# ---- design 1 ----
design_1/clocks.png
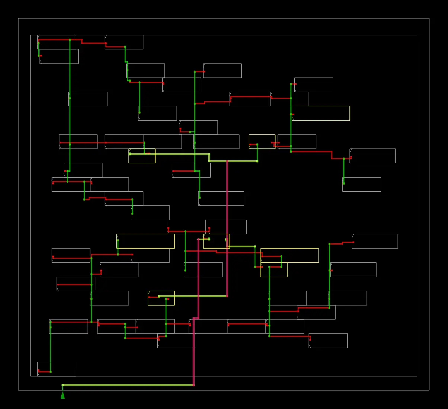
==> config.mk <==
export PLATFORM = sky130hd
export DESIGN_NAME = sram_ctrl
export DESIGN_NICKNAME = d
export VERILOG_FILES = /design/src/rtl/sram_ctrl.sv
export SDC_FILE = /design/constraint.sdc
export NUM_CORES = 1
export LEC_CHECK = 0
export ABC_AREA = 1
export CAP_MARGIN = 20
export CORE_ASPECT_RATIO = 0.9
export CORE_MARGIN = 2
export CORE_UTILIZATION = 39
export DETAILED_ROUTE_END_ITERATION = 6
export GPL_TIMING_DRIVEN = 0
export PLACE_DENSITY = 0.76
export SLEW_MARGIN = 25
export SYNTH_ARGS = -nofsm -noshare
export SYNTH_HDL_FRONTEND = slang
export SYNTH_SLANG_ARGS = --single-unit
==> constraint.sdc <==
create_clock -name i_clk100mhz -period 1.2 [get_ports i_clk100mhz]
set_input_delay 0.12 -clock i_clk100mhz [delete_from_list [all_inputs] [get_ports i_clk100mhz]]
set_output_delay 0.12 -clock i_clk100mhz [all_outputs]
set_load 0.05 [all_outputs]
==> src/rtl/sram_ctrl.sv <==
// sram_ctrl: asynchronous-SRAM access controller for the z80computer bus.
// The CPU side raises i_cs with address/data/direction held stable and waits
// for o_ack (four-phase handshake). i_cs is resynchronised into this 100 MHz
// domain, and the controller then runs the SRAM through setup, strobe (access)
// and hold phases whose lengths are set by parameters in 10 ns steps.
// Every output is a flop, so the pads never see combinational glitches.
module sram_ctrl #(
  parameter int ADDR_W     = 18,
  parameter int SETUP_CYC  = 1,
  parameter int ACCESS_CYC = 4,
  parameter int HOLD_CYC   = 1
) (
  input  logic              i_clk100mhz,
  input  logic              resetn,
  input  logic              i_cs,
  input  logic              i_we,
  input  logic [ADDR_W-1:0] i_addr,
  input  logic [7:0]        i_dat,
  output logic [7:0]        o_dat,
  output logic              o_ack,
  output logic [ADDR_W-1:0] o_sram_addr,
  output logic [7:0]        o_sram_dout,
  output logic              o_sram_doe,
  input  logic [7:0]        i_sram_din,
  output logic              o_sram_cs_n,
  output logic              o_sram_oe_n,
  output logic              o_sram_we_n
);

  // One shared phase counter is enough because the phases never overlap;
  // it only has to reach the longest phase length minus one.
  localparam int MAX_CYC_SA = (SETUP_CYC > ACCESS_CYC) ? SETUP_CYC : ACCESS_CYC;
  localparam int MAX_CYC    = (MAX_CYC_SA > HOLD_CYC) ? MAX_CYC_SA : HOLD_CYC;
  localparam int CNT_W      = (MAX_CYC < 1) ? 1 : $clog2(MAX_CYC + 1);

  localparam logic [CNT_W-1:0] SETUP_LAST  = CNT_W'(SETUP_CYC - 1);
  localparam logic [CNT_W-1:0] ACCESS_LAST = CNT_W'(ACCESS_CYC - 1);
  localparam logic [CNT_W-1:0] HOLD_LAST   = CNT_W'(HOLD_CYC - 1);

  // A zero-length phase would collapse the SRAM timing, so refuse to build.
  if (SETUP_CYC < 1 || ACCESS_CYC < 1 || HOLD_CYC < 1) begin : gBadTiming
    $error("sram_ctrl: SETUP_CYC, ACCESS_CYC and HOLD_CYC must all be >= 1");
  end

  typedef enum logic [2:0] {
    IDLE,
    SETUP,
    ACCESS,
    HOLD,
    DONE
  } state_t;

  state_t           state_q;
  logic [CNT_W-1:0] cnt_q;
  logic             isWrite_q;
  logic             csMeta_q;
  logic             csSync_q;

  // Two-flop synchronizer for the request coming from the 25 MHz CPU domain.
  always_ff @(posedge i_clk100mhz) begin
    if (!resetn) begin
      csMeta_q <= 1'b0;
      csSync_q <= 1'b0;
    end else begin
      csMeta_q <= i_cs;
      csSync_q <= csMeta_q;
    end
  end

  // Access sequencer: walks setup/access/hold and drives every SRAM pin and the ack.
  always_ff @(posedge i_clk100mhz) begin
    if (!resetn) begin
      state_q     <= IDLE;
      cnt_q       <= '0;
      isWrite_q   <= 1'b0;
      o_ack       <= 1'b0;
      o_dat       <= 8'h00;
      o_sram_addr <= '0;
      o_sram_dout <= 8'h00;
      o_sram_doe  <= 1'b0;
      o_sram_cs_n <= 1'b1;
      o_sram_oe_n <= 1'b1;
      o_sram_we_n <= 1'b1;
    end else begin
      case (state_q)
        IDLE: begin
          if (csSync_q) begin
            state_q     <= SETUP;
            cnt_q       <= '0;
            isWrite_q   <= i_we;
            o_sram_addr <= i_addr;
            o_sram_cs_n <= 1'b0;
            if (i_we) begin
              o_sram_dout <= i_dat;
              o_sram_doe  <= 1'b1;
            end
          end
        end

        SETUP: begin
          if (cnt_q == SETUP_LAST) begin
            state_q <= ACCESS;
            cnt_q   <= '0;
            if (isWrite_q) begin
              o_sram_we_n <= 1'b0;
            end else begin
              o_sram_oe_n <= 1'b0;
            end
          end else begin
            cnt_q <= cnt_q + CNT_W'(1);
          end
        end

        ACCESS: begin
          if (cnt_q == ACCESS_LAST) begin
            state_q <= HOLD;
            cnt_q   <= '0;
            if (isWrite_q) begin
              o_sram_we_n <= 1'b1;
            end else begin
              o_dat       <= i_sram_din;
              o_sram_oe_n <= 1'b1;
            end
          end else begin
            cnt_q <= cnt_q + CNT_W'(1);
          end
        end

        HOLD: begin
          if (cnt_q == HOLD_LAST) begin
            state_q     <= DONE;
            cnt_q       <= '0;
            o_sram_cs_n <= 1'b1;
            o_sram_doe  <= 1'b0;
            o_ack       <= 1'b1;
          end else begin
            cnt_q <= cnt_q + CNT_W'(1);
          end
        end

        DONE: begin
          if (!csSync_q) begin
            state_q <= IDLE;
            o_ack   <= 1'b0;
          end
        end

        default: begin
          state_q <= IDLE;
        end
      endcase
    end
  end

endmodule

==> impl_metrics.yaml <==
# generated from flow reports
power_and_ir_drop:
  powerComb_mw: 2.29
  p_leak_nw: 1.42
sta:
  setup_viol: 45
  worst_slack_ns: -0.180
finish:
  largest_reg_flops: 18
worst_setup_path:
  worst_path_most_repeated_cell: "ha_1"
  cp-end-kind: "flip-flop"
  crit_cells: 6
yosys:
  common_cells: "nor2_1 (67), dfxtp_1 (48), nand2_1 (35)"
  top_area_frac: 0.490
  ys_seq_frac: 0.490
status:
  status: "finished, violations left"
  violations: "negative setup slack"
min_path:
  hold_start: "i_we"
route:
  ant_nets: 0
Notes on design_1/clocks.png above:
registers: 48
clk latency of the worst-skew pair: 0.30 ns
Clock group: 1.59 mW
clk_skew: 0.00499 ns
Clock Sinks: 48


# ---- design 2 ----
design_2/wires.png
Scale: 3 px per um.
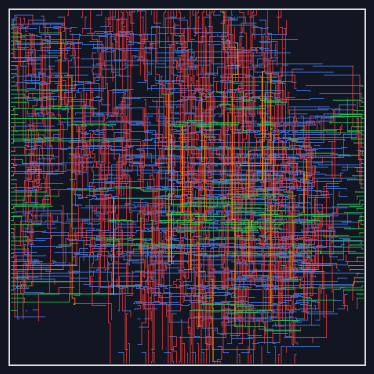
design_2/logic_types.png
Scale: 3 px per um.
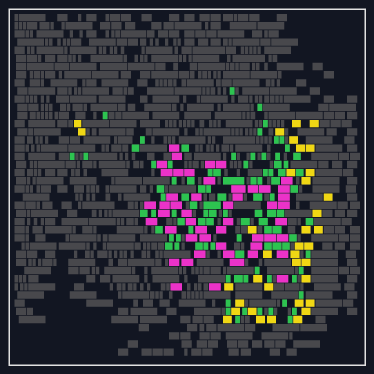
### config.mk
export PLATFORM = sky130hd
export DESIGN_NAME = load_store_unit
export DESIGN_NICKNAME = d
export VERILOG_FILES = /design/src/rtl/lsu_pkg.sv /design/src/rtl/lsu_lane_align.sv /design/src/rtl/load_store_unit.sv
export SDC_FILE = /design/constraint.sdc
export NUM_CORES = 1
export LEC_CHECK = 0
export CORE_UTILIZATION = 52
export DETAILED_ROUTE_END_ITERATION = 8
export PLACE_DENSITY = 0.93
export SYNTH_ARGS = -nofsm -noshare
export SYNTH_HDL_FRONTEND = slang
export SYNTH_HIERARCHICAL = 1
export SYNTH_SLANG_ARGS = --single-unit
### constraint.sdc
create_clock -name clk -period 11.5 [get_ports clk]
set_clock_uncertainty 0.2 [all_clocks]
set_input_delay 2.875 -clock clk [delete_from_list [all_inputs] [get_ports clk]]
set_output_delay 2.875 -clock clk [all_outputs]
set_load 0.01 [all_outputs]
### src/rtl/lsu_pkg.sv
// Shared encodings for the load/store unit: access sizes, FSM states and
// the request error check used at acceptance.
package lsu_pkg;

  localparam logic [1:0] SIZE_BYTE = 2'b00;
  localparam logic [1:0] SIZE_HALF = 2'b01;
  localparam logic [1:0] SIZE_WORD = 2'b10;
  localparam logic [1:0] SIZE_ILL  = 2'b11;

  typedef enum logic [2:0] {
    ST_IDLE     = 3'd0,
    ST_LOAD     = 3'd1,
    ST_RMW_READ = 3'd2,
    ST_STORE    = 3'd3,
    ST_RESP     = 3'd4
  } lsu_state_e;

  // Any hit in this chain makes the request complete with an error and no memory access.
  function automatic logic req_error(input logic [1:0]  size,
                                     input logic [31:0] addr,
                                     input int unsigned mem_words);
    logic err;
    if (size == SIZE_ILL) begin
      err = 1'b1;
    end else if ((size == SIZE_HALF) && addr[0]) begin
      err = 1'b1;
    end else if ((size == SIZE_WORD) && (addr[1:0] != 2'b00)) begin
      err = 1'b1;
    end else if ({2'b00, addr[31:2]} >= 32'(mem_words)) begin
      err = 1'b1;
    end else begin
      err = 1'b0;
    end
    return err;
  endfunction

endpackage

### src/rtl/lsu_lane_align.sv
// Little-endian lane handling: extract/extend a byte or half for loads and
// merge store data into a word for read-modify-write.
module lsu_lane_align
  import lsu_pkg::*;
(
  input  logic [31:0] word_i,
  input  logic [1:0]  offset_i,
  input  logic [1:0]  size_i,
  input  logic        signed_i,
  input  logic [31:0] data_i,
  output logic [31:0] load_o,
  output logic [31:0] merge_o
);

  logic [4:0]  shamt_s;
  logic [31:0] shifted_s;
  logic [31:0] mask_s;

  always_comb begin
    shamt_s   = {offset_i, 3'b000};
    shifted_s = word_i >> shamt_s;
    load_o    = word_i;
    mask_s    = 32'hFFFF_FFFF;
    case (size_i)
      SIZE_BYTE: begin
        load_o = {{24{signed_i & shifted_s[7]}}, shifted_s[7:0]};
        mask_s = 32'h0000_00FF << shamt_s;
      end
      SIZE_HALF: begin
        load_o = {{16{signed_i & shifted_s[15]}}, shifted_s[15:0]};
        mask_s = 32'h0000_FFFF << shamt_s;
      end
      default: begin
        load_o = word_i;
        mask_s = 32'hFFFF_FFFF;
      end
    endcase
    merge_o = (word_i & ~mask_s) | ((data_i << shamt_s) & mask_s);
  end

endmodule

### src/rtl/load_store_unit.sv
// Single-outstanding load/store initiator driving a word-indexed data memory,
// with byte/half lane handling and error flagging.
module load_store_unit
  import lsu_pkg::*;
#(
  parameter int unsigned MEM_WORDS = 1024
)(
  input  logic        clk,
  input  logic        rst,
  input  logic        req_valid,
  output logic        req_ready,
  input  logic        req_write,
  input  logic [1:0]  req_size,
  input  logic        req_signed,
  input  logic [31:0] req_addr,
  input  logic [31:0] req_wdata,
  output logic        resp_valid,
  output logic [31:0] resp_rdata,
  output logic        resp_error,
  output logic [31:0] mem_addr,
  output logic        mem_read,
  output logic        mem_write,
  output logic [31:0] mem_write_data,
  input  logic [31:0] mem_read_data
);

  lsu_state_e  state_q,  state_d;
  logic        write_q,  write_d;
  logic [1:0]  size_q,   size_d;
  logic        signed_q, signed_d;
  logic [31:0] addr_q,   addr_d;
  logic [31:0] wdata_q,  wdata_d;
  logic [31:0] merged_q, merged_d;
  logic [31:0] rdata_q,  rdata_d;
  logic        error_q,  error_d;
  logic        req_err_s;
  logic [31:0] load_s;
  logic [31:0] merge_s;

  lsu_lane_align u_align (
    .word_i   (mem_read_data),
    .offset_i (addr_q[1:0]),
    .size_i   (size_q),
    .signed_i (signed_q),
    .data_i   (wdata_q),
    .load_o   (load_s),
    .merge_o  (merge_s)
  );

  assign req_err_s = req_error(req_size, req_addr, MEM_WORDS);

  // Next-state and datapath update.
  always_comb begin
    state_d  = state_q;
    write_d  = write_q;
    size_d   = size_q;
    signed_d = signed_q;
    addr_d   = addr_q;
    wdata_d  = wdata_q;
    merged_d = merged_q;
    rdata_d  = rdata_q;
    error_d  = error_q;
    case (state_q)
      ST_IDLE: begin
        if (req_valid) begin
          write_d  = req_write;
          size_d   = req_size;
          signed_d = req_signed;
          addr_d   = req_addr;
          wdata_d  = req_wdata;
          merged_d = req_wdata;
          rdata_d  = 32'd0;
          error_d  = req_err_s;
          if (req_err_s) begin
            state_d = ST_RESP;
          end else if (!req_write) begin
            state_d = ST_LOAD;
          end else if (req_size == SIZE_WORD) begin
            state_d = ST_STORE;
          end else begin
            state_d = ST_RMW_READ;
          end
        end else begin
          state_d = ST_IDLE;
        end
      end
      ST_LOAD: begin
        rdata_d = load_s;
        state_d = ST_RESP;
      end
      ST_RMW_READ: begin
        merged_d = merge_s;
        state_d  = ST_STORE;
      end
      ST_STORE: state_d = ST_RESP;
      ST_RESP:  state_d = ST_IDLE;
      default:  state_d = ST_IDLE;
    endcase
  end

  // Reset abandons any access in flight; the memory strobes decode from state_q and drop with it.
  always_ff @(posedge clk or posedge rst) begin
    if (rst) begin
      state_q  <= ST_IDLE;
      write_q  <= 1'b0;
      size_q   <= SIZE_BYTE;
      signed_q <= 1'b0;
      addr_q   <= 32'd0;
      wdata_q  <= 32'd0;
      merged_q <= 32'd0;
      rdata_q  <= 32'd0;
      error_q  <= 1'b0;
    end else begin
      state_q  <= state_d;
      write_q  <= write_d;
      size_q   <= size_d;
      signed_q <= signed_d;
      addr_q   <= addr_d;
      wdata_q  <= wdata_d;
      merged_q <= merged_d;
      rdata_q  <= rdata_d;
      error_q  <= error_d;
    end
  end

  assign req_ready      = (state_q == ST_IDLE);
  assign mem_read       = (state_q == ST_LOAD) || (state_q == ST_RMW_READ);
  assign mem_write      = (state_q == ST_STORE);
  assign mem_addr       = {2'b00, addr_q[31:2]};
  assign mem_write_data = merged_q;
  assign resp_valid     = (state_q == ST_RESP);
  assign resp_error     = (state_q == ST_RESP) && error_q;
  assign resp_rdata     = rdata_q;

  logic unused_s;
  assign unused_s = write_q;

endmodule

==> impl_metrics.yaml <==
# generated from flow reports
global_routing:
  antenna_found_initial: 0
min_path:
  hold_path_class: "flip-flop to flip-flop"
power_and_ir_drop:
  seq_power_uw: 560
yosys:
  yosys.area_share.simple: 0.235
  common_cells: "nand2_1 (329), dfrtp_1 (135), buf_4 (36), nand3_1 (36)"
  synth_cell_types: 43
  synthCells: 811
  syn_area_per_cell_sq_um: 8.65
sta:
  rsz0062_at_grt: "false"
  tightestPinTransition_ns: 1.21
worst_setup_path:
  start_kind: "flip-flop"
  path_class: "flip-flop to primary output"
status:
  status: "finished clean"
finish:
  nets: 1061
  n_all_inverters: 7
  nNonClkBuffers: 211
  syn2layout_area_growth_pct: 35.9
Notes on design_2/wires.png above:
| colour | layer | wire length |
|---|---|---|
| red | metal 2 | 10600 um |
| orange | metal 4 | 842 um |
| blue | metal 1 | 8250 um |
| green | metal 3 | 2180 um |
Overall Global Routing Usage: 0.321
via count: 6693
Routed WL: 21900 um
wire length per cell: 19.1 um

Notes on design_2/logic_types.png above:
| colour | family | cells | most used |
|---|---|---|---|
| green | aoi and oai cells | 96 | o21ai_0 |
| yellow | non-inverting ao/oa cells | 36 | a22o_1 |
| magenta | mux cells | 50 | mux2_2 |
Commonest Layout Cell: nand2_1
combinational share of cell area: 0.331
Post-Layout Cell Count: 1147


# ---- design 3 ----
design_3/flops_by_reg.png
Scale: 4 px per um. Other sequential cells in the stronger grey, the rest of the logic in the fainter grey.
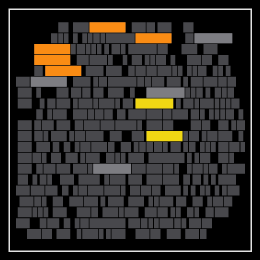
design_3/clocks.png
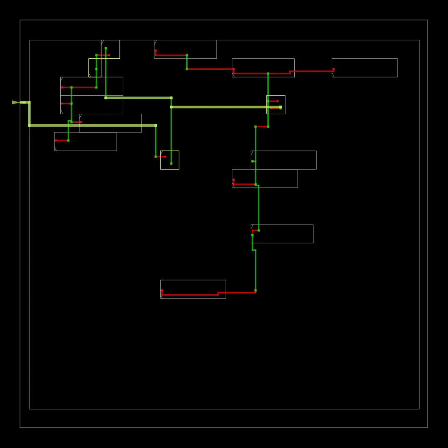
## src/rtl/fifo_wr_arbiter.sv

```systemverilog
// Packet-granular round-robin arbiter that merges several requesters onto one FIFO write port.
// A grant lasts a whole packet; over-long packets are cut at PAR_MAX_PKT words and flagged.
module fifo_wr_arbiter #(
    parameter  int unsigned PAR_FIFO_DW = 8,
    parameter  int unsigned PAR_NUM_REQ = 4,
    parameter  int unsigned PAR_MAX_PKT = 16,
    localparam int unsigned GNT_W       = $clog2(PAR_NUM_REQ)
) (
    input  logic                               i_par_fifo_clk,
    input  logic                               i_par_fifo_reset_b,
    input  logic                               i_par_fifo_clr,
    input  logic [PAR_NUM_REQ-1:0]             i_req_valid,
    input  logic [PAR_NUM_REQ*PAR_FIFO_DW-1:0] i_req_data,
    input  logic [PAR_NUM_REQ-1:0]             i_req_last,
    output logic [PAR_NUM_REQ-1:0]             o_req_ready,
    output logic                               o_par_fifo_spush,
    output logic [PAR_FIFO_DW-1:0]             o_par_fifo_swdata,
    input  logic                               i_par_fifo_sfull,
    output logic [GNT_W-1:0]                   o_grant_id,
    output logic                               o_busy,
    output logic                               o_err_pkt_len
);

    localparam int unsigned CNT_W = $clog2(PAR_MAX_PKT) + 1;

    typedef enum logic {
        IDLE = 1'b0,
        XFER = 1'b1
    } state_t;

    state_t           state;
    logic [GNT_W-1:0] rr_ptr;
    logic [GNT_W-1:0] arb_id;
    logic [GNT_W-1:0] next_ptr;
    logic [GNT_W:0]   probe;
    logic             found;
    logic [CNT_W-1:0] word_cnt;
    logic             owner_valid;
    logic             owner_last;
    logic             push;

    // First valid requester at or after rr_ptr, wrapping modulo PAR_NUM_REQ.
    always_comb begin
        arb_id = rr_ptr;
        found  = 1'b0;
        probe  = '0;
        for (int unsigned i = 0; i < PAR_NUM_REQ; i++) begin
            probe = {1'b0, rr_ptr} + (GNT_W+1)'(i);
            if (probe >= (GNT_W+1)'(PAR_NUM_REQ)) begin
                probe = probe - (GNT_W+1)'(PAR_NUM_REQ);
            end
            if (!found && i_req_valid[probe[GNT_W-1:0]]) begin
                found  = 1'b1;
                arb_id = probe[GNT_W-1:0];
            end
        end
    end

    assign next_ptr = (o_grant_id == GNT_W'(PAR_NUM_REQ - 1)) ? '0 : o_grant_id + GNT_W'(1);

    // Handshake and write path follow the owner combinationally so a word moves in its own cycle.
    always_comb begin
        owner_valid       = i_req_valid[o_grant_id];
        owner_last        = i_req_last[o_grant_id];
        push              = (state == XFER) && owner_valid && !i_par_fifo_sfull && !i_par_fifo_clr;
        o_req_ready       = '0;
        o_par_fifo_swdata = '0;
        if (state == XFER) begin
            o_req_ready[o_grant_id] = ~i_par_fifo_sfull;
            o_par_fifo_swdata       = i_req_data[32'(o_grant_id) * PAR_FIFO_DW +: PAR_FIFO_DW];
        end
        o_par_fifo_spush  = push;
        o_busy            = (state == XFER);
    end

    always_ff @(posedge i_par_fifo_clk or negedge i_par_fifo_reset_b) begin
        if (!i_par_fifo_reset_b) begin
            state         <= IDLE;
            rr_ptr        <= '0;
            word_cnt      <= '0;
            o_grant_id    <= '0;
            o_err_pkt_len <= 1'b0;
        end else begin
            o_err_pkt_len <= 1'b0;
            if (i_par_fifo_clr) begin
                state      <= IDLE;
                rr_ptr     <= '0;
                word_cnt   <= '0;
                o_grant_id <= '0;
            end else begin
                case (state)
                    IDLE: begin
                        if (|i_req_valid) begin
                            o_grant_id <= arb_id;
                            word_cnt   <= '0;
                            state      <= XFER;
                        end
                    end
                    XFER: begin
                        if (push) begin
                            word_cnt <= word_cnt + CNT_W'(1);
                            if (owner_last) begin
                                state  <= IDLE;
                                rr_ptr <= next_ptr;
                            end else if (word_cnt == CNT_W'(PAR_MAX_PKT - 1)) begin
                                // Packet hit the length ceiling without a last: cut it off.
                                state         <= IDLE;
                                rr_ptr        <= next_ptr;
                                o_err_pkt_len <= 1'b1;
                            end
                        end
                    end
                    default: state <= IDLE;
                endcase
            end
        end
    end

endmodule

```

## config.mk

```make
export PLATFORM = sky130hd
export DESIGN_NAME = fifo_wr_arbiter
export DESIGN_NICKNAME = d
export VERILOG_FILES = /design/src/rtl/fifo_wr_arbiter.sv
export SDC_FILE = /design/constraint.sdc
export NUM_CORES = 1
export LEC_CHECK = 0
export ABC_AREA = 1
export CORE_UTILIZATION = 37
export DETAILED_ROUTE_END_ITERATION = 10
export PLACE_DENSITY = 0.77
export SLEW_MARGIN = 25
export SYNTH_ARGS = -nofsm -noshare
export SYNTH_HDL_FRONTEND = slang
export SYNTH_SLANG_ARGS = --single-unit
```

## constraint.sdc

```tcl
create_clock -name i_par_fifo_clk -period 1.5 [get_ports i_par_fifo_clk]
set_clock_uncertainty 0.05 [all_clocks]
set_input_delay 0.3 -clock i_par_fifo_clk [delete_from_list [all_inputs] [get_ports i_par_fifo_clk]]
set_output_delay 0.3 -clock i_par_fifo_clk [all_outputs]
set_load 0.02 [all_outputs]
```

==> impl_metrics.yaml <==
# generated from flow reports
route:
  vias_per_cell: 4.90
  routed_wl_um: 5150
  wl_met1_um: 2170
finish:
  stdcell_area_sq_um: 2490
  top_register: "word_cnt"
  logic_gate_count: 175
  clockBufferCount: 3
  lay_top_count: "nand2_1"
  n_all_inverters: 27
sta:
  min_period_ns: 1.95
  finalCritPeriodShare: 1.30
  tightestPinTransition_ns: 0.319
  worst_slack_ns: -0.445
  hold_slack_ns: 0.205
  setup_viol: 18
min_path:
  hold_path_class: "input pin to asynchronous set/reset pin"
yosys:
  topCombFamilyByArea: "simple AND/OR/NAND/NOR gates"
  common_cells: "nand2_1 (69), nor2_1 (44), inv_1 (21)"
status:
  violations: "negative setup slack"
  status: "finished, violations left"
worst_setup_path:
  cp-end-kind: "primary output"
  crit_cells: 6
  slowest_delay_ns: 0.52
  cp_slowest_cell: "dfrtp_2"
  rr_worst_depth: 10
placement:
  port_buffers: 60
  place_ws_ns: -0.868
power_and_ir_drop:
  p_int_mw: 1.30
Notes on design_3/flops_by_reg.png above:
| colour | signal | sequential cells |
|---|---|---|
| yellow | rr_ptr | 2 |
| orange | word_cnt | 5 |
not coloured: 4
Reg area: 280 sq um
sequential share of cell area: 0.113
sequential logic power: 414 uW
final core utilization: 0.795

Notes on design_3/clocks.png above:
Clock Sinks: 11
registers: 11
clk latency of the worst-skew pair: 0.29 ns
Num CTS Buffers: 3


# ---- design 4 ----
design_4/io_fan.png
Scale: 6 px per um.
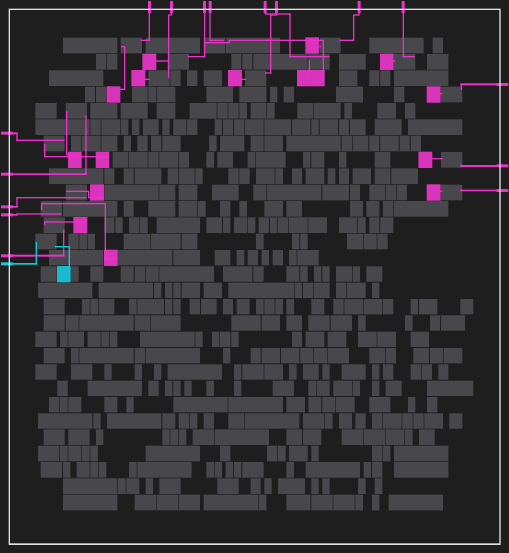
design_4/logic_types.png
Scale: 4 px per um.
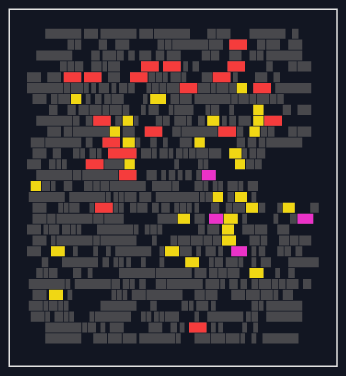
==> config.mk <==
export PLATFORM = sky130hd
export DESIGN_NAME = booth_r4_seq_mult
export DESIGN_NICKNAME = d
export VERILOG_FILES = /design/src/rtl/booth_r4_seq_mult.sv
export SDC_FILE = /design/constraint.sdc
export NUM_CORES = 1
export LEC_CHECK = 0
export CORE_ASPECT_RATIO = 1.1
export CORE_MARGIN = 4
export CORE_UTILIZATION = 57
export CTS_CLUSTER_DIAMETER = 60
export CTS_CLUSTER_SIZE = 16
export DETAILED_ROUTE_END_ITERATION = 12
export PLACE_DENSITY = 0.81
export SKIP_CTS_REPAIR_TIMING = 1
export SYNTH_ARGS = -nofsm -noshare
export SYNTH_HDL_FRONTEND = slang
export SYNTH_SLANG_ARGS = --single-unit
==> constraint.sdc <==
create_clock -name clk -period 5.5 [get_ports clk]
set_input_delay 0.825 -clock clk [delete_from_list [all_inputs] [get_ports clk]]
set_output_delay 0.825 -clock clk [all_outputs]
set_load 0.01 [all_outputs]
==> src/rtl/booth_r4_seq_mult.sv <==
// +-----------------------------------------------------------------------------+
// | booth_r4_seq_mult: iterative radix-4 Booth multiplier, one digit per cycle,  |
// | signed/unsigned operands, valid/ready on both sides.        Rev 1.0          |
// +-----------------------------------------------------------------------------+
`default_nettype none

module booth_r4_seq_mult #(
  parameter int WIDTH = 8
) (
  input  logic                 clk,
  input  logic                 rst_n,
  input  logic                 in_valid,
  output logic                 in_ready,
  input  logic                 in_signed,
  input  logic [WIDTH-1:0]     in_a,
  input  logic [WIDTH-1:0]     in_b,
  output logic                 out_valid,
  input  logic                 out_ready,
  output logic [2*WIDTH-1:0]   out_p,
  output logic                 busy
);

  localparam int AW = 2*WIDTH + 4;            // accumulator width
  localparam int PW = WIDTH + 2;              // extended multiplicand / partial product
  localparam int MW = WIDTH + 3;              // multiplier with b[-1] and two extension bits
  localparam int CW = $clog2(WIDTH/2 + 2);

  if ((WIDTH % 2) != 0 || WIDTH < 4) begin : g_bad_width
    $error("booth_r4_seq_mult: WIDTH must be even and >= 4");
  end

  typedef enum logic [1:0] {
    S_IDLE = 2'd0,
    S_CALC = 2'd1,
    S_DONE = 2'd2
  } state_t;

  state_t          state_q, state_d;
  logic [PW-1:0]   a_q, a_d;
  logic [MW-1:0]   m_q, m_d;
  logic            sgn_q, sgn_d;
  logic [CW-1:0]   cnt_q, cnt_d;
  logic [AW-1:0]   acc_q, acc_d;

  logic [PW-1:0]   pp;
  logic [AW-1:0]   pp_ext;
  logic [AW-1:0]   pp_sh;
  logic [CW-1:0]   last_digit;
  logic            b_ext;

  // The low three bits of the shifting multiplier register are always the
  // current Booth triplet {b[2i+1], b[2i], b[2i-1]}.
  always_comb begin
    pp = '0;
    case (m_q[2:0])
      3'b001, 3'b010: pp = a_q;
      3'b011:         pp = a_q << 1;
      3'b100:         pp = -(a_q << 1);
      3'b101, 3'b110: pp = -a_q;
      default:        pp = '0;
    endcase
  end

  assign pp_ext     = {{(AW-PW){pp[PW-1]}}, pp};
  assign pp_sh      = pp_ext << {cnt_q, 1'b0};
  assign last_digit = sgn_q ? CW'(WIDTH/2 - 1) : CW'(WIDTH/2);
  assign b_ext      = in_signed & in_b[WIDTH-1];

  always_comb begin
    state_d   = state_q;
    a_d       = a_q;
    m_d       = m_q;
    sgn_d     = sgn_q;
    cnt_d     = cnt_q;
    acc_d     = acc_q;
    in_ready  = 1'b0;
    out_valid = 1'b0;
    busy      = 1'b0;
    out_p     = '0;
    case (state_q)
      S_IDLE: begin
        in_ready = 1'b1;
        if (in_valid) begin
          a_d     = in_signed ? {{2{in_a[WIDTH-1]}}, in_a} : {2'b00, in_a};
          m_d     = {b_ext, b_ext, in_b, 1'b0};
          sgn_d   = in_signed;
          cnt_d   = '0;
          acc_d   = '0;
          state_d = S_CALC;
        end
      end
      S_CALC: begin
        busy  = 1'b1;
        acc_d = acc_q + pp_sh;
        m_d   = m_q >> 2;
        cnt_d = cnt_q + CW'(1);
        if (cnt_q == last_digit) begin
          state_d = S_DONE;
        end
      end
      S_DONE: begin
        out_valid = 1'b1;
        out_p     = acc_q[2*WIDTH-1:0];
        if (out_ready) begin
          state_d = S_IDLE;
        end
      end
      default: state_d = S_IDLE;
    endcase
  end

  always_ff @(posedge clk or negedge rst_n) begin
    if (!rst_n) begin
      state_q <= S_IDLE;
      a_q     <= '0;
      m_q     <= '0;
      sgn_q   <= 1'b0;
      cnt_q   <= '0;
      acc_q   <= '0;
    end else begin
      state_q <= state_d;
      a_q     <= a_d;
      m_q     <= m_d;
      sgn_q   <= sgn_d;
      cnt_q   <= cnt_d;
      acc_q   <= acc_d;
    end
  end

endmodule

`default_nettype wire

==> impl_metrics.yaml <==
# generated from flow reports
route:
  wl_met1_um: 4050
  top_layer_used: "met4"
  ant_nets: 0
finish:
  register_area_sq_um: 1030
  seq_share: 0.264
  drive_gt1_frac: 0.0396
clocking:
  clock-root-buffer: "clkbuf_8"
  cts_tree: "done"
min_path:
  hold_path_depth: 2
yosys:
  flop_cell: "dfrtp_1"
  ys_sh_aoi: 0.261
  yosysCellCount: 433
  edf_count: 0
  syn_area_per_cell_sq_um: 7.83
  area_leaders: "dfrtp_1 (30%), nand2_1 (7.5%), ha_1 (7.0%), o21ai_0 (5.2%), and2_1 (4.1%)"
die:
  die_area_sq_um: 7250
global_routing:
  grt_use_met1: 0.355
  grt_start_max_net_pins: 42
  antenna_found_initial: 0
sta:
  max_slew_margin: 0.371
  tightestPinTransition_ns: 0.943
worst_setup_path:
  path_cells: "inv_1 > ha_1 > nor4b_1 > a21boi_0 > xor2_1 > a221o_1 > a21oi_2 > nor2_1 > nand2_1 > o311ai_0 > ha_1 > nand2_1 > or4_1 > a31oi_1 > a211o_1 > nand3_1 > a32oi_1 > nand2b_1"
status:
  status: "finished clean"
About design_4/io_fan.png:
| colour | port | bits | direction | edge | end cells | wire |
|---|---|---|---|---|---|---|
| cyan | out_ready | 1 | input | left | 1 | 14.5 um |
| magenta | out_p | 16 | output | 8 top, 5 left, 3 right | 16 | 272 um |
IO Port Bufs: 39
I/O pins: 40

About design_4/logic_types.png:
| colour | family | cells |
|---|---|---|
| red | fa/ha/maj cells | 20 |
| yellow | non-inverting ao/oa cells | 28 |
| magenta | mux cells | 4 |
Commonest Layout Cell: nand2_1
combinational share of cell area: 0.564


# ---- design 5 ----
design_5/flops_by_reg.png
Scale: 2 px per um. Other sequential cells in the stronger grey, the rest of the logic in the fainter grey.
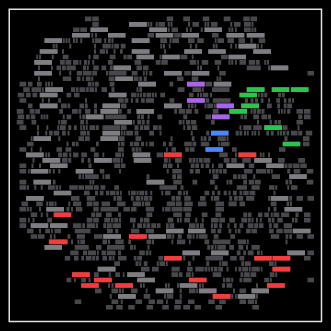
design_5/io_fan.png
Scale: 3 px per um.
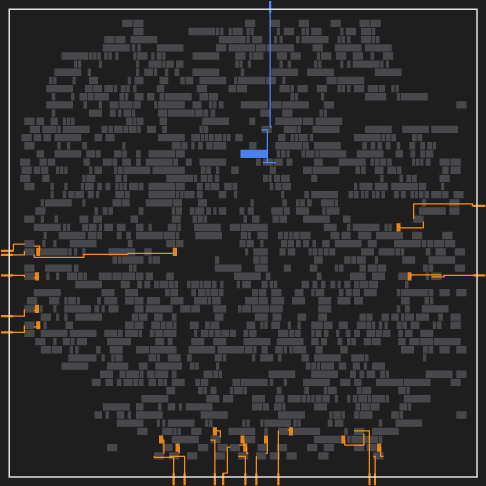
design_5/logic_types.png
Scale: 2 px per um.
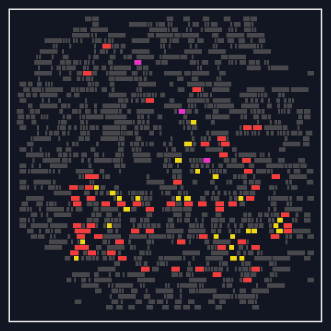
### config.mk
export PLATFORM = sky130hd
export DESIGN_NAME = nco_tune_ctrl
export DESIGN_NICKNAME = d
export VERILOG_FILES = /design/src/rtl/nco_ctrl_pkg.sv /design/src/rtl/nco_ctrl_dwell_cnt.sv /design/src/rtl/nco_tune_ctrl.sv
export SDC_FILE = /design/constraint.sdc
export NUM_CORES = 1
export LEC_CHECK = 0
export CAP_MARGIN = 40
export CORE_MARGIN = 3
export CORE_UTILIZATION = 35
export CTS_CLUSTER_DIAMETER = 120
export DETAILED_ROUTE_END_ITERATION = 8
export PLACE_DENSITY_LB_ADDON = 0.12
export SYNTH_ARGS = -nofsm -noshare
export SYNTH_HDL_FRONTEND = slang
export SYNTH_SLANG_ARGS = --single-unit
### constraint.sdc
create_clock -name clk -period 4.1 [get_ports clk]
set_input_delay 1.025 -clock clk [delete_from_list [all_inputs] [get_ports clk]]
set_output_delay 1.025 -clock clk [all_outputs]
set_load 0.01 [all_outputs]
### src/rtl/nco_ctrl_pkg.sv
// Shared definitions for the NCO tuning sequencer: FSM state encoding and
// the default NCO pipeline latency.
package nco_ctrl_pkg;

    // Must track the out_valid latency of the NCO wrapper.
    localparam int NCO_LAT_DEFAULT = 12;

    typedef enum logic [1:0] {
        IDLE   = 2'd0,
        RAMP   = 2'd1,
        SETTLE = 2'd2
    } state_t;

endpackage

### src/rtl/nco_ctrl_dwell_cnt.sv
// Loadable down-counter with enable and zero flag; used for dwell and
// settle timing. Load has priority over enable and the count stops at zero.
module nco_ctrl_dwell_cnt
    import nco_ctrl_pkg::*;
#(
    parameter int width = 16
) (
    input  logic             clk,
    input  logic             reset,
    input  logic             load,
    input  logic [width-1:0] load_val,
    input  logic             en,
    output logic [width-1:0] cnt,
    output logic             zero
);

    always_ff @(posedge clk or posedge reset) begin
        if (reset) begin
            cnt <= '0;
        end else if (load) begin
            cnt <= load_val;
        end else if (en && (cnt != '0)) begin
            cnt <= cnt - width'(1);
        end
    end

    assign zero = (cnt == '0);

endmodule

### src/rtl/nco_tune_ctrl.sv
// Tuning sequencer in front of the NCO core: accepts jump/ramp retune
// commands, steps the frequency word, then waits out the NCO latency.
//
// state  | meaning
// IDLE   | ready for a command; settled reports the last command finished
// RAMP   | applying dwell-timed frequency steps through freq_mod_o
// SETTLE | final word applied, waiting nco_lat enabled cycles
module nco_tune_ctrl
    import nco_ctrl_pkg::*;
#(
    parameter int apr     = 16,
    parameter int aprp    = 16,
    parameter int stw     = 8,
    parameter int dww     = 16,
    parameter int nco_lat = NCO_LAT_DEFAULT
) (
    input  logic            clk,
    input  logic            reset,
    input  logic            run,
    input  logic            cmd_valid,
    output logic            cmd_ready,
    input  logic [apr-1:0]  cmd_phi_inc,
    input  logic [apr-1:0]  cmd_step,
    input  logic [stw-1:0]  cmd_nsteps,
    input  logic [dww-1:0]  cmd_dwell,
    input  logic [aprp-1:0] cmd_phase,
    input  logic            abort,
    output logic [apr-1:0]  phi_inc_o,
    output logic [apr-1:0]  freq_mod_o,
    output logic [aprp-1:0] phase_mod_o,
    output logic            nco_clken,
    output logic            busy,
    output logic            settled
);

    localparam int lw = (nco_lat > 1) ? $clog2(nco_lat) : 1;

    state_t          state_q, state_d;
    logic [apr-1:0]  phi_q, phi_d;
    logic [apr-1:0]  fm_q, fm_d;
    logic [aprp-1:0] ph_q, ph_d;
    logic [apr-1:0]  step_q, step_d;
    logic [dww-1:0]  dp_q, dp_d;
    logic [stw-1:0]  scnt_q, scnt_d;
    logic            settled_q, settled_d;
    logic            clken_q;

    logic [dww-1:0]  dw_eff;
    logic            d_load, d_en, d_zero;
    logic [dww-1:0]  d_val, dcnt;
    logic            l_load, l_en, l_zero;
    logic [lw-1:0]   lcnt;

    nco_ctrl_dwell_cnt #(.width(dww)) u_dcnt (
        .clk      (clk),
        .reset    (reset),
        .load     (d_load),
        .load_val (d_val),
        .en       (d_en),
        .cnt      (dcnt),
        .zero     (d_zero)
    );

    nco_ctrl_dwell_cnt #(.width(lw)) u_lcnt (
        .clk      (clk),
        .reset    (reset),
        .load     (l_load),
        .load_val (lw'(nco_lat - 1)),
        .en       (l_en),
        .cnt      (lcnt),
        .zero     (l_zero)
    );

    always_ff @(posedge clk or posedge reset) begin
        if (reset) begin
            state_q   <= IDLE;
            phi_q     <= '0;
            fm_q      <= '0;
            ph_q      <= '0;
            step_q    <= '0;
            dp_q      <= '0;
            scnt_q    <= '0;
            settled_q <= 1'b0;
            clken_q   <= 1'b0;
        end else begin
            state_q   <= state_d;
            phi_q     <= phi_d;
            fm_q      <= fm_d;
            ph_q      <= ph_d;
            step_q    <= step_d;
            dp_q      <= dp_d;
            scnt_q    <= scnt_d;
            settled_q <= settled_d;
            clken_q   <= run;
        end
    end

    always_comb begin
        state_d   = state_q;
        phi_d     = phi_q;
        fm_d      = fm_q;
        ph_d      = ph_q;
        step_d    = step_q;
        dp_d      = dp_q;
        scnt_d    = scnt_q;
        settled_d = settled_q;
        d_load    = 1'b0;
        d_val     = dp_q - dww'(1);
        d_en      = 1'b0;
        l_load    = 1'b0;
        l_en      = 1'b0;
        dw_eff    = (cmd_dwell == '0) ? dww'(1) : cmd_dwell;

        case (state_q)
            IDLE: begin
                // Accept is deliberately not gated by nco_clken.
                if (cmd_valid) begin
                    phi_d     = cmd_phi_inc;
                    fm_d      = '0;
                    ph_d      = cmd_phase;
                    settled_d = 1'b0;
                    step_d    = cmd_step;
                    dp_d      = dw_eff;
                    d_load    = 1'b1;
                    d_val     = dw_eff - dww'(1);
                    scnt_d    = cmd_nsteps;
                    if (cmd_nsteps != '0) begin
                        state_d = RAMP;
                    end else begin
                        state_d = SETTLE;
                        l_load  = 1'b1;
                    end
                end
            end
            RAMP: begin
                if (clken_q) begin
                    if (abort) begin
                        phi_d   = phi_q + fm_q;
                        fm_d    = '0;
                        state_d = IDLE;
                    end else if (!d_zero) begin
                        d_en = 1'b1;
                    end else if (scnt_q == stw'(1)) begin
                        // Fold the last step so phi+fm seen by the NCO is continuous.
                        phi_d   = phi_q + fm_q + step_q;
                        fm_d    = '0;
                        scnt_d  = '0;
                        state_d = SETTLE;
                        l_load  = 1'b1;
                    end else begin
                        fm_d   = fm_q + step_q;
                        scnt_d = scnt_q - stw'(1);
                        d_load = 1'b1;
                    end
                end
            end
            SETTLE: begin
                if (clken_q) begin
                    if (abort) begin
                        phi_d   = phi_q + fm_q;
                        fm_d    = '0;
                        state_d = IDLE;
                    end else if (l_zero) begin
                        settled_d = 1'b1;
                        state_d   = IDLE;
                    end else begin
                        l_en = 1'b1;
                    end
                end
            end
            default: begin
                state_d = IDLE;
            end
        endcase
    end

    assign cmd_ready   = (state_q == IDLE);
    assign busy        = (state_q != IDLE);
    assign phi_inc_o   = phi_q;
    assign freq_mod_o  = fm_q;
    assign phase_mod_o = ph_q;
    assign nco_clken   = clken_q;
    assign settled     = settled_q;

endmodule

==> impl_metrics.yaml <==
# generated from flow reports
status:
  status: "finished clean"
power_and_ir_drop:
  p_sw_mw: 4.33
  p_comb_frac: 0.656
  power.density_nw_per_um2: 916
worst_setup_path:
  r2r-start: "phi_inc_o[0]$_DFFE_PP0P_"
  r2r_end: "phi_inc_o[10]$_DFFE_PP0P_"
  worst-path-max-fanout: 3
yosys:
  flop_cell: "dfrtp_1"
  area_leaders: "dfrtp_1 (36%), nand2_1 (11%), ha_1 (9.1%), xnor2_1 (5.5%), o21ai_0 (3.9%)"
sta:
  fin_skew_ns: 0.00787
route:
  drtIter0Drc: 398
  drc_errors: 0
min_path:
  hold_end: "phase_mod_o[1]$_DFFE_PP0P_"
run:
  drv_cap: 0
global_routing:
  grt_pass1_vias: 6826
finish:
  largest_class: "logic gates"
clocking:
  insertion_delay_ns: 0.36
## Picture notes: design_5/flops_by_reg.png
| colour | signal | sequential cells |
|---|---|---|
| blue | state_q | 2 |
| green | scnt_q | 8 |
| purple | u_lcnt.cnt | 4 |
| red | freq_mod_o | 16 |
final core utilization: 0.451
sequential share of cell area: 0.284
sequential logic power: 2.17 mW
Reg area: 2800 sq um

## Picture notes: design_5/io_fan.png
| colour | port | bits | direction | edge | end cells | wire |
|---|---|---|---|---|---|---|
| blue | settled | 1 | output | top | 1 | 56.0 um |
| orange | cmd_step | 16 | input | 9 bottom, 5 left, 2 right | 16 | 295 um |
IO Port Bufs: 128
I/O pins: 129

## Picture notes: design_5/logic_types.png
| colour | family | cells | most used |
|---|---|---|---|
| magenta | mux cells | 3 | mux2i_1 |
| red | fa/ha/maj cells | 60 | ha_1 |
| yellow | non-inverting ao/oa cells | 26 | a21o_1 |
Commonest Layout Cell: nand2_1
Post-Layout Cell Count: 1364
combinational share of cell area: 0.486


# ---- design 6 ----
design_6/clocks.png
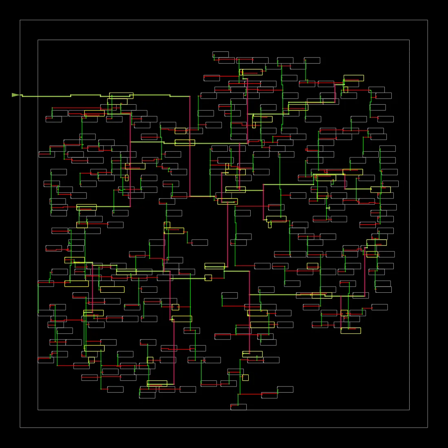
$ cat src/rtl/fm_wb_packer.sv
// Packs a PE row's write-back byte stream and guard stream into memory words,
// emitting full words as they complete and masked partial words on flush.
module fm_wb_lane_packer #(
    parameter int PACK   = 8,
    parameter int LANE_W = 8,
    parameter int ADDR_W = 10
) (
    input  logic                     clk,
    input  logic                     rst,
    input  logic                     load_i,
    input  logic [ADDR_W-1:0]        base_i,
    input  logic                     run_i,
    input  logic                     flush_i,
    input  logic [LANE_W-1:0]        data_i,
    input  logic                     valid_i,
    output logic                     ready_o,
    input  logic                     wr_ready_i,
    output logic                     wr_en_o,
    output logic [ADDR_W-1:0]        wr_addr_o,
    output logic [LANE_W*PACK-1:0]   wr_data_o,
    output logic [PACK-1:0]          wr_mask_o,
    output logic                     empty_o
);
    localparam int CNT_W  = (PACK > 1) ? $clog2(PACK) : 1;
    localparam int WORD_W = LANE_W * PACK;
    localparam logic [CNT_W-1:0] LAST = CNT_W'(PACK - 1);

    logic [CNT_W-1:0]  lane_cnt_q, lane_cnt_d;
    logic [WORD_W-1:0] pack_q, pack_d;
    logic              hold_valid_q, hold_valid_d;
    logic [WORD_W-1:0] hold_data_q, hold_data_d;
    logic [PACK-1:0]   hold_mask_q, hold_mask_d;
    logic [ADDR_W-1:0] addr_q, addr_d;

    logic [WORD_W-1:0] word_in;
    logic [PACK-1:0]   partial_mask;
    logic              accept;
    logic              hold_free;

    // word_in is the packing register with the offered element dropped into its lane
    for (genvar gi = 0; gi < PACK; gi++) begin : g_lane
        assign word_in[gi*LANE_W +: LANE_W] =
            (lane_cnt_q == CNT_W'(gi)) ? data_i : pack_q[gi*LANE_W +: LANE_W];
        assign partial_mask[gi] = (CNT_W'(gi) < lane_cnt_q);
    end

    assign hold_free = !hold_valid_q || wr_ready_i;
    assign ready_o   = run_i && ((lane_cnt_q != LAST) || hold_free);
    assign accept    = valid_i && ready_o;
    assign empty_o   = (lane_cnt_q == '0) && !hold_valid_q;

    assign wr_en_o   = hold_valid_q;
    assign wr_addr_o = addr_q;
    assign wr_data_o = hold_data_q;
    assign wr_mask_o = hold_mask_q;

    always_comb begin
        lane_cnt_d   = lane_cnt_q;
        pack_d       = pack_q;
        hold_valid_d = hold_valid_q;
        hold_data_d  = hold_data_q;
        hold_mask_d  = hold_mask_q;
        addr_d       = addr_q;

        if (hold_valid_q && wr_ready_i) begin
            hold_valid_d = 1'b0;
            addr_d       = addr_q + ADDR_W'(1);
        end

        if (load_i) begin
            addr_d     = base_i;
            lane_cnt_d = '0;
            pack_d     = '0;
        end else if (accept) begin
            if (lane_cnt_q == LAST) begin
                hold_valid_d = 1'b1;
                hold_data_d  = word_in;
                hold_mask_d  = '1;
                lane_cnt_d   = '0;
                pack_d       = '0;
            end else begin
                pack_d     = word_in;
                lane_cnt_d = lane_cnt_q + CNT_W'(1);
            end
        end else if (flush_i && (lane_cnt_q != '0) && hold_free) begin
            // unfilled lanes are already zero because pack_q is cleared per word
            hold_valid_d = 1'b1;
            hold_data_d  = pack_q;
            hold_mask_d  = partial_mask;
            lane_cnt_d   = '0;
            pack_d       = '0;
        end
    end

    always_ff @(posedge clk) begin
        if (rst) begin
            lane_cnt_q   <= '0;
            pack_q       <= '0;
            hold_valid_q <= 1'b0;
            hold_data_q  <= '0;
            hold_mask_q  <= '0;
            addr_q       <= '0;
        end else begin
            lane_cnt_q   <= lane_cnt_d;
            pack_q       <= pack_d;
            hold_valid_q <= hold_valid_d;
            hold_data_q  <= hold_data_d;
            hold_mask_q  <= hold_mask_d;
            addr_q       <= addr_d;
        end
    end
endmodule

module fm_wb_packer #(
    parameter int PACK   = 8,
    parameter int ADDR_W = 10
) (
    input  logic                 clk,
    input  logic                 rst,
    input  logic                 start_i,
    input  logic [ADDR_W-1:0]    fm_base_i,
    input  logic [ADDR_W-1:0]    guard_base_i,
    output logic                 busy_o,
    output logic                 done_o,
    input  logic [7:0]           wb_data_i,
    input  logic                 wb_valid_i,
    output logic                 wb_ready_o,
    input  logic [5:0]           guard_i,
    input  logic                 guard_valid_i,
    output logic                 guard_ready_o,
    input  logic                 wb_finish_i,
    output logic                 fm_wr_en_o,
    output logic [ADDR_W-1:0]    fm_wr_addr_o,
    output logic [8*PACK-1:0]    fm_wr_data_o,
    output logic [PACK-1:0]      fm_wr_mask_o,
    input  logic                 fm_wr_ready_i,
    output logic                 guard_wr_en_o,
    output logic [ADDR_W-1:0]    guard_wr_addr_o,
    output logic [6*PACK-1:0]    guard_wr_data_o,
    output logic [PACK-1:0]      guard_wr_mask_o,
    input  logic                 guard_wr_ready_i
);
    typedef enum logic [1:0] {S_IDLE, S_RUN, S_FLUSH, S_DONE} state_t;

    state_t state_q, state_d;
    logic   load;
    logic   fm_empty, guard_empty;

    assign load   = (state_q == S_IDLE) && start_i;
    assign busy_o = (state_q != S_IDLE);
    assign done_o = (state_q == S_DONE);

    always_comb begin
        state_d = state_q;
        case (state_q)
            S_IDLE:  if (start_i) state_d = S_RUN;
            S_RUN:   if (wb_finish_i) state_d = S_FLUSH;
            S_FLUSH: if (fm_empty && guard_empty) state_d = S_DONE;
            S_DONE:  state_d = S_IDLE;
            default: state_d = S_IDLE;
        endcase
    end

    always_ff @(posedge clk) begin
        if (rst) state_q <= S_IDLE;
        else     state_q <= state_d;
    end

    fm_wb_lane_packer #(.PACK(PACK), .LANE_W(8), .ADDR_W(ADDR_W)) u_fm (
        .clk        (clk),
        .rst        (rst),
        .load_i     (load),
        .base_i     (fm_base_i),
        .run_i      (state_q == S_RUN),
        .flush_i    (state_q == S_FLUSH),
        .data_i     (wb_data_i),
        .valid_i    (wb_valid_i),
        .ready_o    (wb_ready_o),
        .wr_ready_i (fm_wr_ready_i),
        .wr_en_o    (fm_wr_en_o),
        .wr_addr_o  (fm_wr_addr_o),
        .wr_data_o  (fm_wr_data_o),
        .wr_mask_o  (fm_wr_mask_o),
        .empty_o    (fm_empty)
    );

    fm_wb_lane_packer #(.PACK(PACK), .LANE_W(6), .ADDR_W(ADDR_W)) u_guard (
        .clk        (clk),
        .rst        (rst),
        .load_i     (load),
        .base_i     (guard_base_i),
        .run_i      (state_q == S_RUN),
        .flush_i    (state_q == S_FLUSH),
        .data_i     (guard_i),
        .valid_i    (guard_valid_i),
        .ready_o    (guard_ready_o),
        .wr_ready_i (guard_wr_ready_i),
        .wr_en_o    (guard_wr_en_o),
        .wr_addr_o  (guard_wr_addr_o),
        .wr_data_o  (guard_wr_data_o),
        .wr_mask_o  (guard_wr_mask_o),
        .empty_o    (guard_empty)
    );
endmodule

$ cat config.mk
export PLATFORM = sky130hd
export DESIGN_NAME = fm_wb_packer
export DESIGN_NICKNAME = d
export VERILOG_FILES = /design/src/rtl/fm_wb_packer.sv
export SDC_FILE = /design/constraint.sdc
export NUM_CORES = 1
export LEC_CHECK = 0
export CAP_MARGIN = 5
export CORE_MARGIN = 8
export CORE_UTILIZATION = 40
export DETAILED_ROUTE_END_ITERATION = 12
export HOLD_SLACK_MARGIN = 0.1
export PLACE_DENSITY = 0.73
export SLEW_MARGIN = 15
export SYNTH_ARGS = -nofsm -noshare
export SYNTH_HDL_FRONTEND = slang
export SYNTH_SLANG_ARGS = --single-unit
$ cat constraint.sdc
create_clock -name clk -period 5.35 [get_ports clk]
set_input_delay 1.07 -clock clk [delete_from_list [all_inputs] [get_ports clk]]
set_output_delay 1.07 -clock clk [all_outputs]
set_load 0.01 [all_outputs]
==> impl_metrics.yaml <==
# generated from flow reports
clocking:
  cts-resized-gates: 0
  cts_hold_buffers: 0
finish:
  lay_top_count: "dfxtp_1"
  syn2layout_area_growth_pct: 26.0
  seq_share: 0.359
yosys:
  synth_cell_types: 54
  synthMuxAreaShare: 0.106
route:
  vias_per_cell: 5.61
  wl_per_cell_um: 19.2
  wl_met1_um: 15000
min_path:
  hold_path_depth: 1
die:
  rows: 63
sta:
  max_freq_mhz: 263
  hold_slack_ns: 0.457
global_routing:
  track_usage: 0.188
worst_setup_path:
  start_kind: "input pin"
  worst_path_most_repeated_cell: "clkdlybuf4s50_1"
  r2r-start: "u_guard.lane_cnt_q[1]$_SDFFE_PP0P_"
status:
  status: "finished clean"
About design_6/clocks.png:
Clock Sinks: 270
registers: 270


# ---- design 7 ----
design_7/clocks.png
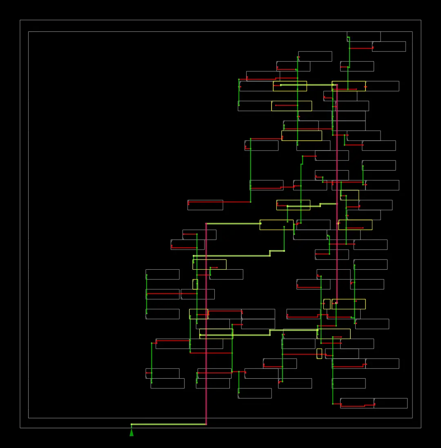
design_7/flops_by_reg.png
Scale: 2 px per um. Other sequential cells in the stronger grey, the rest of the logic in the fainter grey.
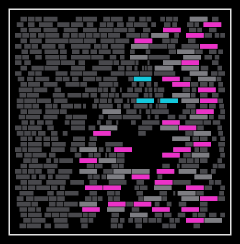
$ cat config.mk
export PLATFORM = sky130hd
export DESIGN_NAME = mem_port_arbiter
export DESIGN_NICKNAME = d
export VERILOG_FILES = /design/src/rtl/mem_arb_pkg.sv /design/src/rtl/mem_rsp_slot.sv /design/src/rtl/mem_port_arbiter.sv
export SDC_FILE = /design/constraint.sdc
export NUM_CORES = 1
export LEC_CHECK = 0
export CAP_MARGIN = 10
export CORE_AREA = 2 2 108 110
export DETAILED_ROUTE_END_ITERATION = 16
export DIE_AREA = 0 0 110 112
export HOLD_SLACK_MARGIN = 0.12
export PLACE_DENSITY_LB_ADDON = 0.05
export RECOVER_POWER = 25
export SETUP_SLACK_MARGIN = 0.3
export SLEW_MARGIN = 20
export SYNTH_ARGS = -nofsm -noshare
export SYNTH_HDL_FRONTEND = slang
export SYNTH_SLANG_ARGS = --single-unit
$ cat constraint.sdc
create_clock -name clk -period 3.2 [get_ports clk]
set_input_delay 0.64 -clock clk [delete_from_list [all_inputs] [get_ports clk]]
set_output_delay 0.64 -clock clk [all_outputs]
set_load 0.1 [all_outputs]
$ cat src/rtl/mem_arb_pkg.sv
// rtl/mem_arb_pkg.sv - shared types and constants for the memory port arbiter
package mem_arb_pkg;

    typedef enum logic [1:0] {
        OWN_NONE,
        OWN_IFU,
        OWN_LSU
    } owner_e;

    localparam int MEM_DATA_W = 32;
    localparam int WORD_BYTES = 4;
    localparam int OFFS_W     = $clog2(WORD_BYTES);
    localparam int STRB_W     = MEM_DATA_W / 8;

endpackage

$ cat src/rtl/mem_rsp_slot.sv
// rtl/mem_rsp_slot.sv - one-entry read response holding slot with in-flight tracking
module mem_rsp_slot #(
    parameter int DATA_W = 32
) (
    input  logic              clk,
    input  logic              rst,
    input  logic              i_issue,
    input  logic [DATA_W-1:0] i_rdata,
    input  logic              i_rsp_ready,
    output logic              o_eligible,
    output logic              o_rsp_valid,
    output logic [DATA_W-1:0] o_rsp_data
);

    logic              r_inflight;
    logic              r_valid;
    logic [DATA_W-1:0] r_data;

    // Capture wins over release so a freed slot can be refilled in the same cycle.
    always_ff @(posedge clk or posedge rst) begin
        if (rst) begin
            r_inflight <= 1'b0;
            r_valid    <= 1'b0;
            r_data     <= '0;
        end else begin
            r_inflight <= i_issue;
            if (r_inflight) begin
                r_valid <= 1'b1;
                r_data  <= i_rdata;
            end else if (r_valid && i_rsp_ready) begin
                r_valid <= 1'b0;
            end
        end
    end

    assign o_eligible  = !r_inflight && (!r_valid || i_rsp_ready);
    assign o_rsp_valid = r_valid;
    assign o_rsp_data  = r_data;

endmodule

$ cat src/rtl/mem_port_arbiter.sv
// rtl/mem_port_arbiter.sv - single-port memory arbiter between IFU reads and LSU loads/stores
module mem_port_arbiter
    import mem_arb_pkg::*;
#(
    parameter int ADDR_W         = 32,
    parameter int DATA_W         = 32,
    parameter int MAX_LSU_STREAK = 4
) (
    input  logic              clk,
    input  logic              rst,
    input  logic              ifu_req_valid,
    output logic              ifu_req_ready,
    input  logic [ADDR_W-1:0] ifu_req_addr,
    output logic              ifu_rsp_valid,
    input  logic              ifu_rsp_ready,
    output logic [DATA_W-1:0] ifu_rsp_data,
    input  logic              lsu_req_valid,
    output logic              lsu_req_ready,
    input  logic              lsu_req_write,
    input  logic [ADDR_W-1:0] lsu_req_addr,
    input  logic [DATA_W-1:0] lsu_req_wdata,
    input  logic [STRB_W-1:0] lsu_req_wstrb,
    output logic              lsu_rsp_valid,
    input  logic              lsu_rsp_ready,
    output logic [DATA_W-1:0] lsu_rsp_data,
    output logic              mem_en,
    output logic              mem_we,
    output logic [ADDR_W-3:0] mem_addr,
    output logic [DATA_W-1:0] mem_wdata,
    output logic [STRB_W-1:0] mem_wstrb,
    input  logic [DATA_W-1:0] mem_rdata
);

    localparam int STREAK_W = $clog2(MAX_LSU_STREAK + 1);

    logic                w_ifu_elig;
    logic                w_lsu_load_elig;
    logic                w_ifu_ok;
    logic                w_lsu_ok;
    logic                w_ifu_issue;
    logic                w_lsu_issue;
    logic                w_unused_offs;
    owner_e              w_owner;
    logic [STREAK_W-1:0] r_streak;

    assign w_ifu_ok = !rst && ifu_req_valid && w_ifu_elig;
    assign w_lsu_ok = !rst && lsu_req_valid && (lsu_req_write || w_lsu_load_elig);

    always_comb begin
        w_owner = OWN_NONE;
        if (w_ifu_ok && w_lsu_ok) begin
            w_owner = (r_streak == STREAK_W'(MAX_LSU_STREAK)) ? OWN_IFU : OWN_LSU;
        end else if (w_ifu_ok) begin
            w_owner = OWN_IFU;
        end else if (w_lsu_ok) begin
            w_owner = OWN_LSU;
        end
    end

    assign ifu_req_ready = (w_owner == OWN_IFU);
    assign lsu_req_ready = (w_owner == OWN_LSU);
    assign w_ifu_issue   = ifu_req_ready;
    assign w_lsu_issue   = lsu_req_ready && !lsu_req_write;

    always_comb begin
        mem_en    = (w_owner != OWN_NONE);
        mem_we    = 1'b0;
        mem_addr  = '0;
        mem_wdata = '0;
        mem_wstrb = '0;
        if (w_owner == OWN_IFU) begin
            mem_addr = ifu_req_addr[ADDR_W-1:OFFS_W];
        end else if (w_owner == OWN_LSU) begin
            mem_addr = lsu_req_addr[ADDR_W-1:OFFS_W];
            if (lsu_req_write) begin
                mem_we    = 1'b1;
                mem_wdata = lsu_req_wdata;
                mem_wstrb = lsu_req_wstrb;
            end
        end
    end

    // Byte offsets are dropped: accesses are word-aligned by truncation.
    assign w_unused_offs = ^{ifu_req_addr[OFFS_W-1:0], lsu_req_addr[OFFS_W-1:0]};

    // Streak only counts LSU wins while IFU is actually waiting.
    always_ff @(posedge clk or posedge rst) begin
        if (rst) begin
            r_streak <= '0;
        end else if (!ifu_req_valid || w_owner == OWN_IFU) begin
            r_streak <= '0;
        end else if (w_owner == OWN_LSU && r_streak != STREAK_W'(MAX_LSU_STREAK)) begin
            r_streak <= r_streak + 1'b1;
        end
    end

    mem_rsp_slot #(.DATA_W(DATA_W)) u_ifu_slot (
        .clk         (clk),
        .rst         (rst),
        .i_issue     (w_ifu_issue),
        .i_rdata     (mem_rdata),
        .i_rsp_ready (ifu_rsp_ready),
        .o_eligible  (w_ifu_elig),
        .o_rsp_valid (ifu_rsp_valid),
        .o_rsp_data  (ifu_rsp_data)
    );

    mem_rsp_slot #(.DATA_W(DATA_W)) u_lsu_slot (
        .clk         (clk),
        .rst         (rst),
        .i_issue     (w_lsu_issue),
        .i_rdata     (mem_rdata),
        .i_rsp_ready (lsu_rsp_ready),
        .o_eligible  (w_lsu_load_elig),
        .o_rsp_valid (lsu_rsp_valid),
        .o_rsp_data  (lsu_rsp_data)
    );

endmodule

==> impl_metrics.yaml <==
# generated from flow reports
run:
  drv_cap: 2
status:
  status: "finished, violations left"
  violations: "max-capacitance violations, max-slew violations"
yosys:
  common_cells: "dfrtp_1 (71), mux2_2 (64), and3_1 (36)"
  top_area_frac: 0.525
  synth-async-reset-ratio: 1.00
finish:
  lay_top_cells: "clkdlybuf4s50_1 (128), buf_4 (76), buf_12 (75), dfrtp_1 (69), mux2_2 (64)"
  logic_gate_count: 159
  buf_share: 0.471
  clk_share: 0.0420
worst_setup_path:
  worst-path-max-fanout: 6
  path_cells: "inv_1 > ha_1 > nand2_2 > o21a_4 > buf_6 > bufbuf_16 > a22o_4 > buf_12"
placement:
  port_buffers: 270
  hpwl_um: 10100
die:
  tap_cells: 143
clocking:
  cts_buffer_depth: 2
global_routing:
  grt_pass1_wl_um: 20300
sta:
  drv_slew: 68
power_and_ir_drop:
  seq_power_share: 0.233
  ir_worst_vdd_mv: 0.520
## Picture notes: design_7/clocks.png
clk latency of the worst-skew pair: 0.32 ns
Clock Sinks: 71
Clock buffer cells: 13
Clock group: 1.07 mW

## Picture notes: design_7/flops_by_reg.png
| colour | signal | sequential cells |
|---|---|---|
| cyan | r_streak | 3 |
| magenta | u_ifu_slot.o_rsp_data | 32 |
Reg area: 1780 sq um
sequential share of cell area: 0.230
sequential logic power: 1.20 mW
final core utilization: 0.693


# ---- design 8 ----
design_8/sizes.png
Scale: 2 px per um.
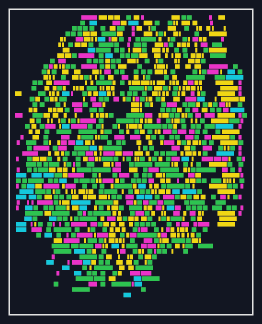
design_8/io_fan.png
Scale: 3 px per um.
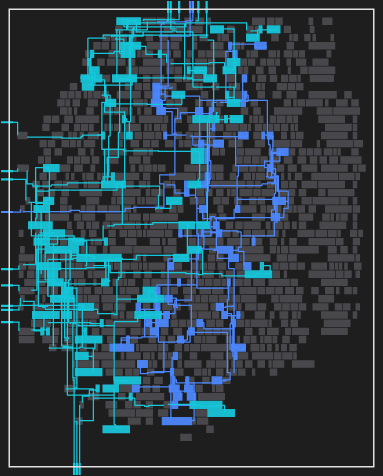
design_8/logic_types.png
Scale: 2 px per um.
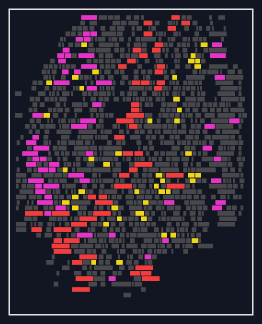
--- config.mk ---
export PLATFORM = sky130hd
export DESIGN_NAME = alu_unit
export DESIGN_NICKNAME = d
export VERILOG_FILES = /design/src/rtl/alu_unit.sv
export SDC_FILE = /design/constraint.sdc
export NUM_CORES = 1
export LEC_CHECK = 0
export CORE_AREA = 2 2 119 150
export CTS_CLUSTER_DIAMETER = 50
export DETAILED_ROUTE_END_ITERATION = 7
export DIE_AREA = 0 0 121 152
export PLACE_DENSITY = 0.56
export RECOVER_POWER = 25
export SLEW_MARGIN = 20
export SYNTH_ARGS = -nofsm -noshare
export SYNTH_HDL_FRONTEND = slang
export SYNTH_SLANG_ARGS = --single-unit
--- constraint.sdc ---
create_clock -name clk -period 0.8 [get_ports clk]
set_input_delay 0.16 -clock clk [delete_from_list [all_inputs] [get_ports clk]]
set_output_delay 0.16 -clock clk [all_outputs]
set_load 0.01 [all_outputs]
--- src/rtl/alu_unit.sv ---
`default_nettype none
// alu_unit: registered N-bit ALU (add/sub/logic/shifts) with carry/borrow and zero flags, one-cycle latency.
// Optional signed-overflow flag and OVERFLOW port enabled by defining ALU_OVF_EN.

package alu_pkg;
  typedef enum logic [2:0] {
    ALU_ADD = 3'd0,
    ALU_SUB = 3'd1,
    ALU_AND = 3'd2,
    ALU_OR  = 3'd3,
    ALU_XOR = 3'd4,
    ALU_SHL = 3'd5,
    ALU_SHR = 3'd6
  } alu_op_t;
endpackage

module alu_unit #(
  parameter int N = 16
) (
  input  logic         clk,
  input  logic         rst,
  input  logic [N-1:0] A,
  input  logic [N-1:0] B,
  input  logic [2:0]   OP,
  input  logic         IN_VALID,
  output logic [N-1:0] RESULT,
  output logic         CARRY,
  output logic         ZERO,
  output logic         OUT_VALID
`ifdef ALU_OVF_EN
  ,
  output logic         OVERFLOW
`endif
);

  logic [N-1:0] next_result;
  logic         next_carry;

  always_comb begin
    next_result = '0;
    next_carry  = 1'b0;
    case (OP)
      alu_pkg::ALU_ADD: {next_carry, next_result} = {1'b0, A} + {1'b0, B};
      // The N+1-bit difference sets the top bit exactly when A < B (borrow).
      alu_pkg::ALU_SUB: {next_carry, next_result} = {1'b0, A} - {1'b0, B};
      alu_pkg::ALU_AND: next_result = A & B;
      alu_pkg::ALU_OR:  next_result = A | B;
      alu_pkg::ALU_XOR: next_result = A ^ B;
      alu_pkg::ALU_SHL: next_result = A << B;
      alu_pkg::ALU_SHR: next_result = A >> B;
      default: begin
        next_result = '0;
        next_carry  = 1'b0;
      end
    endcase
  end

`ifdef ALU_OVF_EN
  logic next_ovf;

  always_comb begin
    next_ovf = 1'b0;
    case (OP)
      alu_pkg::ALU_ADD: next_ovf = (A[N-1] == B[N-1]) && (next_result[N-1] != A[N-1]);
      alu_pkg::ALU_SUB: next_ovf = (A[N-1] != B[N-1]) && (next_result[N-1] != A[N-1]);
      default:          next_ovf = 1'b0;
    endcase
  end

  always_ff @(posedge clk or posedge rst) begin
    if (rst) begin
      OVERFLOW <= 1'b0;
    end else if (IN_VALID) begin
      OVERFLOW <= next_ovf;
    end
  end
`endif

  always_ff @(posedge clk or posedge rst) begin
    if (rst) begin
      RESULT    <= '0;
      CARRY     <= 1'b0;
      ZERO      <= 1'b1;
      OUT_VALID <= 1'b0;
    end else begin
      OUT_VALID <= IN_VALID;
      if (IN_VALID) begin
        RESULT <= next_result;
        CARRY  <= next_carry;
        ZERO   <= (next_result == '0);
      end
    end
  end

endmodule

`default_nettype wire

==> impl_metrics.yaml <==
# generated from flow reports
finish:
  nets: 1131
  final_core_util: 0.564
status:
  status: "finished, violations left"
  violations: "negative setup slack"
placement:
  placed_cells: 1217
yosys:
  topCombFamilyByArea: "AND-OR/OR-AND gates"
  synth.most_common_cell: "nor2_1"
  synth_cell_types: 82
power_and_ir_drop:
  finalPower_mw: 8.56
sta:
  worst_slack_ns: -1.84
  setup_viol: 37
clocking:
  cts_buffer_depth: 2
  cts-resized-gates: 357
global_routing:
  grt_busiest_layer: "met2"
worst_setup_path:
  path_class: "input pin to flip-flop"
## Picture notes: design_8/sizes.png
| colour | size | cells | share |
|---|---|---|---|
| magenta | _2 cells | 155 | 15% |
| green | _3 and _4 cells | 398 | 38% |
| cyan | _6 and larger | 48 | 4.6% |
| yellow | _0 and _1 cells | 438 | 42% |
area delta synth->final: 91.1%
Design Area, Final: 9640 sq um
bufs w/o clock: 401

## Picture notes: design_8/io_fan.png
| colour | port | bits | direction | edge | end cells | wire |
|---|---|---|---|---|---|---|
| blue | OP | 3 | input | 2 top, 1 left | 78 | 1360 um |
| cyan | A | 16 | input | 8 left, 5 top, 3 bottom | 88 | 2210 um |
IO Port Bufs: 56
I/O pins: 57

## Picture notes: design_8/logic_types.png
| colour | family | cells | most used |
|---|---|---|---|
| yellow | non-inverting ao/oa cells | 45 | a21o_1 |
| red | fa/ha/maj cells | 53 | ha_1 |
| magenta | mux cells | 57 | mux2i_1 |
combinational share of cell area: 0.560
Post-Layout Cell Count: 1263
Commonest Layout Cell: buf_4


# ---- design 9 ----
**config.mk**
```make
export PLATFORM = sky130hd
export DESIGN_NAME = nibble_serial_adder
export DESIGN_NICKNAME = d
export VERILOG_FILES = /design/src/rtl/nibble_serial_adder.sv
export SDC_FILE = /design/constraint.sdc
export NUM_CORES = 1
export LEC_CHECK = 0
export ABC_AREA = 0
export CAP_MARGIN = 20
export CORE_MARGIN = 2
export CORE_UTILIZATION = 48
export CTS_CLUSTER_SIZE = 16
export DETAILED_ROUTE_END_ITERATION = 16
export PLACE_DENSITY = 0.87
export SLEW_MARGIN = 20
export SYNTH_ARGS = -nofsm -noshare
export SYNTH_HDL_FRONTEND = slang
export SYNTH_SLANG_ARGS = --single-unit
export TNS_END_PERCENT = 100
```
**constraint.sdc**
```tcl
create_clock -name clk -period 2.9 [get_ports clk]
set_clock_uncertainty 0.05 [all_clocks]
set_input_delay 0.58 -clock clk [delete_from_list [all_inputs] [get_ports clk]]
set_output_delay 0.58 -clock clk [all_outputs]
set_load 0.02 [all_outputs]
```
**src/rtl/nibble_serial_adder.sv**
```systemverilog
// Multi-cycle WIDTH-bit adder: sequences one 4-bit ripple-carry slice over the
// operands, least significant nibble first, carrying between nibbles in a register.

module rcarry_4bit (
  input  logic [3:0] i_a,
  input  logic [3:0] i_b,
  input  logic       i_cin,
  output logic [3:0] o_s,
  output logic       o_cout
);

  logic [4:0] w_carry;

  // Plain ripple chain inside the slice; this is the only combinational carry path.
  always_comb begin
    w_carry    = '0;
    o_s        = '0;
    w_carry[0] = i_cin;
    for (int i = 0; i < 4; i++) begin
      o_s[i]       = i_a[i] ^ i_b[i] ^ w_carry[i];
      w_carry[i+1] = (i_a[i] & i_b[i]) | (w_carry[i] & (i_a[i] ^ i_b[i]));
    end
    o_cout = w_carry[4];
  end

endmodule

module nibble_serial_adder #(
  parameter int WIDTH = 16
) (
  input  logic             clk,
  input  logic             rst_n,
  input  logic             start,
  input  logic [WIDTH-1:0] a,
  input  logic [WIDTH-1:0] b,
  input  logic             cin,
  output logic             busy,
  output logic             done,
  output logic [WIDTH-1:0] sum,
  output logic             cout
);

  localparam int NIB   = WIDTH / 4;
  localparam int CNT_W = (NIB > 1) ? $clog2(NIB) : 1;

  typedef enum logic [1:0] {IDLE, ADD, DONE} state_t;

  state_t           r_state;
  logic [CNT_W-1:0] r_cnt;
  logic [WIDTH-1:0] r_opA;
  logic [WIDTH-1:0] r_opB;
  logic [WIDTH-1:0] r_acc;
  logic             r_carry;
  logic [WIDTH-1:0] r_sum;
  logic             r_cout;

  logic [3:0]       w_nibA;
  logic [3:0]       w_nibB;
  logic [3:0]       w_s;
  logic             w_sliceCout;
  logic [WIDTH-1:0] w_accNext;
  logic             w_lastNib;

  assign w_nibA    = r_opA[4*r_cnt +: 4];
  assign w_nibB    = r_opB[4*r_cnt +: 4];
  assign w_lastNib = (r_cnt == CNT_W'(NIB - 1));

  rcarry_4bit u_slice (
    .i_a    (w_nibA),
    .i_b    (w_nibB),
    .i_cin  (r_carry),
    .o_s    (w_s),
    .o_cout (w_sliceCout)
  );

  // On the last nibble every lower nibble is already in r_acc, so this is the full sum.
  always_comb begin
    w_accNext                = r_acc;
    w_accNext[4*r_cnt +: 4]  = w_s;
  end

  always_ff @(posedge clk or negedge rst_n) begin
    if (!rst_n) begin
      r_state <= IDLE;
      r_cnt   <= '0;
      r_opA   <= '0;
      r_opB   <= '0;
      r_acc   <= '0;
      r_carry <= 1'b0;
      r_sum   <= '0;
      r_cout  <= 1'b0;
    end else begin
      case (r_state)
        IDLE, DONE: begin
          if (start) begin
            r_opA   <= a;
            r_opB   <= b;
            r_carry <= cin;
            r_cnt   <= '0;
            r_state <= ADD;
          end else begin
            r_state <= IDLE;
          end
        end
        ADD: begin
          r_acc   <= w_accNext;
          r_carry <= w_sliceCout;
          if (w_lastNib) begin
            r_cnt   <= '0;
            r_sum   <= w_accNext;
            r_cout  <= w_sliceCout;
            r_state <= DONE;
          end else begin
            r_cnt   <= r_cnt + 1'b1;
          end
        end
        default: r_state <= IDLE;
      endcase
    end
  end

  assign busy = (r_state == ADD);
  assign done = (r_state == DONE);
  assign sum  = r_sum;
  assign cout = r_cout;

endmodule

```
design_9/flops_by_reg.png
Scale: 3 px per um. Other sequential cells in the stronger grey, the rest of the logic in the fainter grey.
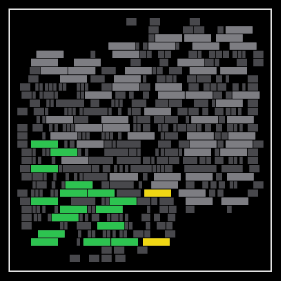
| colour | signal | sequential cells |
|---|---|---|
| green | r_opA | 16 |
| yellow | r_state | 2 |
not coloured: 52
Reg area: 1750 sq um
sequential logic power: 1.66 mW
final core utilization: 0.611
sequential share of cell area: 0.427

design_9/wires.png
Scale: 4 px per um.
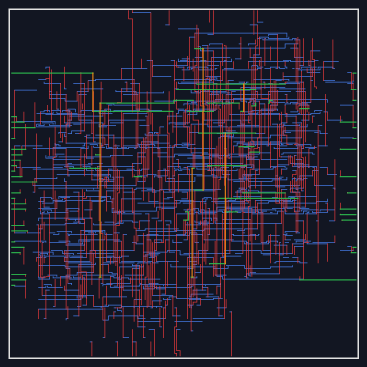
| colour | layer | wire length |
|---|---|---|
| orange | metal 4 | 155 um |
| blue | metal 1 | 3030 um |
| red | metal 2 | 3380 um |
| green | metal 3 | 316 um |
wire length per cell: 14.9 um
Routed WL: 6880 um
via count: 2423
Overall Global Routing Usage: 0.197

design_9/clocks.png
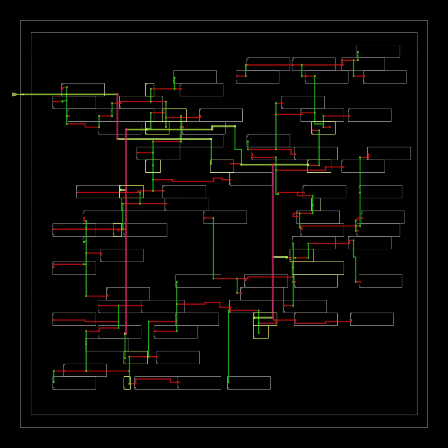
registers: 70
Clock buffer cells: 10

==> impl_metrics.yaml <==
# generated from flow reports
yosys:
  synthMuxAreaShare: 0.0638
  yosysTopAreaCell: "dfrtp_1"
  xor_share: 0
worst_setup_path:
  slowest_delay_ns: 0.53
  crit_required_ns: 3.09
route:
  route.met2.wl_um: 3380
  ant_nets: 0
  wl_met1_um: 3030
die:
  tap_cells: 80
finish:
  lay_top_cells: "nand2_1 (103), dfrtp_1 (69), clkdlybuf4s50_1 (53), nor2_1 (19), nand2b_1 (18)"
  logic_gate_count: 219
  largest_class: "registers"
  diodes: 0
  buf_share: 0.154
placement:
  hpwl_um: 4880
  dpl_cell_area_sq_um: 3890
clocking:
  clk_pin_slew_ns: 0.08
min_path:
  hold_path_class: "input pin to asynchronous set/reset pin"
status:
  status: "finished clean"
power_and_ir_drop:
  power-top-group: "combinational logic"

# ---- design 10 ----
design_10/flops_by_reg.png
Scale: 4 px per um. Other sequential cells in the stronger grey, the rest of the logic in the fainter grey.
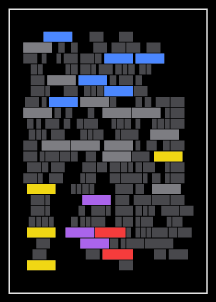
design_10/io_fan.png
Scale: 6 px per um.
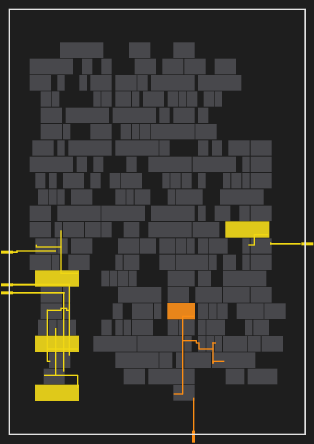
design_10/wires.png
Scale: 6 px per um.
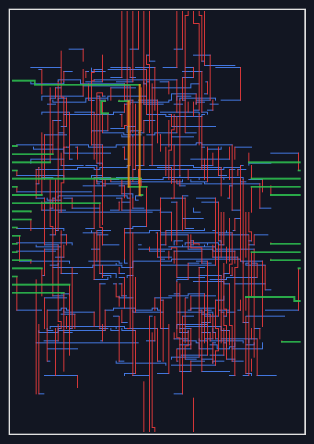
### config.mk
export PLATFORM = sky130hd
export DESIGN_NAME = control_unit
export DESIGN_NICKNAME = d
export VERILOG_FILES = /design/src/rtl/cpu_pkg.sv /design/src/rtl/instr_fields.sv /design/src/rtl/control_unit.sv
export SDC_FILE = /design/constraint.sdc
export NUM_CORES = 1
export LEC_CHECK = 0
export CORE_ASPECT_RATIO = 1.5
export CORE_MARGIN = 3
export CORE_UTILIZATION = 42
export CTS_CLUSTER_DIAMETER = 120
export DETAILED_ROUTE_END_ITERATION = 12
export PLACE_DENSITY = 0.78
export SLEW_MARGIN = 0
export SYNTH_ARGS = -nofsm -noshare
export SYNTH_HDL_FRONTEND = slang
export SYNTH_SLANG_ARGS = --single-unit
### constraint.sdc
create_clock -name clk -period 2.2 [get_ports clk]
set_clock_uncertainty 0.15 [all_clocks]
set_input_delay 0.22 -clock clk [delete_from_list [all_inputs] [get_ports clk]]
set_output_delay 0.22 -clock clk [all_outputs]
set_load 0.005 [all_outputs]
### src/rtl/cpu_pkg.sv
// Shared opcode constants, instruction field positions and sequencer state codes
// for the control unit, register bank and ALU.
package cpu_pkg;

    localparam logic [2:0] OP_LOAD    = 3'b000;
    localparam logic [2:0] OP_ADD     = 3'b001;
    localparam logic [2:0] OP_ADDI    = 3'b010;
    localparam logic [2:0] OP_SUB     = 3'b011;
    localparam logic [2:0] OP_SUBI    = 3'b100;
    localparam logic [2:0] OP_MUL     = 3'b101;
    localparam logic [2:0] OP_CLR     = 3'b110;
    localparam logic [2:0] OP_DISPLAY = 3'b111;

    localparam int OPCODE_MSB = 17;
    localparam int OPCODE_LSB = 15;
    localparam int DEST_MSB   = 14;
    localparam int DEST_LSB   = 11;
    localparam int ADDR1_MSB  = 10;
    localparam int ADDR1_LSB  = 7;
    localparam int ADDR2_MSB  = 6;
    localparam int ADDR2_LSB  = 3;
    localparam int SIGN_BIT   = 6;
    localparam int IMM_MSB    = 5;
    localparam int IMM_LSB    = 0;

    localparam logic [1:0] ST_IDLE  = 2'd0;
    localparam logic [1:0] ST_READ  = 2'd1;
    localparam logic [1:0] ST_WRITE = 2'd2;
    localparam logic [1:0] ST_DONE  = 2'd3;

    function automatic logic is_imm(input logic [2:0] op);
        return (op == OP_LOAD) || (op == OP_ADDI) || (op == OP_SUBI);
    endfunction

endpackage

### src/rtl/instr_fields.sv
// Combinational split of an instruction word into the bank-facing fields,
// zeroing whichever operand fields do not apply to the instruction's form.
module instr_fields
    import cpu_pkg::*;
(
    input  logic [17:0] instr,
    output logic [2:0]  opcode,
    output logic [3:0]  dest,
    output logic [3:0]  addr1,
    output logic [3:0]  addr2,
    output logic        sinalImm,
    output logic [5:0]  Imm
);

    logic imm_form;

    // Bits [6:0] are either a second register address or a signed immediate.
    always_comb begin
        opcode   = instr[OPCODE_MSB:OPCODE_LSB];
        dest     = instr[DEST_MSB:DEST_LSB];
        addr1    = instr[ADDR1_MSB:ADDR1_LSB];
        imm_form = is_imm(instr[OPCODE_MSB:OPCODE_LSB]);
        addr2    = 4'd0;
        sinalImm = 1'b0;
        Imm      = 6'd0;
        if (imm_form) begin
            sinalImm = instr[SIGN_BIT];
            Imm      = instr[IMM_MSB:IMM_LSB];
        end else begin
            addr2    = instr[ADDR2_MSB:ADDR2_LSB];
        end
    end

endmodule

### src/rtl/control_unit.sv
// Single-issue instruction sequencer: IDLE -> READ -> WRITE (or show) -> DONE.
// Optional retirement counter enabled by defining CONTROL_UNIT_RETIRE_CNT_EN.
module control_unit
    import cpu_pkg::*;
#(
    parameter int INSTR_W     = 18,
    parameter int WB_CYCLES   = 1,
    parameter int READ_CYCLES = 1
) (
    input  logic               clk,
    input  logic               rst,
    input  logic [INSTR_W-1:0] instr,
    input  logic               instr_valid,
    output logic               instr_ready,
    output logic [2:0]         opcode,
    output logic [3:0]         dest,
    output logic [3:0]         addr1,
    output logic [3:0]         addr2,
    output logic               sinalImm,
    output logic [5:0]         Imm,
    output logic               we,
    output logic               show,
    output logic               done
`ifdef CONTROL_UNIT_RETIRE_CNT_EN
    ,
    output logic [15:0]        retired
`endif
);

    localparam logic [2:0] READ_LOAD = 3'(READ_CYCLES - 1);
    localparam logic [2:0] WB_LOAD   = 3'(WB_CYCLES - 1);

    logic [1:0] state;
    logic [2:0] phase;

    logic [2:0] next_opcode;
    logic [3:0] next_dest;
    logic [3:0] next_addr1;
    logic [3:0] next_addr2;
    logic       next_sinal;
    logic [5:0] next_imm;

    instr_fields u_fields (
        .instr    (instr),
        .opcode   (next_opcode),
        .dest     (next_dest),
        .addr1    (next_addr1),
        .addr2    (next_addr2),
        .sinalImm (next_sinal),
        .Imm      (next_imm)
    );

    // Fields are only loaded on a handshake, so they are settled a full cycle before we rises.
    always_ff @(posedge clk) begin
        if (rst) begin
            state    <= ST_IDLE;
            phase    <= 3'd0;
            opcode   <= 3'd0;
            dest     <= 4'd0;
            addr1    <= 4'd0;
            addr2    <= 4'd0;
            sinalImm <= 1'b0;
            Imm      <= 6'd0;
        end else begin
            case (state)
                ST_IDLE: begin
                    if (instr_valid) begin
                        opcode   <= next_opcode;
                        dest     <= next_dest;
                        addr1    <= next_addr1;
                        addr2    <= next_addr2;
                        sinalImm <= next_sinal;
                        Imm      <= next_imm;
                        phase    <= READ_LOAD;
                        state    <= ST_READ;
                    end
                end
                ST_READ: begin
                    if (phase == 3'd0) begin
                        phase <= WB_LOAD;
                        state <= (opcode == OP_DISPLAY) ? ST_DONE : ST_WRITE;
                    end else begin
                        phase <= phase - 3'd1;
                    end
                end
                ST_WRITE: begin
                    if (phase == 3'd0) begin
                        state <= ST_DONE;
                    end else begin
                        phase <= phase - 3'd1;
                    end
                end
                default: begin
                    state <= ST_IDLE;
                end
            endcase
        end
    end

    // DISPLAY skips the write phase and pulses show in its final read cycle instead.
    always_comb begin
        instr_ready = (state == ST_IDLE) && !rst;
        we          = (state == ST_WRITE);
        show        = (state == ST_READ) && (phase == 3'd0) && (opcode == OP_DISPLAY);
        done        = (state == ST_DONE);
    end

`ifdef CONTROL_UNIT_RETIRE_CNT_EN
    always_ff @(posedge clk) begin
        if (rst) begin
            retired <= 16'd0;
        end else if (state == ST_DONE) begin
            retired <= retired + 16'd1;
        end
    end
`endif

endmodule
==> impl_metrics.yaml <==
# generated from flow reports
status:
  status: "finished clean"
power_and_ir_drop:
  p_comb_frac: 0.472
  pwr-share-clk: 0.136
worst_setup_path:
  cp_slowest_cell: "clkdlybuf4s50_1"
  start_kind: "flip-flop"
  path_cells: "inv_1 > ha_1 > nor2b_1 > clkdlybuf4s50_1"
yosys:
  fp_nets: 170
  topCombFamilyByArea: "simple AND/OR/NAND/NOR gates"
  synth.most_common_cell: "nand2_1"
  edf_count: 0
  area_leaders: "dfxtp_1 (46%), nand2_1 (12%), a21oi_1 (10%), ha_1 (7.5%), nand3_1 (5.6%)"
finish:
  fillers: 230
  lay_top_cells: "clkdlybuf4s50_1 (45), nand2_1 (37), dfxtp_1 (25), a21oi_1 (24), nand3_1 (13)"
  drive_gt1_frac: 0.0798
  buf_share: 0.284
  final_core_util: 0.668
min_path:
  hold_end: "addr1[3]$_SDFFE_PP0P_"
placement:
  hpwl_um: 2190
route:
  wl_met1_um: 1180
  dr_wl_met3_um: 182
run:
  warnings: 31
global_routing:
  met3_usage: 0.0526
  grt_pass1_wl_um: 5110
sta:
  max_slew_margin: 0.522
Notes on design_10/flops_by_reg.png above:
| colour | signal | sequential cells |
|---|---|---|
| red | state | 2 |
| blue | Imm | 6 |
| purple | opcode | 3 |
| yellow | dest | 4 |
Reg area: 543 sq um
sequential logic power: 633 uW

Notes on design_10/io_fan.png above:
| colour | port | bits | direction | edge | end cells | wire |
|---|---|---|---|---|---|---|
| orange | we | 1 | output | bottom | 1 | 34.2 um |
| yellow | dest | 4 | output | 3 left, 1 right | 4 | 108 um |
IO Port Bufs: 46
I/O pins: 47

Notes on design_10/wires.png above:
| colour | layer | wire length |
|---|---|---|
| green | metal 3 | 182 um |
| orange | metal 4 | 32.6 um |
| blue | metal 1 | 1180 um |
| red | metal 2 | 1560 um |
via count: 1151
Overall Global Routing Usage: 0.183


# ---- design 11 ----
### src/rtl/store_buffer_if.sv
// Store-side and memory-side write channels of the store buffer.
// The slave modport is the buffer's view; master is the surrounding logic.
interface store_buffer_if #(
  parameter int unsigned AW = 32
);
  logic          st_valid;
  logic          st_ready;
  logic [AW-1:0] st_addr;
  logic [31:0]   st_wdata;
  logic [3:0]    st_wmask;

  logic          mem_wvalid;
  logic          mem_wready;
  logic [AW-1:0] mem_waddr;
  logic [31:0]   mem_wdata;
  logic [3:0]    mem_wmask;

  modport master (
    output st_valid, st_addr, st_wdata, st_wmask, mem_wready,
    input  st_ready, mem_wvalid, mem_waddr, mem_wdata, mem_wmask
  );

  modport slave (
    input  st_valid, st_addr, st_wdata, st_wmask, mem_wready,
    output st_ready, mem_wvalid, mem_waddr, mem_wdata, mem_wmask
  );
endinterface

### src/rtl/store_buffer.sv
// In-order store buffer between lane alignment and data memory, with load-conflict detect.
// Optional STORE_BUF_MERGE_EN: same-word stores merge into the youngest non-head entry.
module store_buffer #(
  parameter int unsigned DEPTH = 4,
  parameter int unsigned AW    = 32
) (
  input  logic                     clk,
  input  logic                     rst_n,
  store_buffer_if.slave            bus,
  input  logic                     ld_valid,
  input  logic [AW-1:0]            ld_addr,
  output logic                     ld_conflict,
  output logic                     empty,
  output logic [$clog2(DEPTH):0]   count
);

  localparam int unsigned PW = $clog2(DEPTH) + 1;
  localparam int unsigned IW = PW - 1;
  localparam int unsigned WW = AW - 2;

  typedef struct packed {
    logic [WW-1:0] waddr;
    logic [31:0]   wdata;
    logic [3:0]    wmask;
  } entry_t;

  entry_t        ent_q [DEPTH];
  logic [PW-1:0] wr_ptr_q;
  logic [PW-1:0] rd_ptr_q;

  logic [PW-1:0] used_c;
  logic          full_c;
  logic          empty_c;
  logic [IW-1:0] wr_idx_c;
  logic [IW-1:0] rd_idx_c;
  logic [WW-1:0] st_word_c;
  logic [WW-1:0] ld_word_c;
  logic          merge_c;
  logic          push_c;
  logic          pop_c;
  logic          unused_bits_c;

  assign used_c    = PW'(wr_ptr_q - rd_ptr_q);
  assign empty_c   = (wr_ptr_q == rd_ptr_q);
  assign full_c    = (wr_ptr_q[PW-1] != rd_ptr_q[PW-1]) &&
                     (wr_ptr_q[IW-1:0] == rd_ptr_q[IW-1:0]);
  assign wr_idx_c  = wr_ptr_q[IW-1:0];
  assign rd_idx_c  = rd_ptr_q[IW-1:0];
  assign st_word_c = bus.st_addr[AW-1:2];
  assign ld_word_c = ld_addr[AW-1:2];

  // Byte-offset bits carry no meaning for word-granular tracking.
  assign unused_bits_c = ^{bus.st_addr[1:0], ld_addr[1:0]};

`ifdef STORE_BUF_MERGE_EN
  logic [IW-1:0] yng_idx_c;
  assign yng_idx_c = IW'(wr_idx_c - IW'(1));
  // Never merge into the head: it may be mid-handshake with memory.
  assign merge_c   = (used_c >= PW'(2)) && (ent_q[yng_idx_c].waddr == st_word_c) &&
                     (bus.st_wmask != 4'b0000);
`else
  assign merge_c   = 1'b0;
`endif

  assign bus.st_ready = !full_c || merge_c;
  assign push_c       = bus.st_valid && bus.st_ready && (bus.st_wmask != 4'b0000) && !merge_c;
  assign pop_c        = !empty_c && bus.mem_wready;

  assign bus.mem_wvalid = !empty_c;
  assign bus.mem_waddr  = {ent_q[rd_idx_c].waddr, 2'b00};
  assign bus.mem_wdata  = ent_q[rd_idx_c].wdata;
  assign bus.mem_wmask  = ent_q[rd_idx_c].wmask;
  assign empty          = empty_c;
  assign count          = used_c;

  // Pointer state; reset drops every queued store including the in-flight head.
  always_ff @(posedge clk or negedge rst_n) begin
    if (!rst_n) begin
      wr_ptr_q <= '0;
      rd_ptr_q <= '0;
    end else begin
      if (push_c) wr_ptr_q <= PW'(wr_ptr_q + PW'(1));
      if (pop_c)  rd_ptr_q <= PW'(rd_ptr_q + PW'(1));
    end
  end

  // Entry storage; contents are don't-care until written.
  always_ff @(posedge clk) begin
    if (push_c) begin
      ent_q[wr_idx_c] <= '{waddr: st_word_c, wdata: bus.st_wdata, wmask: bus.st_wmask};
    end
`ifdef STORE_BUF_MERGE_EN
    if (bus.st_valid && merge_c) begin
      for (int b = 0; b < 4; b++) begin
        if (bus.st_wmask[b]) ent_q[yng_idx_c].wdata[8*b +: 8] <= bus.st_wdata[8*b +: 8];
      end
      ent_q[yng_idx_c].wmask <= ent_q[yng_idx_c].wmask | bus.st_wmask;
    end
`endif
  end

  // An entry leaving this cycle still blocks the load until it is gone.
  always_comb begin
    logic          hit;
    logic [IW-1:0] off;
    hit = 1'b0;
    off = '0;
    for (int unsigned i = 0; i < DEPTH; i++) begin
      off = IW'(IW'(i) - rd_idx_c);
      if (({1'b0, off} < used_c) && (ent_q[i].waddr == ld_word_c)) hit = 1'b1;
    end
    if (push_c && (st_word_c == ld_word_c)) hit = 1'b1;
    ld_conflict = ld_valid && hit;
  end

endmodule
### src/flat_wrapper.sv
// flat-port wrapper written by rule: the top's interface ports become plain ports
module store_buffer_flat 
#(
  parameter int unsigned DEPTH = 4,
  parameter int unsigned AW    = 32
)
  (clk, rst_n, ld_valid, ld_addr, ld_conflict, empty, count, bus_st_valid, bus_st_addr, bus_st_wdata, bus_st_wmask, bus_mem_wready, bus_st_ready, bus_mem_wvalid, bus_mem_waddr, bus_mem_wdata, bus_mem_wmask);
  store_buffer_if #(.AW(AW)) bus_i ();
  input  logic clk;
  input  logic rst_n;
  input  logic ld_valid;
  input  logic [AW-1:0] ld_addr;
  output logic ld_conflict;
  output logic empty;
  output logic [$clog2(DEPTH):0] count;
  input wire logic [$bits(bus_i.st_valid)-1:0] bus_st_valid;
  input wire logic [$bits(bus_i.st_addr)-1:0] bus_st_addr;
  input wire logic [$bits(bus_i.st_wdata)-1:0] bus_st_wdata;
  input wire logic [$bits(bus_i.st_wmask)-1:0] bus_st_wmask;
  input wire logic [$bits(bus_i.mem_wready)-1:0] bus_mem_wready;
  output wire logic [$bits(bus_i.st_ready)-1:0] bus_st_ready;
  output wire logic [$bits(bus_i.mem_wvalid)-1:0] bus_mem_wvalid;
  output wire logic [$bits(bus_i.mem_waddr)-1:0] bus_mem_waddr;
  output wire logic [$bits(bus_i.mem_wdata)-1:0] bus_mem_wdata;
  output wire logic [$bits(bus_i.mem_wmask)-1:0] bus_mem_wmask;
  assign bus_i.st_valid = bus_st_valid;
  assign bus_i.st_addr = bus_st_addr;
  assign bus_i.st_wdata = bus_st_wdata;
  assign bus_i.st_wmask = bus_st_wmask;
  assign bus_i.mem_wready = bus_mem_wready;
  assign bus_st_ready = bus_i.st_ready;
  assign bus_mem_wvalid = bus_i.mem_wvalid;
  assign bus_mem_waddr = bus_i.mem_waddr;
  assign bus_mem_wdata = bus_i.mem_wdata;
  assign bus_mem_wmask = bus_i.mem_wmask;
  store_buffer #(.DEPTH(DEPTH), .AW(AW)) u_core (.clk(clk), .rst_n(rst_n), .bus(bus_i), .ld_valid(ld_valid), .ld_addr(ld_addr), .ld_conflict(ld_conflict), .empty(empty), .count(count));
endmodule
### config.mk
export PLATFORM = sky130hd
export DESIGN_NAME = store_buffer_flat
export DESIGN_NICKNAME = d
export VERILOG_FILES = /design/src/rtl/store_buffer_if.sv /design/src/rtl/store_buffer.sv /design/src/flat_wrapper.sv
export SDC_FILE = /design/constraint.sdc
export NUM_CORES = 1
export LEC_CHECK = 0
export CORE_ASPECT_RATIO = 0.9
export CORE_MARGIN = 10
export CORE_UTILIZATION = 55
export CTS_CLUSTER_SIZE = 16
export DETAILED_ROUTE_END_ITERATION = 12
export PLACE_DENSITY = 0.8
export REMOVE_ABC_BUFFERS = 1
export SYNTH_ARGS = -nofsm -noshare
export SYNTH_HDL_FRONTEND = slang
export SYNTH_SLANG_ARGS = --single-unit
### constraint.sdc
create_clock -name clk -period 7.2 [get_ports clk]
set_input_delay 1.44 -clock clk [delete_from_list [all_inputs] [get_ports clk]]
set_output_delay 1.44 -clock clk [all_outputs]
set_load 0.02 [all_outputs]
design_11/wires.png
Scale: 2 px per um.
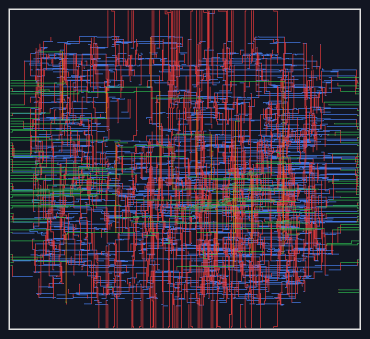
| colour | layer | wire length |
|---|---|---|
| red | metal 2 | 13200 um |
| blue | metal 1 | 11600 um |
| green | metal 3 | 2730 um |
| orange | metal 4 | 542 um |
wire length per cell: 25.2 um
Overall Global Routing Usage: 0.198
Routed WL: 28000 um
via count: 6322

==> impl_metrics.yaml <==
# generated from flow reports
worst_setup_path:
  arrival_ns: 4.20
  cp_top_family: "buffers and inverters"
status:
  status: "finished clean"
yosys:
  adder_share: 0.0154
  common_cells: "edfxtp_1 (264), xnor2_1 (115), mux4_2 (66)"
  synth.most_common_cell: "edfxtp_1"
power_and_ir_drop:
  p_int_mw: 3.95
  p_leak_nw: 4.66
  powerComb_mw: 2.40
die:
  coreArea_sq_um: 21000
  rows: 50
  die_y_um: 159
global_routing:
  grt_busiest_layer: "met2"
  met3_usage: 0.0680
sta:
  setup_tns_ns: 0
  hold_slack_ns: 0.536
  worst_slack_ns: 1.56
finish:
  buf_share: 0.120
  final-comb-area_sq_um: 3530
  final_core_util: 0.694
route:
  top_layer_used: "met4"
  dr.pass1.iters: 5
clocking:
  clk_pin_slew_ns: 0.06
  cts_tree: "done"
design_11/io_fan.png
Scale: 3 px per um.
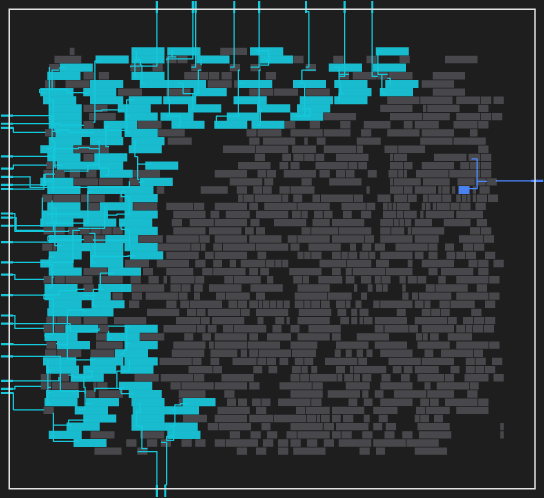
| colour | port | bits | direction | edge | end cells | wire |
|---|---|---|---|---|---|---|
| cyan | bus_st_wdata | 32 | input | 22 left, 8 top, 2 bottom | 128 | 1600 um |
| blue | bus_st_ready | 1 | output | right | 1 | 32.8 um |
I/O pins: 180
IO Port Bufs: 173


# ---- design 12 ----
design_12/logic_types.png
Scale: 3 px per um.
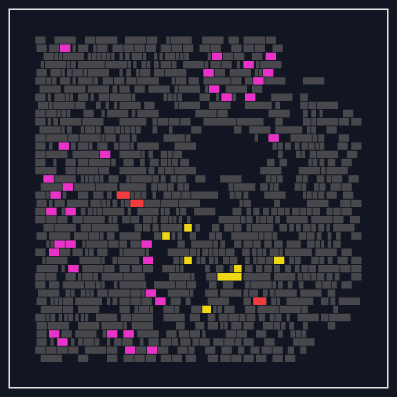
design_12/wires.png
Scale: 3 px per um.
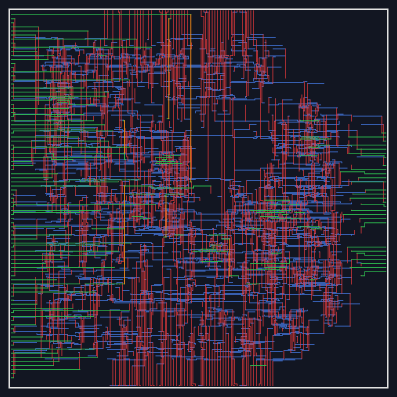
$ cat config.mk
export PLATFORM = sky130hd
export DESIGN_NAME = cpu_run_ctrl
export DESIGN_NICKNAME = d
export VERILOG_FILES = /design/src/rtl/cpu_run_ctrl.sv
export SDC_FILE = /design/constraint.sdc
export NUM_CORES = 1
export LEC_CHECK = 0
export ABC_AREA = 0
export CAP_MARGIN = 20
export CORE_MARGIN = 8
export CORE_UTILIZATION = 43
export CTS_CLUSTER_SIZE = 8
export DETAILED_ROUTE_END_ITERATION = 10
export PLACE_DENSITY = 0.78
export SETUP_SLACK_MARGIN = 0.3
export SLEW_MARGIN = 20
export SYNTH_ARGS = -nofsm -noshare
export SYNTH_HDL_FRONTEND = slang
export SYNTH_SLANG_ARGS = --single-unit
$ cat constraint.sdc
create_clock -name clk -period 3.43 [get_ports clk]
set_clock_uncertainty 0.05 [all_clocks]
set_input_delay 1.029 -clock clk [delete_from_list [all_inputs] [get_ports clk]]
set_output_delay 1.029 -clock clk [all_outputs]
set_load 0.02 [all_outputs]
$ cat src/rtl/cpu_run_ctrl.sv
// Run-lifecycle sequencer for SingleCycleCPU: streams a program into instruction
// memory, holds the CPU in reset until told to run, counts run cycles and stops the
// CPU when it fetches a halt instruction (ecall or a jal-to-self loop).
// Optional feature: define RUN_TIMEOUT_EN to force a halt after MAX_CYCLES run cycles.
module cpu_run_ctrl #(
  parameter int unsigned IMEM_WORDS = 256,
  parameter int unsigned ADDR_W     = 8,
  parameter int unsigned CNT_W      = 32,
  parameter int unsigned MAX_CYCLES = 100000
) (
  input  logic              clk,
  input  logic              rst,
  input  logic              go,
  input  logic              ld_valid,
  input  logic [31:0]       ld_data,
  input  logic              ld_last,
  output logic              ld_ready,
  output logic              imem_we,
  output logic [ADDR_W-1:0] imem_addr,
  output logic [31:0]       imem_wdata,
  output logic              cpu_start,
  input  logic [31:0]       cpu_instr,
  input  logic [31:0]       cpu_pc,
  output logic              busy,
  output logic              done,
  output logic [1:0]        halt_cause,
  output logic [31:0]       halt_pc,
  output logic [CNT_W-1:0]  cycle_cnt,
  output logic [ADDR_W:0]   load_cnt
);

  localparam logic [31:0]     InstrEcall   = 32'h0000_0073;
  localparam logic [31:0]     InstrJalSelf = 32'h0000_006F;
  localparam logic [ADDR_W:0] LoadFull     = (ADDR_W + 1)'(IMEM_WORDS);

  localparam logic [1:0] CauseNone    = 2'b00;
  localparam logic [1:0] CauseEcall   = 2'b01;
  localparam logic [1:0] CauseJalSelf = 2'b10;
`ifdef RUN_TIMEOUT_EN
  localparam logic [1:0] CauseTimeout = 2'b11;
  localparam logic [CNT_W-1:0] TimeoutAt = CNT_W'(MAX_CYCLES - 1);
`else
  logic unused_max_cycles;
  assign unused_max_cycles = ^MAX_CYCLES;
`endif

  typedef enum logic [2:0] {StIdle, StLoad, StReady, StRun, StHalt} state_e;

  state_e              state_q, state_d;
  logic [ADDR_W:0]     load_cnt_q, load_cnt_d;
  logic [CNT_W-1:0]    cycle_cnt_q, cycle_cnt_d;
  logic [1:0]          halt_cause_q, halt_cause_d;
  logic [31:0]         halt_pc_q, halt_pc_d;
  logic                imem_we_q, imem_we_d;
  logic [ADDR_W-1:0]   imem_addr_q, imem_addr_d;
  logic [31:0]         imem_wdata_q, imem_wdata_d;
  logic                cpu_start_q;
  logic                accept;

  // Load handshake readiness and state-decoded status flags.
  always_comb begin
    ld_ready = 1'b0;
    case (state_q)
      StIdle, StHalt: ld_ready = 1'b1;
      StLoad:         ld_ready = (load_cnt_q != LoadFull);
      default:        ld_ready = 1'b0;
    endcase
  end

  assign accept = ld_valid & ld_ready;
  assign busy   = (state_q == StLoad) || (state_q == StRun);
  assign done   = (state_q == StHalt);

  // Next-state, load write port and run bookkeeping.
  always_comb begin
    state_d      = state_q;
    load_cnt_d   = load_cnt_q;
    cycle_cnt_d  = cycle_cnt_q;
    halt_cause_d = halt_cause_q;
    halt_pc_d    = halt_pc_q;
    imem_we_d    = 1'b0;
    imem_addr_d  = imem_addr_q;
    imem_wdata_d = imem_wdata_q;
    case (state_q)
      StIdle, StHalt: begin
        if (accept) begin
          // A load always wins over a simultaneous go.
          imem_we_d    = 1'b1;
          imem_addr_d  = '0;
          imem_wdata_d = ld_data;
          load_cnt_d   = (ADDR_W + 1)'(1);
          halt_cause_d = CauseNone;
          state_d      = ld_last ? StReady : StLoad;
        end else if ((state_q == StHalt) && go) begin
          cycle_cnt_d  = '0;
          halt_cause_d = CauseNone;
          state_d      = StRun;
        end
      end
      StLoad: begin
        if (accept) begin
          imem_we_d    = 1'b1;
          imem_addr_d  = load_cnt_q[ADDR_W-1:0];
          imem_wdata_d = ld_data;
          load_cnt_d   = load_cnt_q + 1'b1;
          // Filling the whole memory acts as an implicit last word.
          if (ld_last || (load_cnt_d == LoadFull)) state_d = StReady;
        end
      end
      StReady: begin
        if (go) begin
          cycle_cnt_d = '0;
          state_d     = StRun;
        end
      end
      StRun: begin
        if (cycle_cnt_q != '1) cycle_cnt_d = cycle_cnt_q + 1'b1;
        if (cpu_instr == InstrEcall) begin
          halt_cause_d = CauseEcall;
          halt_pc_d    = cpu_pc;
          state_d      = StHalt;
        end else if (cpu_instr == InstrJalSelf) begin
          halt_cause_d = CauseJalSelf;
          halt_pc_d    = cpu_pc;
          state_d      = StHalt;
`ifdef RUN_TIMEOUT_EN
        end else if (cycle_cnt_q == TimeoutAt) begin
          halt_cause_d = CauseTimeout;
          halt_pc_d    = cpu_pc;
          state_d      = StHalt;
`endif
        end
      end
      default: state_d = StIdle;
    endcase
  end

  // State registers; cpu_start follows the next state so it tracks RUN entry/exit.
  always_ff @(posedge clk) begin
    if (rst) begin
      state_q      <= StIdle;
      load_cnt_q   <= '0;
      cycle_cnt_q  <= '0;
      halt_cause_q <= CauseNone;
      halt_pc_q    <= '0;
      imem_we_q    <= 1'b0;
      imem_addr_q  <= '0;
      imem_wdata_q <= '0;
      cpu_start_q  <= 1'b0;
    end else begin
      state_q      <= state_d;
      load_cnt_q   <= load_cnt_d;
      cycle_cnt_q  <= cycle_cnt_d;
      halt_cause_q <= halt_cause_d;
      halt_pc_q    <= halt_pc_d;
      imem_we_q    <= imem_we_d;
      imem_addr_q  <= imem_addr_d;
      imem_wdata_q <= imem_wdata_d;
      cpu_start_q  <= (state_d == StRun);
    end
  end

  assign imem_we    = imem_we_q;
  assign imem_addr  = imem_addr_q;
  assign imem_wdata = imem_wdata_q;
  assign cpu_start  = cpu_start_q;
  assign halt_cause = halt_cause_q;
  assign halt_pc    = halt_pc_q;
  assign cycle_cnt  = cycle_cnt_q;
  assign load_cnt   = load_cnt_q;

endmodule
==> impl_metrics.yaml <==
# generated from flow reports
finish:
  largest_class: "logic gates"
  stdcell_area_sq_um: 8110
  n_all_inverters: 10
  nets: 936
  final_core_util: 0.684
  buf_share: 0.289
global_routing:
  antenna_found_initial: 0
  grt_pass1_wl_um: 28700
yosys:
  yosys.area_share.simple: 0.254
  fp_nets: 725
  topCombFamilyByArea: "simple AND/OR/NAND/NOR gates"
  yosysTopAreaCell: "dfxtp_1"
  numSynthFlops: 120
worst_setup_path:
  crit_cells: 3
  startpoint: "state_q[0]$_SDFF_PP0_"
  path_cells: "nand2b_1 > inv_1 > clkdlybuf4s50_1"
  crit_required_ns: 2.35
placement:
  place_ws_ns: 0.138
power_and_ir_drop:
  p_leak_nw: 2.77
status:
  status: "finished clean"
min_path:
  hold_end: "imem_addr[1]$_SDFFE_PP0P_"
route:
  route.met2.wl_um: 8950
die:
  fp_util: 0.436
sta:
  min_period_ns: 2.92
About design_12/logic_types.png:
| colour | family | cells | most used |
|---|---|---|---|
| yellow | non-inverting ao/oa cells | 7 | a21o_1 |
| magenta | mux cells | 32 | mux2i_1 |
| red | fa/ha/maj cells | 3 | ha_1 |
Post-Layout Cell Count: 992
Commonest Layout Cell: clkdlybuf4s50_1

About design_12/wires.png:
| colour | layer | wire length |
|---|---|---|
| blue | metal 1 | 6560 um |
| green | metal 3 | 2160 um |
| red | metal 2 | 8950 um |
| orange | metal 4 | 158 um |
Overall Global Routing Usage: 0.222
Routed WL: 17800 um
wire length per cell: 18.0 um
via count: 5542


# ---- design 13 ----
### config.mk
export PLATFORM = sky130hd
export DESIGN_NAME = fetch_sequencer
export DESIGN_NICKNAME = d
export VERILOG_FILES = /design/src/rtl/fetch_sequencer.sv
export SDC_FILE = /design/constraint.sdc
export NUM_CORES = 1
export LEC_CHECK = 0
export ABC_AREA = 1
export CAP_MARGIN = 20
export CORE_UTILIZATION = 50
export DETAILED_ROUTE_END_ITERATION = 12
export GPL_ROUTABILITY_DRIVEN = 0
export HOLD_SLACK_MARGIN = 0.08
export PLACE_DENSITY = 0.76
export SLEW_MARGIN = 5
export SYNTH_ARGS = -nofsm -noshare
export SYNTH_HDL_FRONTEND = slang
export SYNTH_SLANG_ARGS = --single-unit
### constraint.sdc
create_clock -name Clk -period 4.3 [get_ports Clk]
set_clock_uncertainty 0.15 [all_clocks]
set_input_delay 0.86 -clock Clk [delete_from_list [all_inputs] [get_ports Clk]]
set_output_delay 0.86 -clock Clk [all_outputs]
set_load 0.05 [all_outputs]
### src/rtl/fetch_sequencer.sv
// Program-counter sequencer for the instruction ROM: start/run/done control,
// linear fetch, absolute and relative branches, stall, halt and error detection.
module fetch_sequencer #(
    parameter int          PC_W       = 8,
    parameter int unsigned START_ADDR = 0,
    parameter int          CNT_W      = 16
) (
    input  logic             Clk,
    input  logic             Reset_n,
    input  logic             start,
    input  logic             stall,
    input  logic             halt,
    input  logic             branch_taken,
    input  logic             branch_rel,
    input  logic [PC_W-1:0]  branch_target,
    output logic [PC_W-1:0]  prog_ctr,
    output logic             running,
    output logic             done,
    output logic             err,
    output logic [CNT_W-1:0] instr_count
);

    typedef enum logic [1:0] {
        IDLE = 2'd0,
        RUN  = 2'd1,
        DONE = 2'd2
    } state_t;

    localparam logic [PC_W-1:0] START_PC = PC_W'(START_ADDR);

    state_t                 state, state_nxt;
    logic [PC_W-1:0]        pc_nxt;
    logic                   err_nxt;
    logic [CNT_W-1:0]       cnt_nxt;
    logic signed [PC_W:0]   rel_sum;

    function automatic logic [CNT_W-1:0] sat_inc(input logic [CNT_W-1:0] v);
        return (&v) ? v : v + 1'b1;
    endfunction

    // Relative target at one extra bit: any result with the top bit set is
    // either negative or beyond the last ROM address.
    assign rel_sum = signed'({1'b0, prog_ctr}) +
                     signed'({branch_target[PC_W-1], branch_target});

    always_comb begin
        state_nxt = state;
        pc_nxt    = prog_ctr;
        err_nxt   = err;
        cnt_nxt   = instr_count;
        case (state)
            IDLE, DONE: begin
                if (start) begin
                    state_nxt = RUN;
                    pc_nxt    = START_PC;
                    cnt_nxt   = '0;
                    err_nxt   = 1'b0;
                end
            end
            RUN: begin
                if (!stall) begin
                    cnt_nxt = sat_inc(instr_count);
                    if (halt) begin
                        state_nxt = DONE;
                    end else if (branch_taken && !branch_rel) begin
                        pc_nxt = branch_target;
                    end else if (branch_taken) begin
                        if (rel_sum[PC_W]) begin
                            state_nxt = DONE;
                            err_nxt   = 1'b1;
                        end else begin
                            pc_nxt = rel_sum[PC_W-1:0];
                        end
                    end else if (&prog_ctr) begin
                        state_nxt = DONE;
                        err_nxt   = 1'b1;
                    end else begin
                        pc_nxt = prog_ctr + 1'b1;
                    end
                end
            end
            default: state_nxt = IDLE;
        endcase
    end

    always_ff @(posedge Clk or negedge Reset_n) begin
        if (!Reset_n) begin
            state       <= IDLE;
            prog_ctr    <= START_PC;
            err         <= 1'b0;
            instr_count <= '0;
        end else begin
            state       <= state_nxt;
            prog_ctr    <= pc_nxt;
            err         <= err_nxt;
            instr_count <= cnt_nxt;
        end
    end

    assign running = (state == RUN);
    assign done    = (state == DONE);

endmodule
design_13/flops_by_reg.png
Scale: 4 px per um. Other sequential cells in the stronger grey, the rest of the logic in the fainter grey.
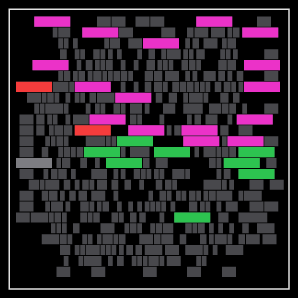
| colour | signal | sequential cells |
|---|---|---|
| magenta | instr_count | 16 |
| green | prog_ctr | 8 |
| red | state | 2 |
final core utilization: 0.632
sequential share of cell area: 0.244
Reg area: 676 sq um

==> impl_metrics.yaml <==
# generated from flow reports
power_and_ir_drop:
  swShare: 0.545
  seq_power_uw: 409
  ir_worst_vdd_mv: 0.356
global_routing:
  grt_pass1_wl_um: 9640
  grt_util_met2: 0.393
finish:
  buf_share: 0.156
  largest_reg_flops: 16
  fin_cells: 431
worst_setup_path:
  arrival_ns: 2.90
  worst-path-max-fanout: 14
  slowest_delay_ns: 0.42
yosys:
  synthMuxAreaShare: 0
  syn_area_per_cell_sq_um: 6.73
  ys_sh_aoi: 0.125
sta:
  setup_tns_ns: 0
  max_freq_mhz: 348
  rsz0062_at_grt: "false"
route:
  wl_met1_um: 2780
clocking:
  cts_buffer_depth: 2
min_path:
  hold_start: "err$_DFFE_PN0P_"
die:
  coreArea_sq_um: 4380
placement:
  place_ws_ns: 1.13
status:
  status: "finished clean"

# ---- design 14 ----
design_14/clocks.png
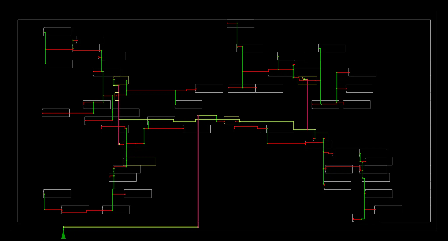
### src/rtl/byte_lane_arbiter.sv
// byte_lane_arbiter
//   Shares one 8-bit byte lane between N_REQ word sources. A round-robin
//   arbiter picks a requester. The winning 32-bit word is captured and sent
//   MSB byte first, one byte per cycle. sof_out and eof_out mark the word
//   boundaries for the downstream 8b->32b packer.
//
// Optional feature (macro BYTE_LANE_PARITY_EN):
//   Adds the parity_out port. It carries the even parity of data_out, is
//   registered with data_out and holds its value with data_out during hold.
//
// Ports:
//   clock      in   1          single clock, posedge
//   reset      in   1          asynchronous, active-high
//   req        in   N_REQ      req[i]: requester i holds a valid word
//   data_in    in   32*N_REQ   word of requester i at [32*i +: 32]
//   hold       in   1          lane back-pressure, 1 = freeze lane
//   ack        out  N_REQ      one-cycle pulse: word of requester i captured
//   data_out   out  8          current lane byte
//   valid_out  out  1          data_out carries a byte this cycle
//   sof_out    out  1          first byte of word (bits 31:24)
//   eof_out    out  1          last byte of word (bits 7:0)
//   src_out    out  ID_W       requester id of the word on the lane
//   busy       out  1          word in flight
//   parity_out out  1          ^data_out (only with BYTE_LANE_PARITY_EN)
module byte_lane_arbiter #(
  parameter int unsigned N_REQ = 4,
  parameter int unsigned ID_W  = 2
) (
  input  logic                 clock,
  input  logic                 reset,
  input  logic [N_REQ-1:0]     req,
  input  logic [32*N_REQ-1:0]  data_in,
  input  logic                 hold,
  output logic [N_REQ-1:0]     ack,
  output logic [7:0]           data_out,
  output logic                 valid_out,
  output logic                 sof_out,
  output logic                 eof_out,
  output logic [ID_W-1:0]      src_out,
  output logic                 busy
`ifdef BYTE_LANE_PARITY_EN
  ,
  output logic                 parity_out
`endif
);

  typedef enum logic [0:0] {StIdle, StSend} state_e;

  state_e            state_q, state_d;
  logic [1:0]        idx_q, idx_d;       // byte currently presented on the lane
  logic [31:0]       word_q, word_d;
  logic [ID_W-1:0]   rr_q, rr_d;
  logic [N_REQ-1:0]  ack_q, ack_d;
  logic [7:0]        data_q, data_d;
  logic              valid_q, valid_d;
  logic              sof_q, sof_d;
  logic              eof_q, eof_d;
  logic [ID_W-1:0]   src_q, src_d;

  // Round-robin search. Rotating req so that the pointer lands on bit 0
  // turns the search into a plain lowest-set-bit scan.
  logic [2*N_REQ-1:0] req_dbl;
  logic [N_REQ-1:0]   req_rot;
  logic               found;
  int unsigned        offset;
  int unsigned        gnt_idx;
  logic [31:0]        win_word;
  logic               grant;
  logic [1:0]         idx_nxt;

  always_comb begin
    req_dbl  = {req, req} >> rr_q;
    req_rot  = req_dbl[N_REQ-1:0];
    found    = 1'b0;
    offset   = 0;
    for (int unsigned k = 0; k < N_REQ; k++) begin
      if (!found && req_rot[k]) begin
        found  = 1'b1;
        offset = k;
      end
    end
    gnt_idx  = (32'(rr_q) + offset) % N_REQ;
    win_word = '0;
    for (int unsigned i = 0; i < N_REQ; i++) begin
      if (i == gnt_idx) win_word = data_in[32*i +: 32];
    end
  end

  // A new word may start only when no bytes are owed: idle, or eof on the lane.
  assign grant   = !hold && found && ((state_q == StIdle) || (idx_q == 2'd3));
  assign idx_nxt = idx_q + 2'd1;

  always_comb begin
    state_d = state_q;
    idx_d   = idx_q;
    word_d  = word_q;
    rr_d    = rr_q;
    ack_d   = '0;
    data_d  = data_q;
    valid_d = 1'b0;
    sof_d   = 1'b0;
    eof_d   = 1'b0;
    src_d   = src_q;

    if (grant) begin
      word_d  = win_word;
      data_d  = win_word[31:24];
      src_d   = ID_W'(gnt_idx);
      valid_d = 1'b1;
      sof_d   = 1'b1;
      for (int unsigned i = 0; i < N_REQ; i++) begin
        ack_d[i] = (i == gnt_idx);
      end
      rr_d    = ID_W'((gnt_idx + 1) % N_REQ);
      state_d = StSend;
      idx_d   = 2'd0;
    end else if (!hold && (state_q == StSend)) begin
      if (idx_q == 2'd3) begin
        state_d = StIdle;
        idx_d   = 2'd0;
      end else begin
        idx_d   = idx_nxt;
        valid_d = 1'b1;
        eof_d   = (idx_nxt == 2'd3);
        unique case (idx_nxt)
          2'd1:    data_d = word_q[23:16];
          2'd2:    data_d = word_q[15:8];
          default: data_d = word_q[7:0];
        endcase
      end
    end
  end

  always_ff @(posedge clock or posedge reset) begin
    if (reset) begin
      state_q <= StIdle;
      idx_q   <= 2'd0;
      word_q  <= '0;
      rr_q    <= '0;
      ack_q   <= '0;
      data_q  <= '0;
      valid_q <= 1'b0;
      sof_q   <= 1'b0;
      eof_q   <= 1'b0;
      src_q   <= '0;
    end else begin
      state_q <= state_d;
      idx_q   <= idx_d;
      word_q  <= word_d;
      rr_q    <= rr_d;
      ack_q   <= ack_d;
      data_q  <= data_d;
      valid_q <= valid_d;
      sof_q   <= sof_d;
      eof_q   <= eof_d;
      src_q   <= src_d;
    end
  end

`ifdef BYTE_LANE_PARITY_EN
  logic parity_q;

  always_ff @(posedge clock or posedge reset) begin
    if (reset) begin
      parity_q <= 1'b0;
    end else begin
      parity_q <= ^data_d;
    end
  end

  assign parity_out = parity_q;
`endif

  assign ack       = ack_q;
  assign data_out  = data_q;
  assign valid_out = valid_q;
  assign sof_out   = sof_q;
  assign eof_out   = eof_q;
  assign src_out   = src_q;
  assign busy      = (state_q == StSend);

endmodule

### config.mk
export PLATFORM = sky130hd
export DESIGN_NAME = byte_lane_arbiter
export DESIGN_NICKNAME = d
export VERILOG_FILES = /design/src/rtl/byte_lane_arbiter.sv
export SDC_FILE = /design/constraint.sdc
export NUM_CORES = 1
export LEC_CHECK = 0
export CELL_PAD_IN_SITES_DETAIL_PLACEMENT = 0
export CELL_PAD_IN_SITES_GLOBAL_PLACEMENT = 1
export CORE_ASPECT_RATIO = 0.5
export CORE_MARGIN = 2
export CORE_UTILIZATION = 32
export CTS_BUF_LIST = sky130_fd_sc_hd__clkbuf_8
export CTS_CLUSTER_SIZE = 28
export DETAILED_ROUTE_END_ITERATION = 10
export GPL_TIMING_DRIVEN = 0
export PLACE_DENSITY_LB_ADDON = 0.1
export SETUP_SLACK_MARGIN = 0.02
export SYNTH_ARGS = -nofsm -noshare
export SYNTH_HDL_FRONTEND = slang
export SYNTH_SLANG_ARGS = --single-unit
export TNS_END_PERCENT = 30
### constraint.sdc
create_clock -name clock -period 8.3 [get_ports clock]
set_input_delay 1.245 -clock clock [delete_from_list [all_inputs] [get_ports clock]]
set_output_delay 1.245 -clock clock [all_outputs]
set_load 0.05 [all_outputs]
==> impl_metrics.yaml <==
# generated from flow reports
die:
  die_area_sq_um: 10600
  die_x_um: 143
  io-pin-count: 153
worst_setup_path:
  r2r-start: "rr_q[0]$_DFFE_PP0P_"
  startpoint: "req[1]"
  cp-end-kind: "flip-flop"
  arrival_ns: 4.80
route:
  vias_per_cell: 5.17
  vias: 3345
  dr_wl_met3_um: 792
  wl_per_cell_um: 17.9
  dr.pass1.iters: 4
  drtIter0Drc: 173
finish:
  syn2layout_area_growth_pct: 57.8
placement:
  place_congestion: 0.849
clocking:
  clk_pin_slew_ns: 0.08
  cts.sinks: 46
yosys:
  yosysTopAreaCell: "dfrtp_1"
min_path:
  hold_start: "data_out[6]$_DFFE_PP0P_"
status:
  status: "finished clean"
About design_14/clocks.png:
registers: 46
Clock group: 168 uW


# ---- design 15 ----
design_15/logic_types.png
Scale: 8 px per um.
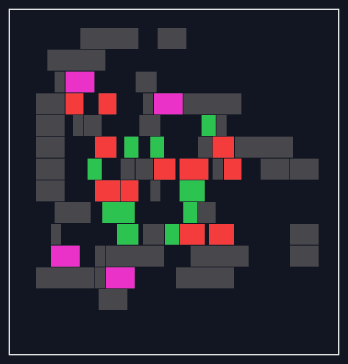
design_15/io_fan.png
Scale: 12 px per um.
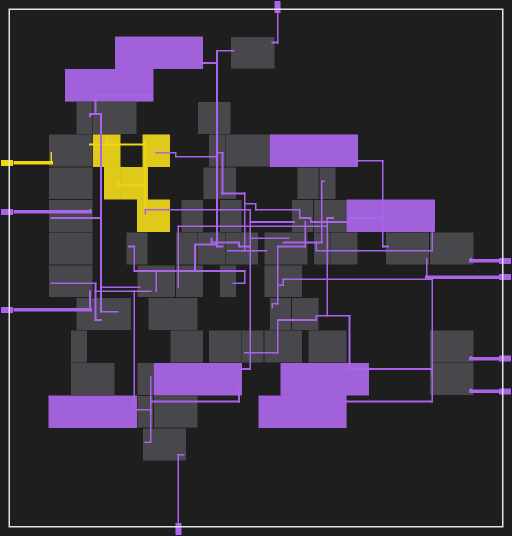
===== src/rtl/sr_chk_sat_cnt.sv =====
// Saturating event counter with synchronous clear; sticks at all-ones.
module sr_chk_sat_cnt #(
    parameter int CNT_W = 8
) (
    input  logic             clk,
    input  logic             rst,
    input  logic             clr,
    input  logic             inc,
    output logic [CNT_W-1:0] cnt
);

    always_ff @(posedge clk) begin
        if (rst || clr) begin
            cnt <= '0;
        end else if (inc && (cnt != '1)) begin
            cnt <= cnt + 1'b1;
        end
    end

endmodule


===== config.mk =====
export PLATFORM = sky130hd
export DESIGN_NAME = sr_chk_sat_cnt
export DESIGN_NICKNAME = d
export VERILOG_FILES = /design/src/rtl/sr_chk_sat_cnt.sv
export SDC_FILE = /design/constraint.sdc
export NUM_CORES = 1
export LEC_CHECK = 0
export CORE_AREA = 2 2 39 41
export DETAILED_ROUTE_END_ITERATION = 7
export DIE_AREA = 0 0 41 43
export PLACE_DENSITY_LB_ADDON = 0.25
export SYNTH_ARGS = -nofsm -noshare
export SYNTH_HDL_FRONTEND = slang
export SYNTH_SLANG_ARGS = --single-unit

===== constraint.sdc =====
create_clock -name clk -period 3 [get_ports clk]
set_clock_uncertainty 0.05 [all_clocks]
set_input_delay 0.45 -clock clk [delete_from_list [all_inputs] [get_ports clk]]
set_output_delay 0.45 -clock clk [all_outputs]
set_load 0.03 [all_outputs]

==> impl_metrics.yaml <==
# generated from flow reports
status:
  status: "finished clean"
die:
  die_area_sq_um: 1760
clocking:
  cts_tree: "done"
  insertion_delay_ns: 0.25
  cts_hold_buffers: 0
power_and_ir_drop:
  power.density_nw_per_um2: 359
  powerComb_uw: 15.6
  p_leak_nw: 0.210
  p_sw_uw: 43.3
worst_setup_path:
  slowest_delay_ns: 0.72
  rr_worst_depth: 4
route:
  drtIter0Drc: 8
  routed_wl_um: 867
  vias: 408
  ant_nets: 0
min_path:
  hold_path_class: "flip-flop to flip-flop"
placement:
  dpl_cell_area_sq_um: 547
yosys:
  syn_area_sq_um: 422
global_routing:
  grt_start_max_net_pins: 9
sta:
  setup_viol: 0
finish:
  diodes: 0
  reg_top3: "cnt (8)"
Notes on design_15/logic_types.png above:
| colour | family | cells |
|---|---|---|
| magenta | mux cells | 4 |
| green | aoi and oai cells | 9 |
| red | and/or cells | 11 |
Commonest Layout Cell: clkdlybuf4s50_1
Post-Layout Cell Count: 77
combinational share of cell area: 0.444

Notes on design_15/io_fan.png above:
| colour | port | bits | direction | edge | end cells | wire |
|---|---|---|---|---|---|---|
| yellow | clr | 1 | input | left | 5 | 17.2 um |
| purple | cnt | 8 | output | 4 right, 2 left, 1 top, 1 bottom | 8 | 335 um |
I/O pins: 12
IO Port Bufs: 11



==> screenshots <==
Sequential cells grouped by signal name.
(a)
Scale: 2 px per um. Other sequential cells in the stronger grey, the rest of the logic in the fainter grey.
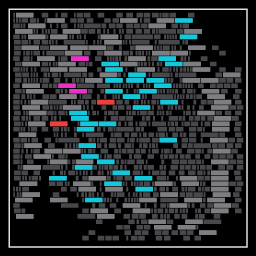
(b)
Scale: 3 px per um. Other sequential cells in the stronger grey, the rest of the logic in the fainter grey.
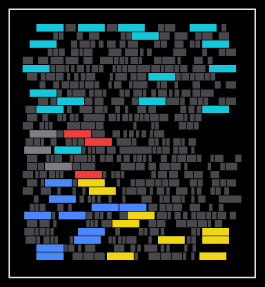
(c)
Scale: 2 px per um. Other sequential cells in the stronger grey, the rest of the logic in the fainter grey.
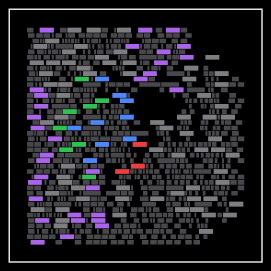
(d)
Scale: 4 px per um. Other sequential cells in the stronger grey, the rest of the logic in the fainter grey.
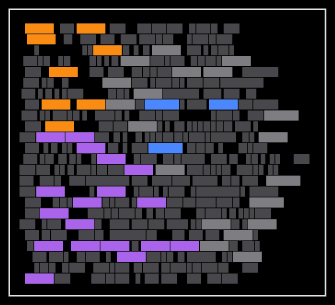
(e)
Scale: 1.5 px per um. Other sequential cells in the stronger grey, the rest of the logic in the fainter grey.
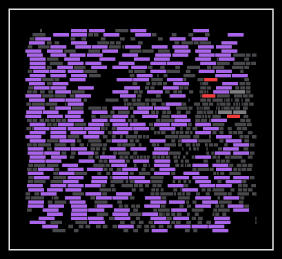
(f)
Scale: 2 px per um. Other sequential cells in the stronger grey, the rest of the logic in the fainter grey.
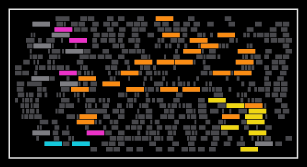
- fewest cells: (d)
- largest die: (e)
(c) -> design 12
(e) -> design 11
(b) -> design 4
(d) -> design 1
(f) -> design 14
(a) -> design 2

Key to (d):
| colour | signal | sequential cells |
|---|---|---|
| purple | o_sram_addr | 18 |
| orange | o_dat | 8 |
| blue | cnt_q | 3 |
not coloured: 19


==> notes/layouts.md <==
Pictures saved along the way, in no particular order.

Metal layers overlaid.
Plate I
Scale: 4 px per um.
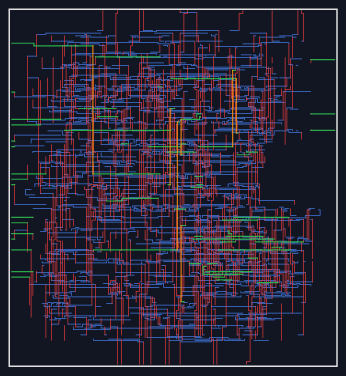
Plate II
Scale: 2 px per um.
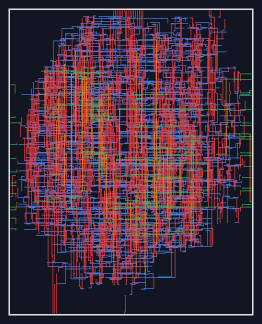
Plate III
Scale: 2 px per um.
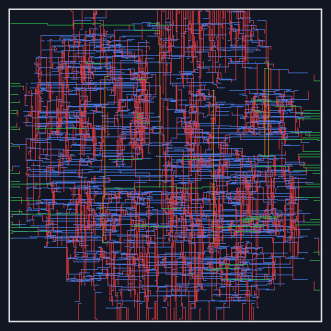
Plate IV
Scale: 2 px per um.
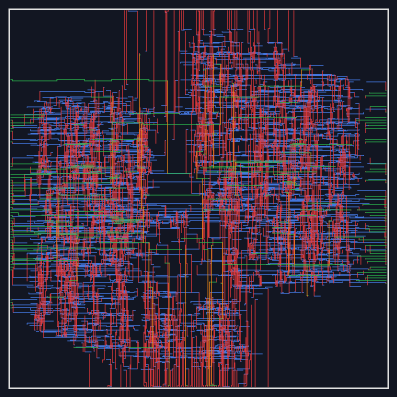
Plate V
Scale: 8 px per um.
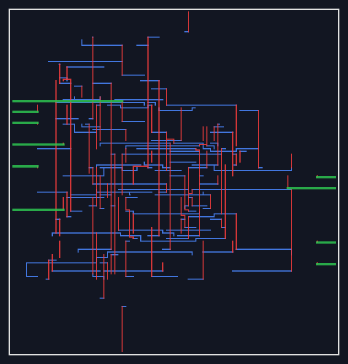
Plate VI
Scale: 3 px per um.
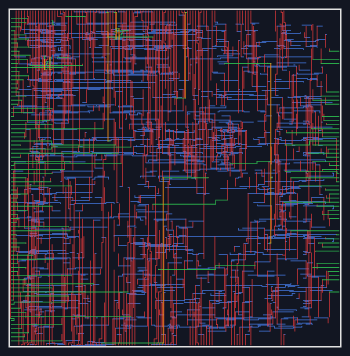
Plate VI: design 7
Plate II: design 8
Plate I: design 4
Plate V: design 15
Plate III: design 5
Plate IV: design 6

No activity file was given, so power comes from the tool's default toggle rates.
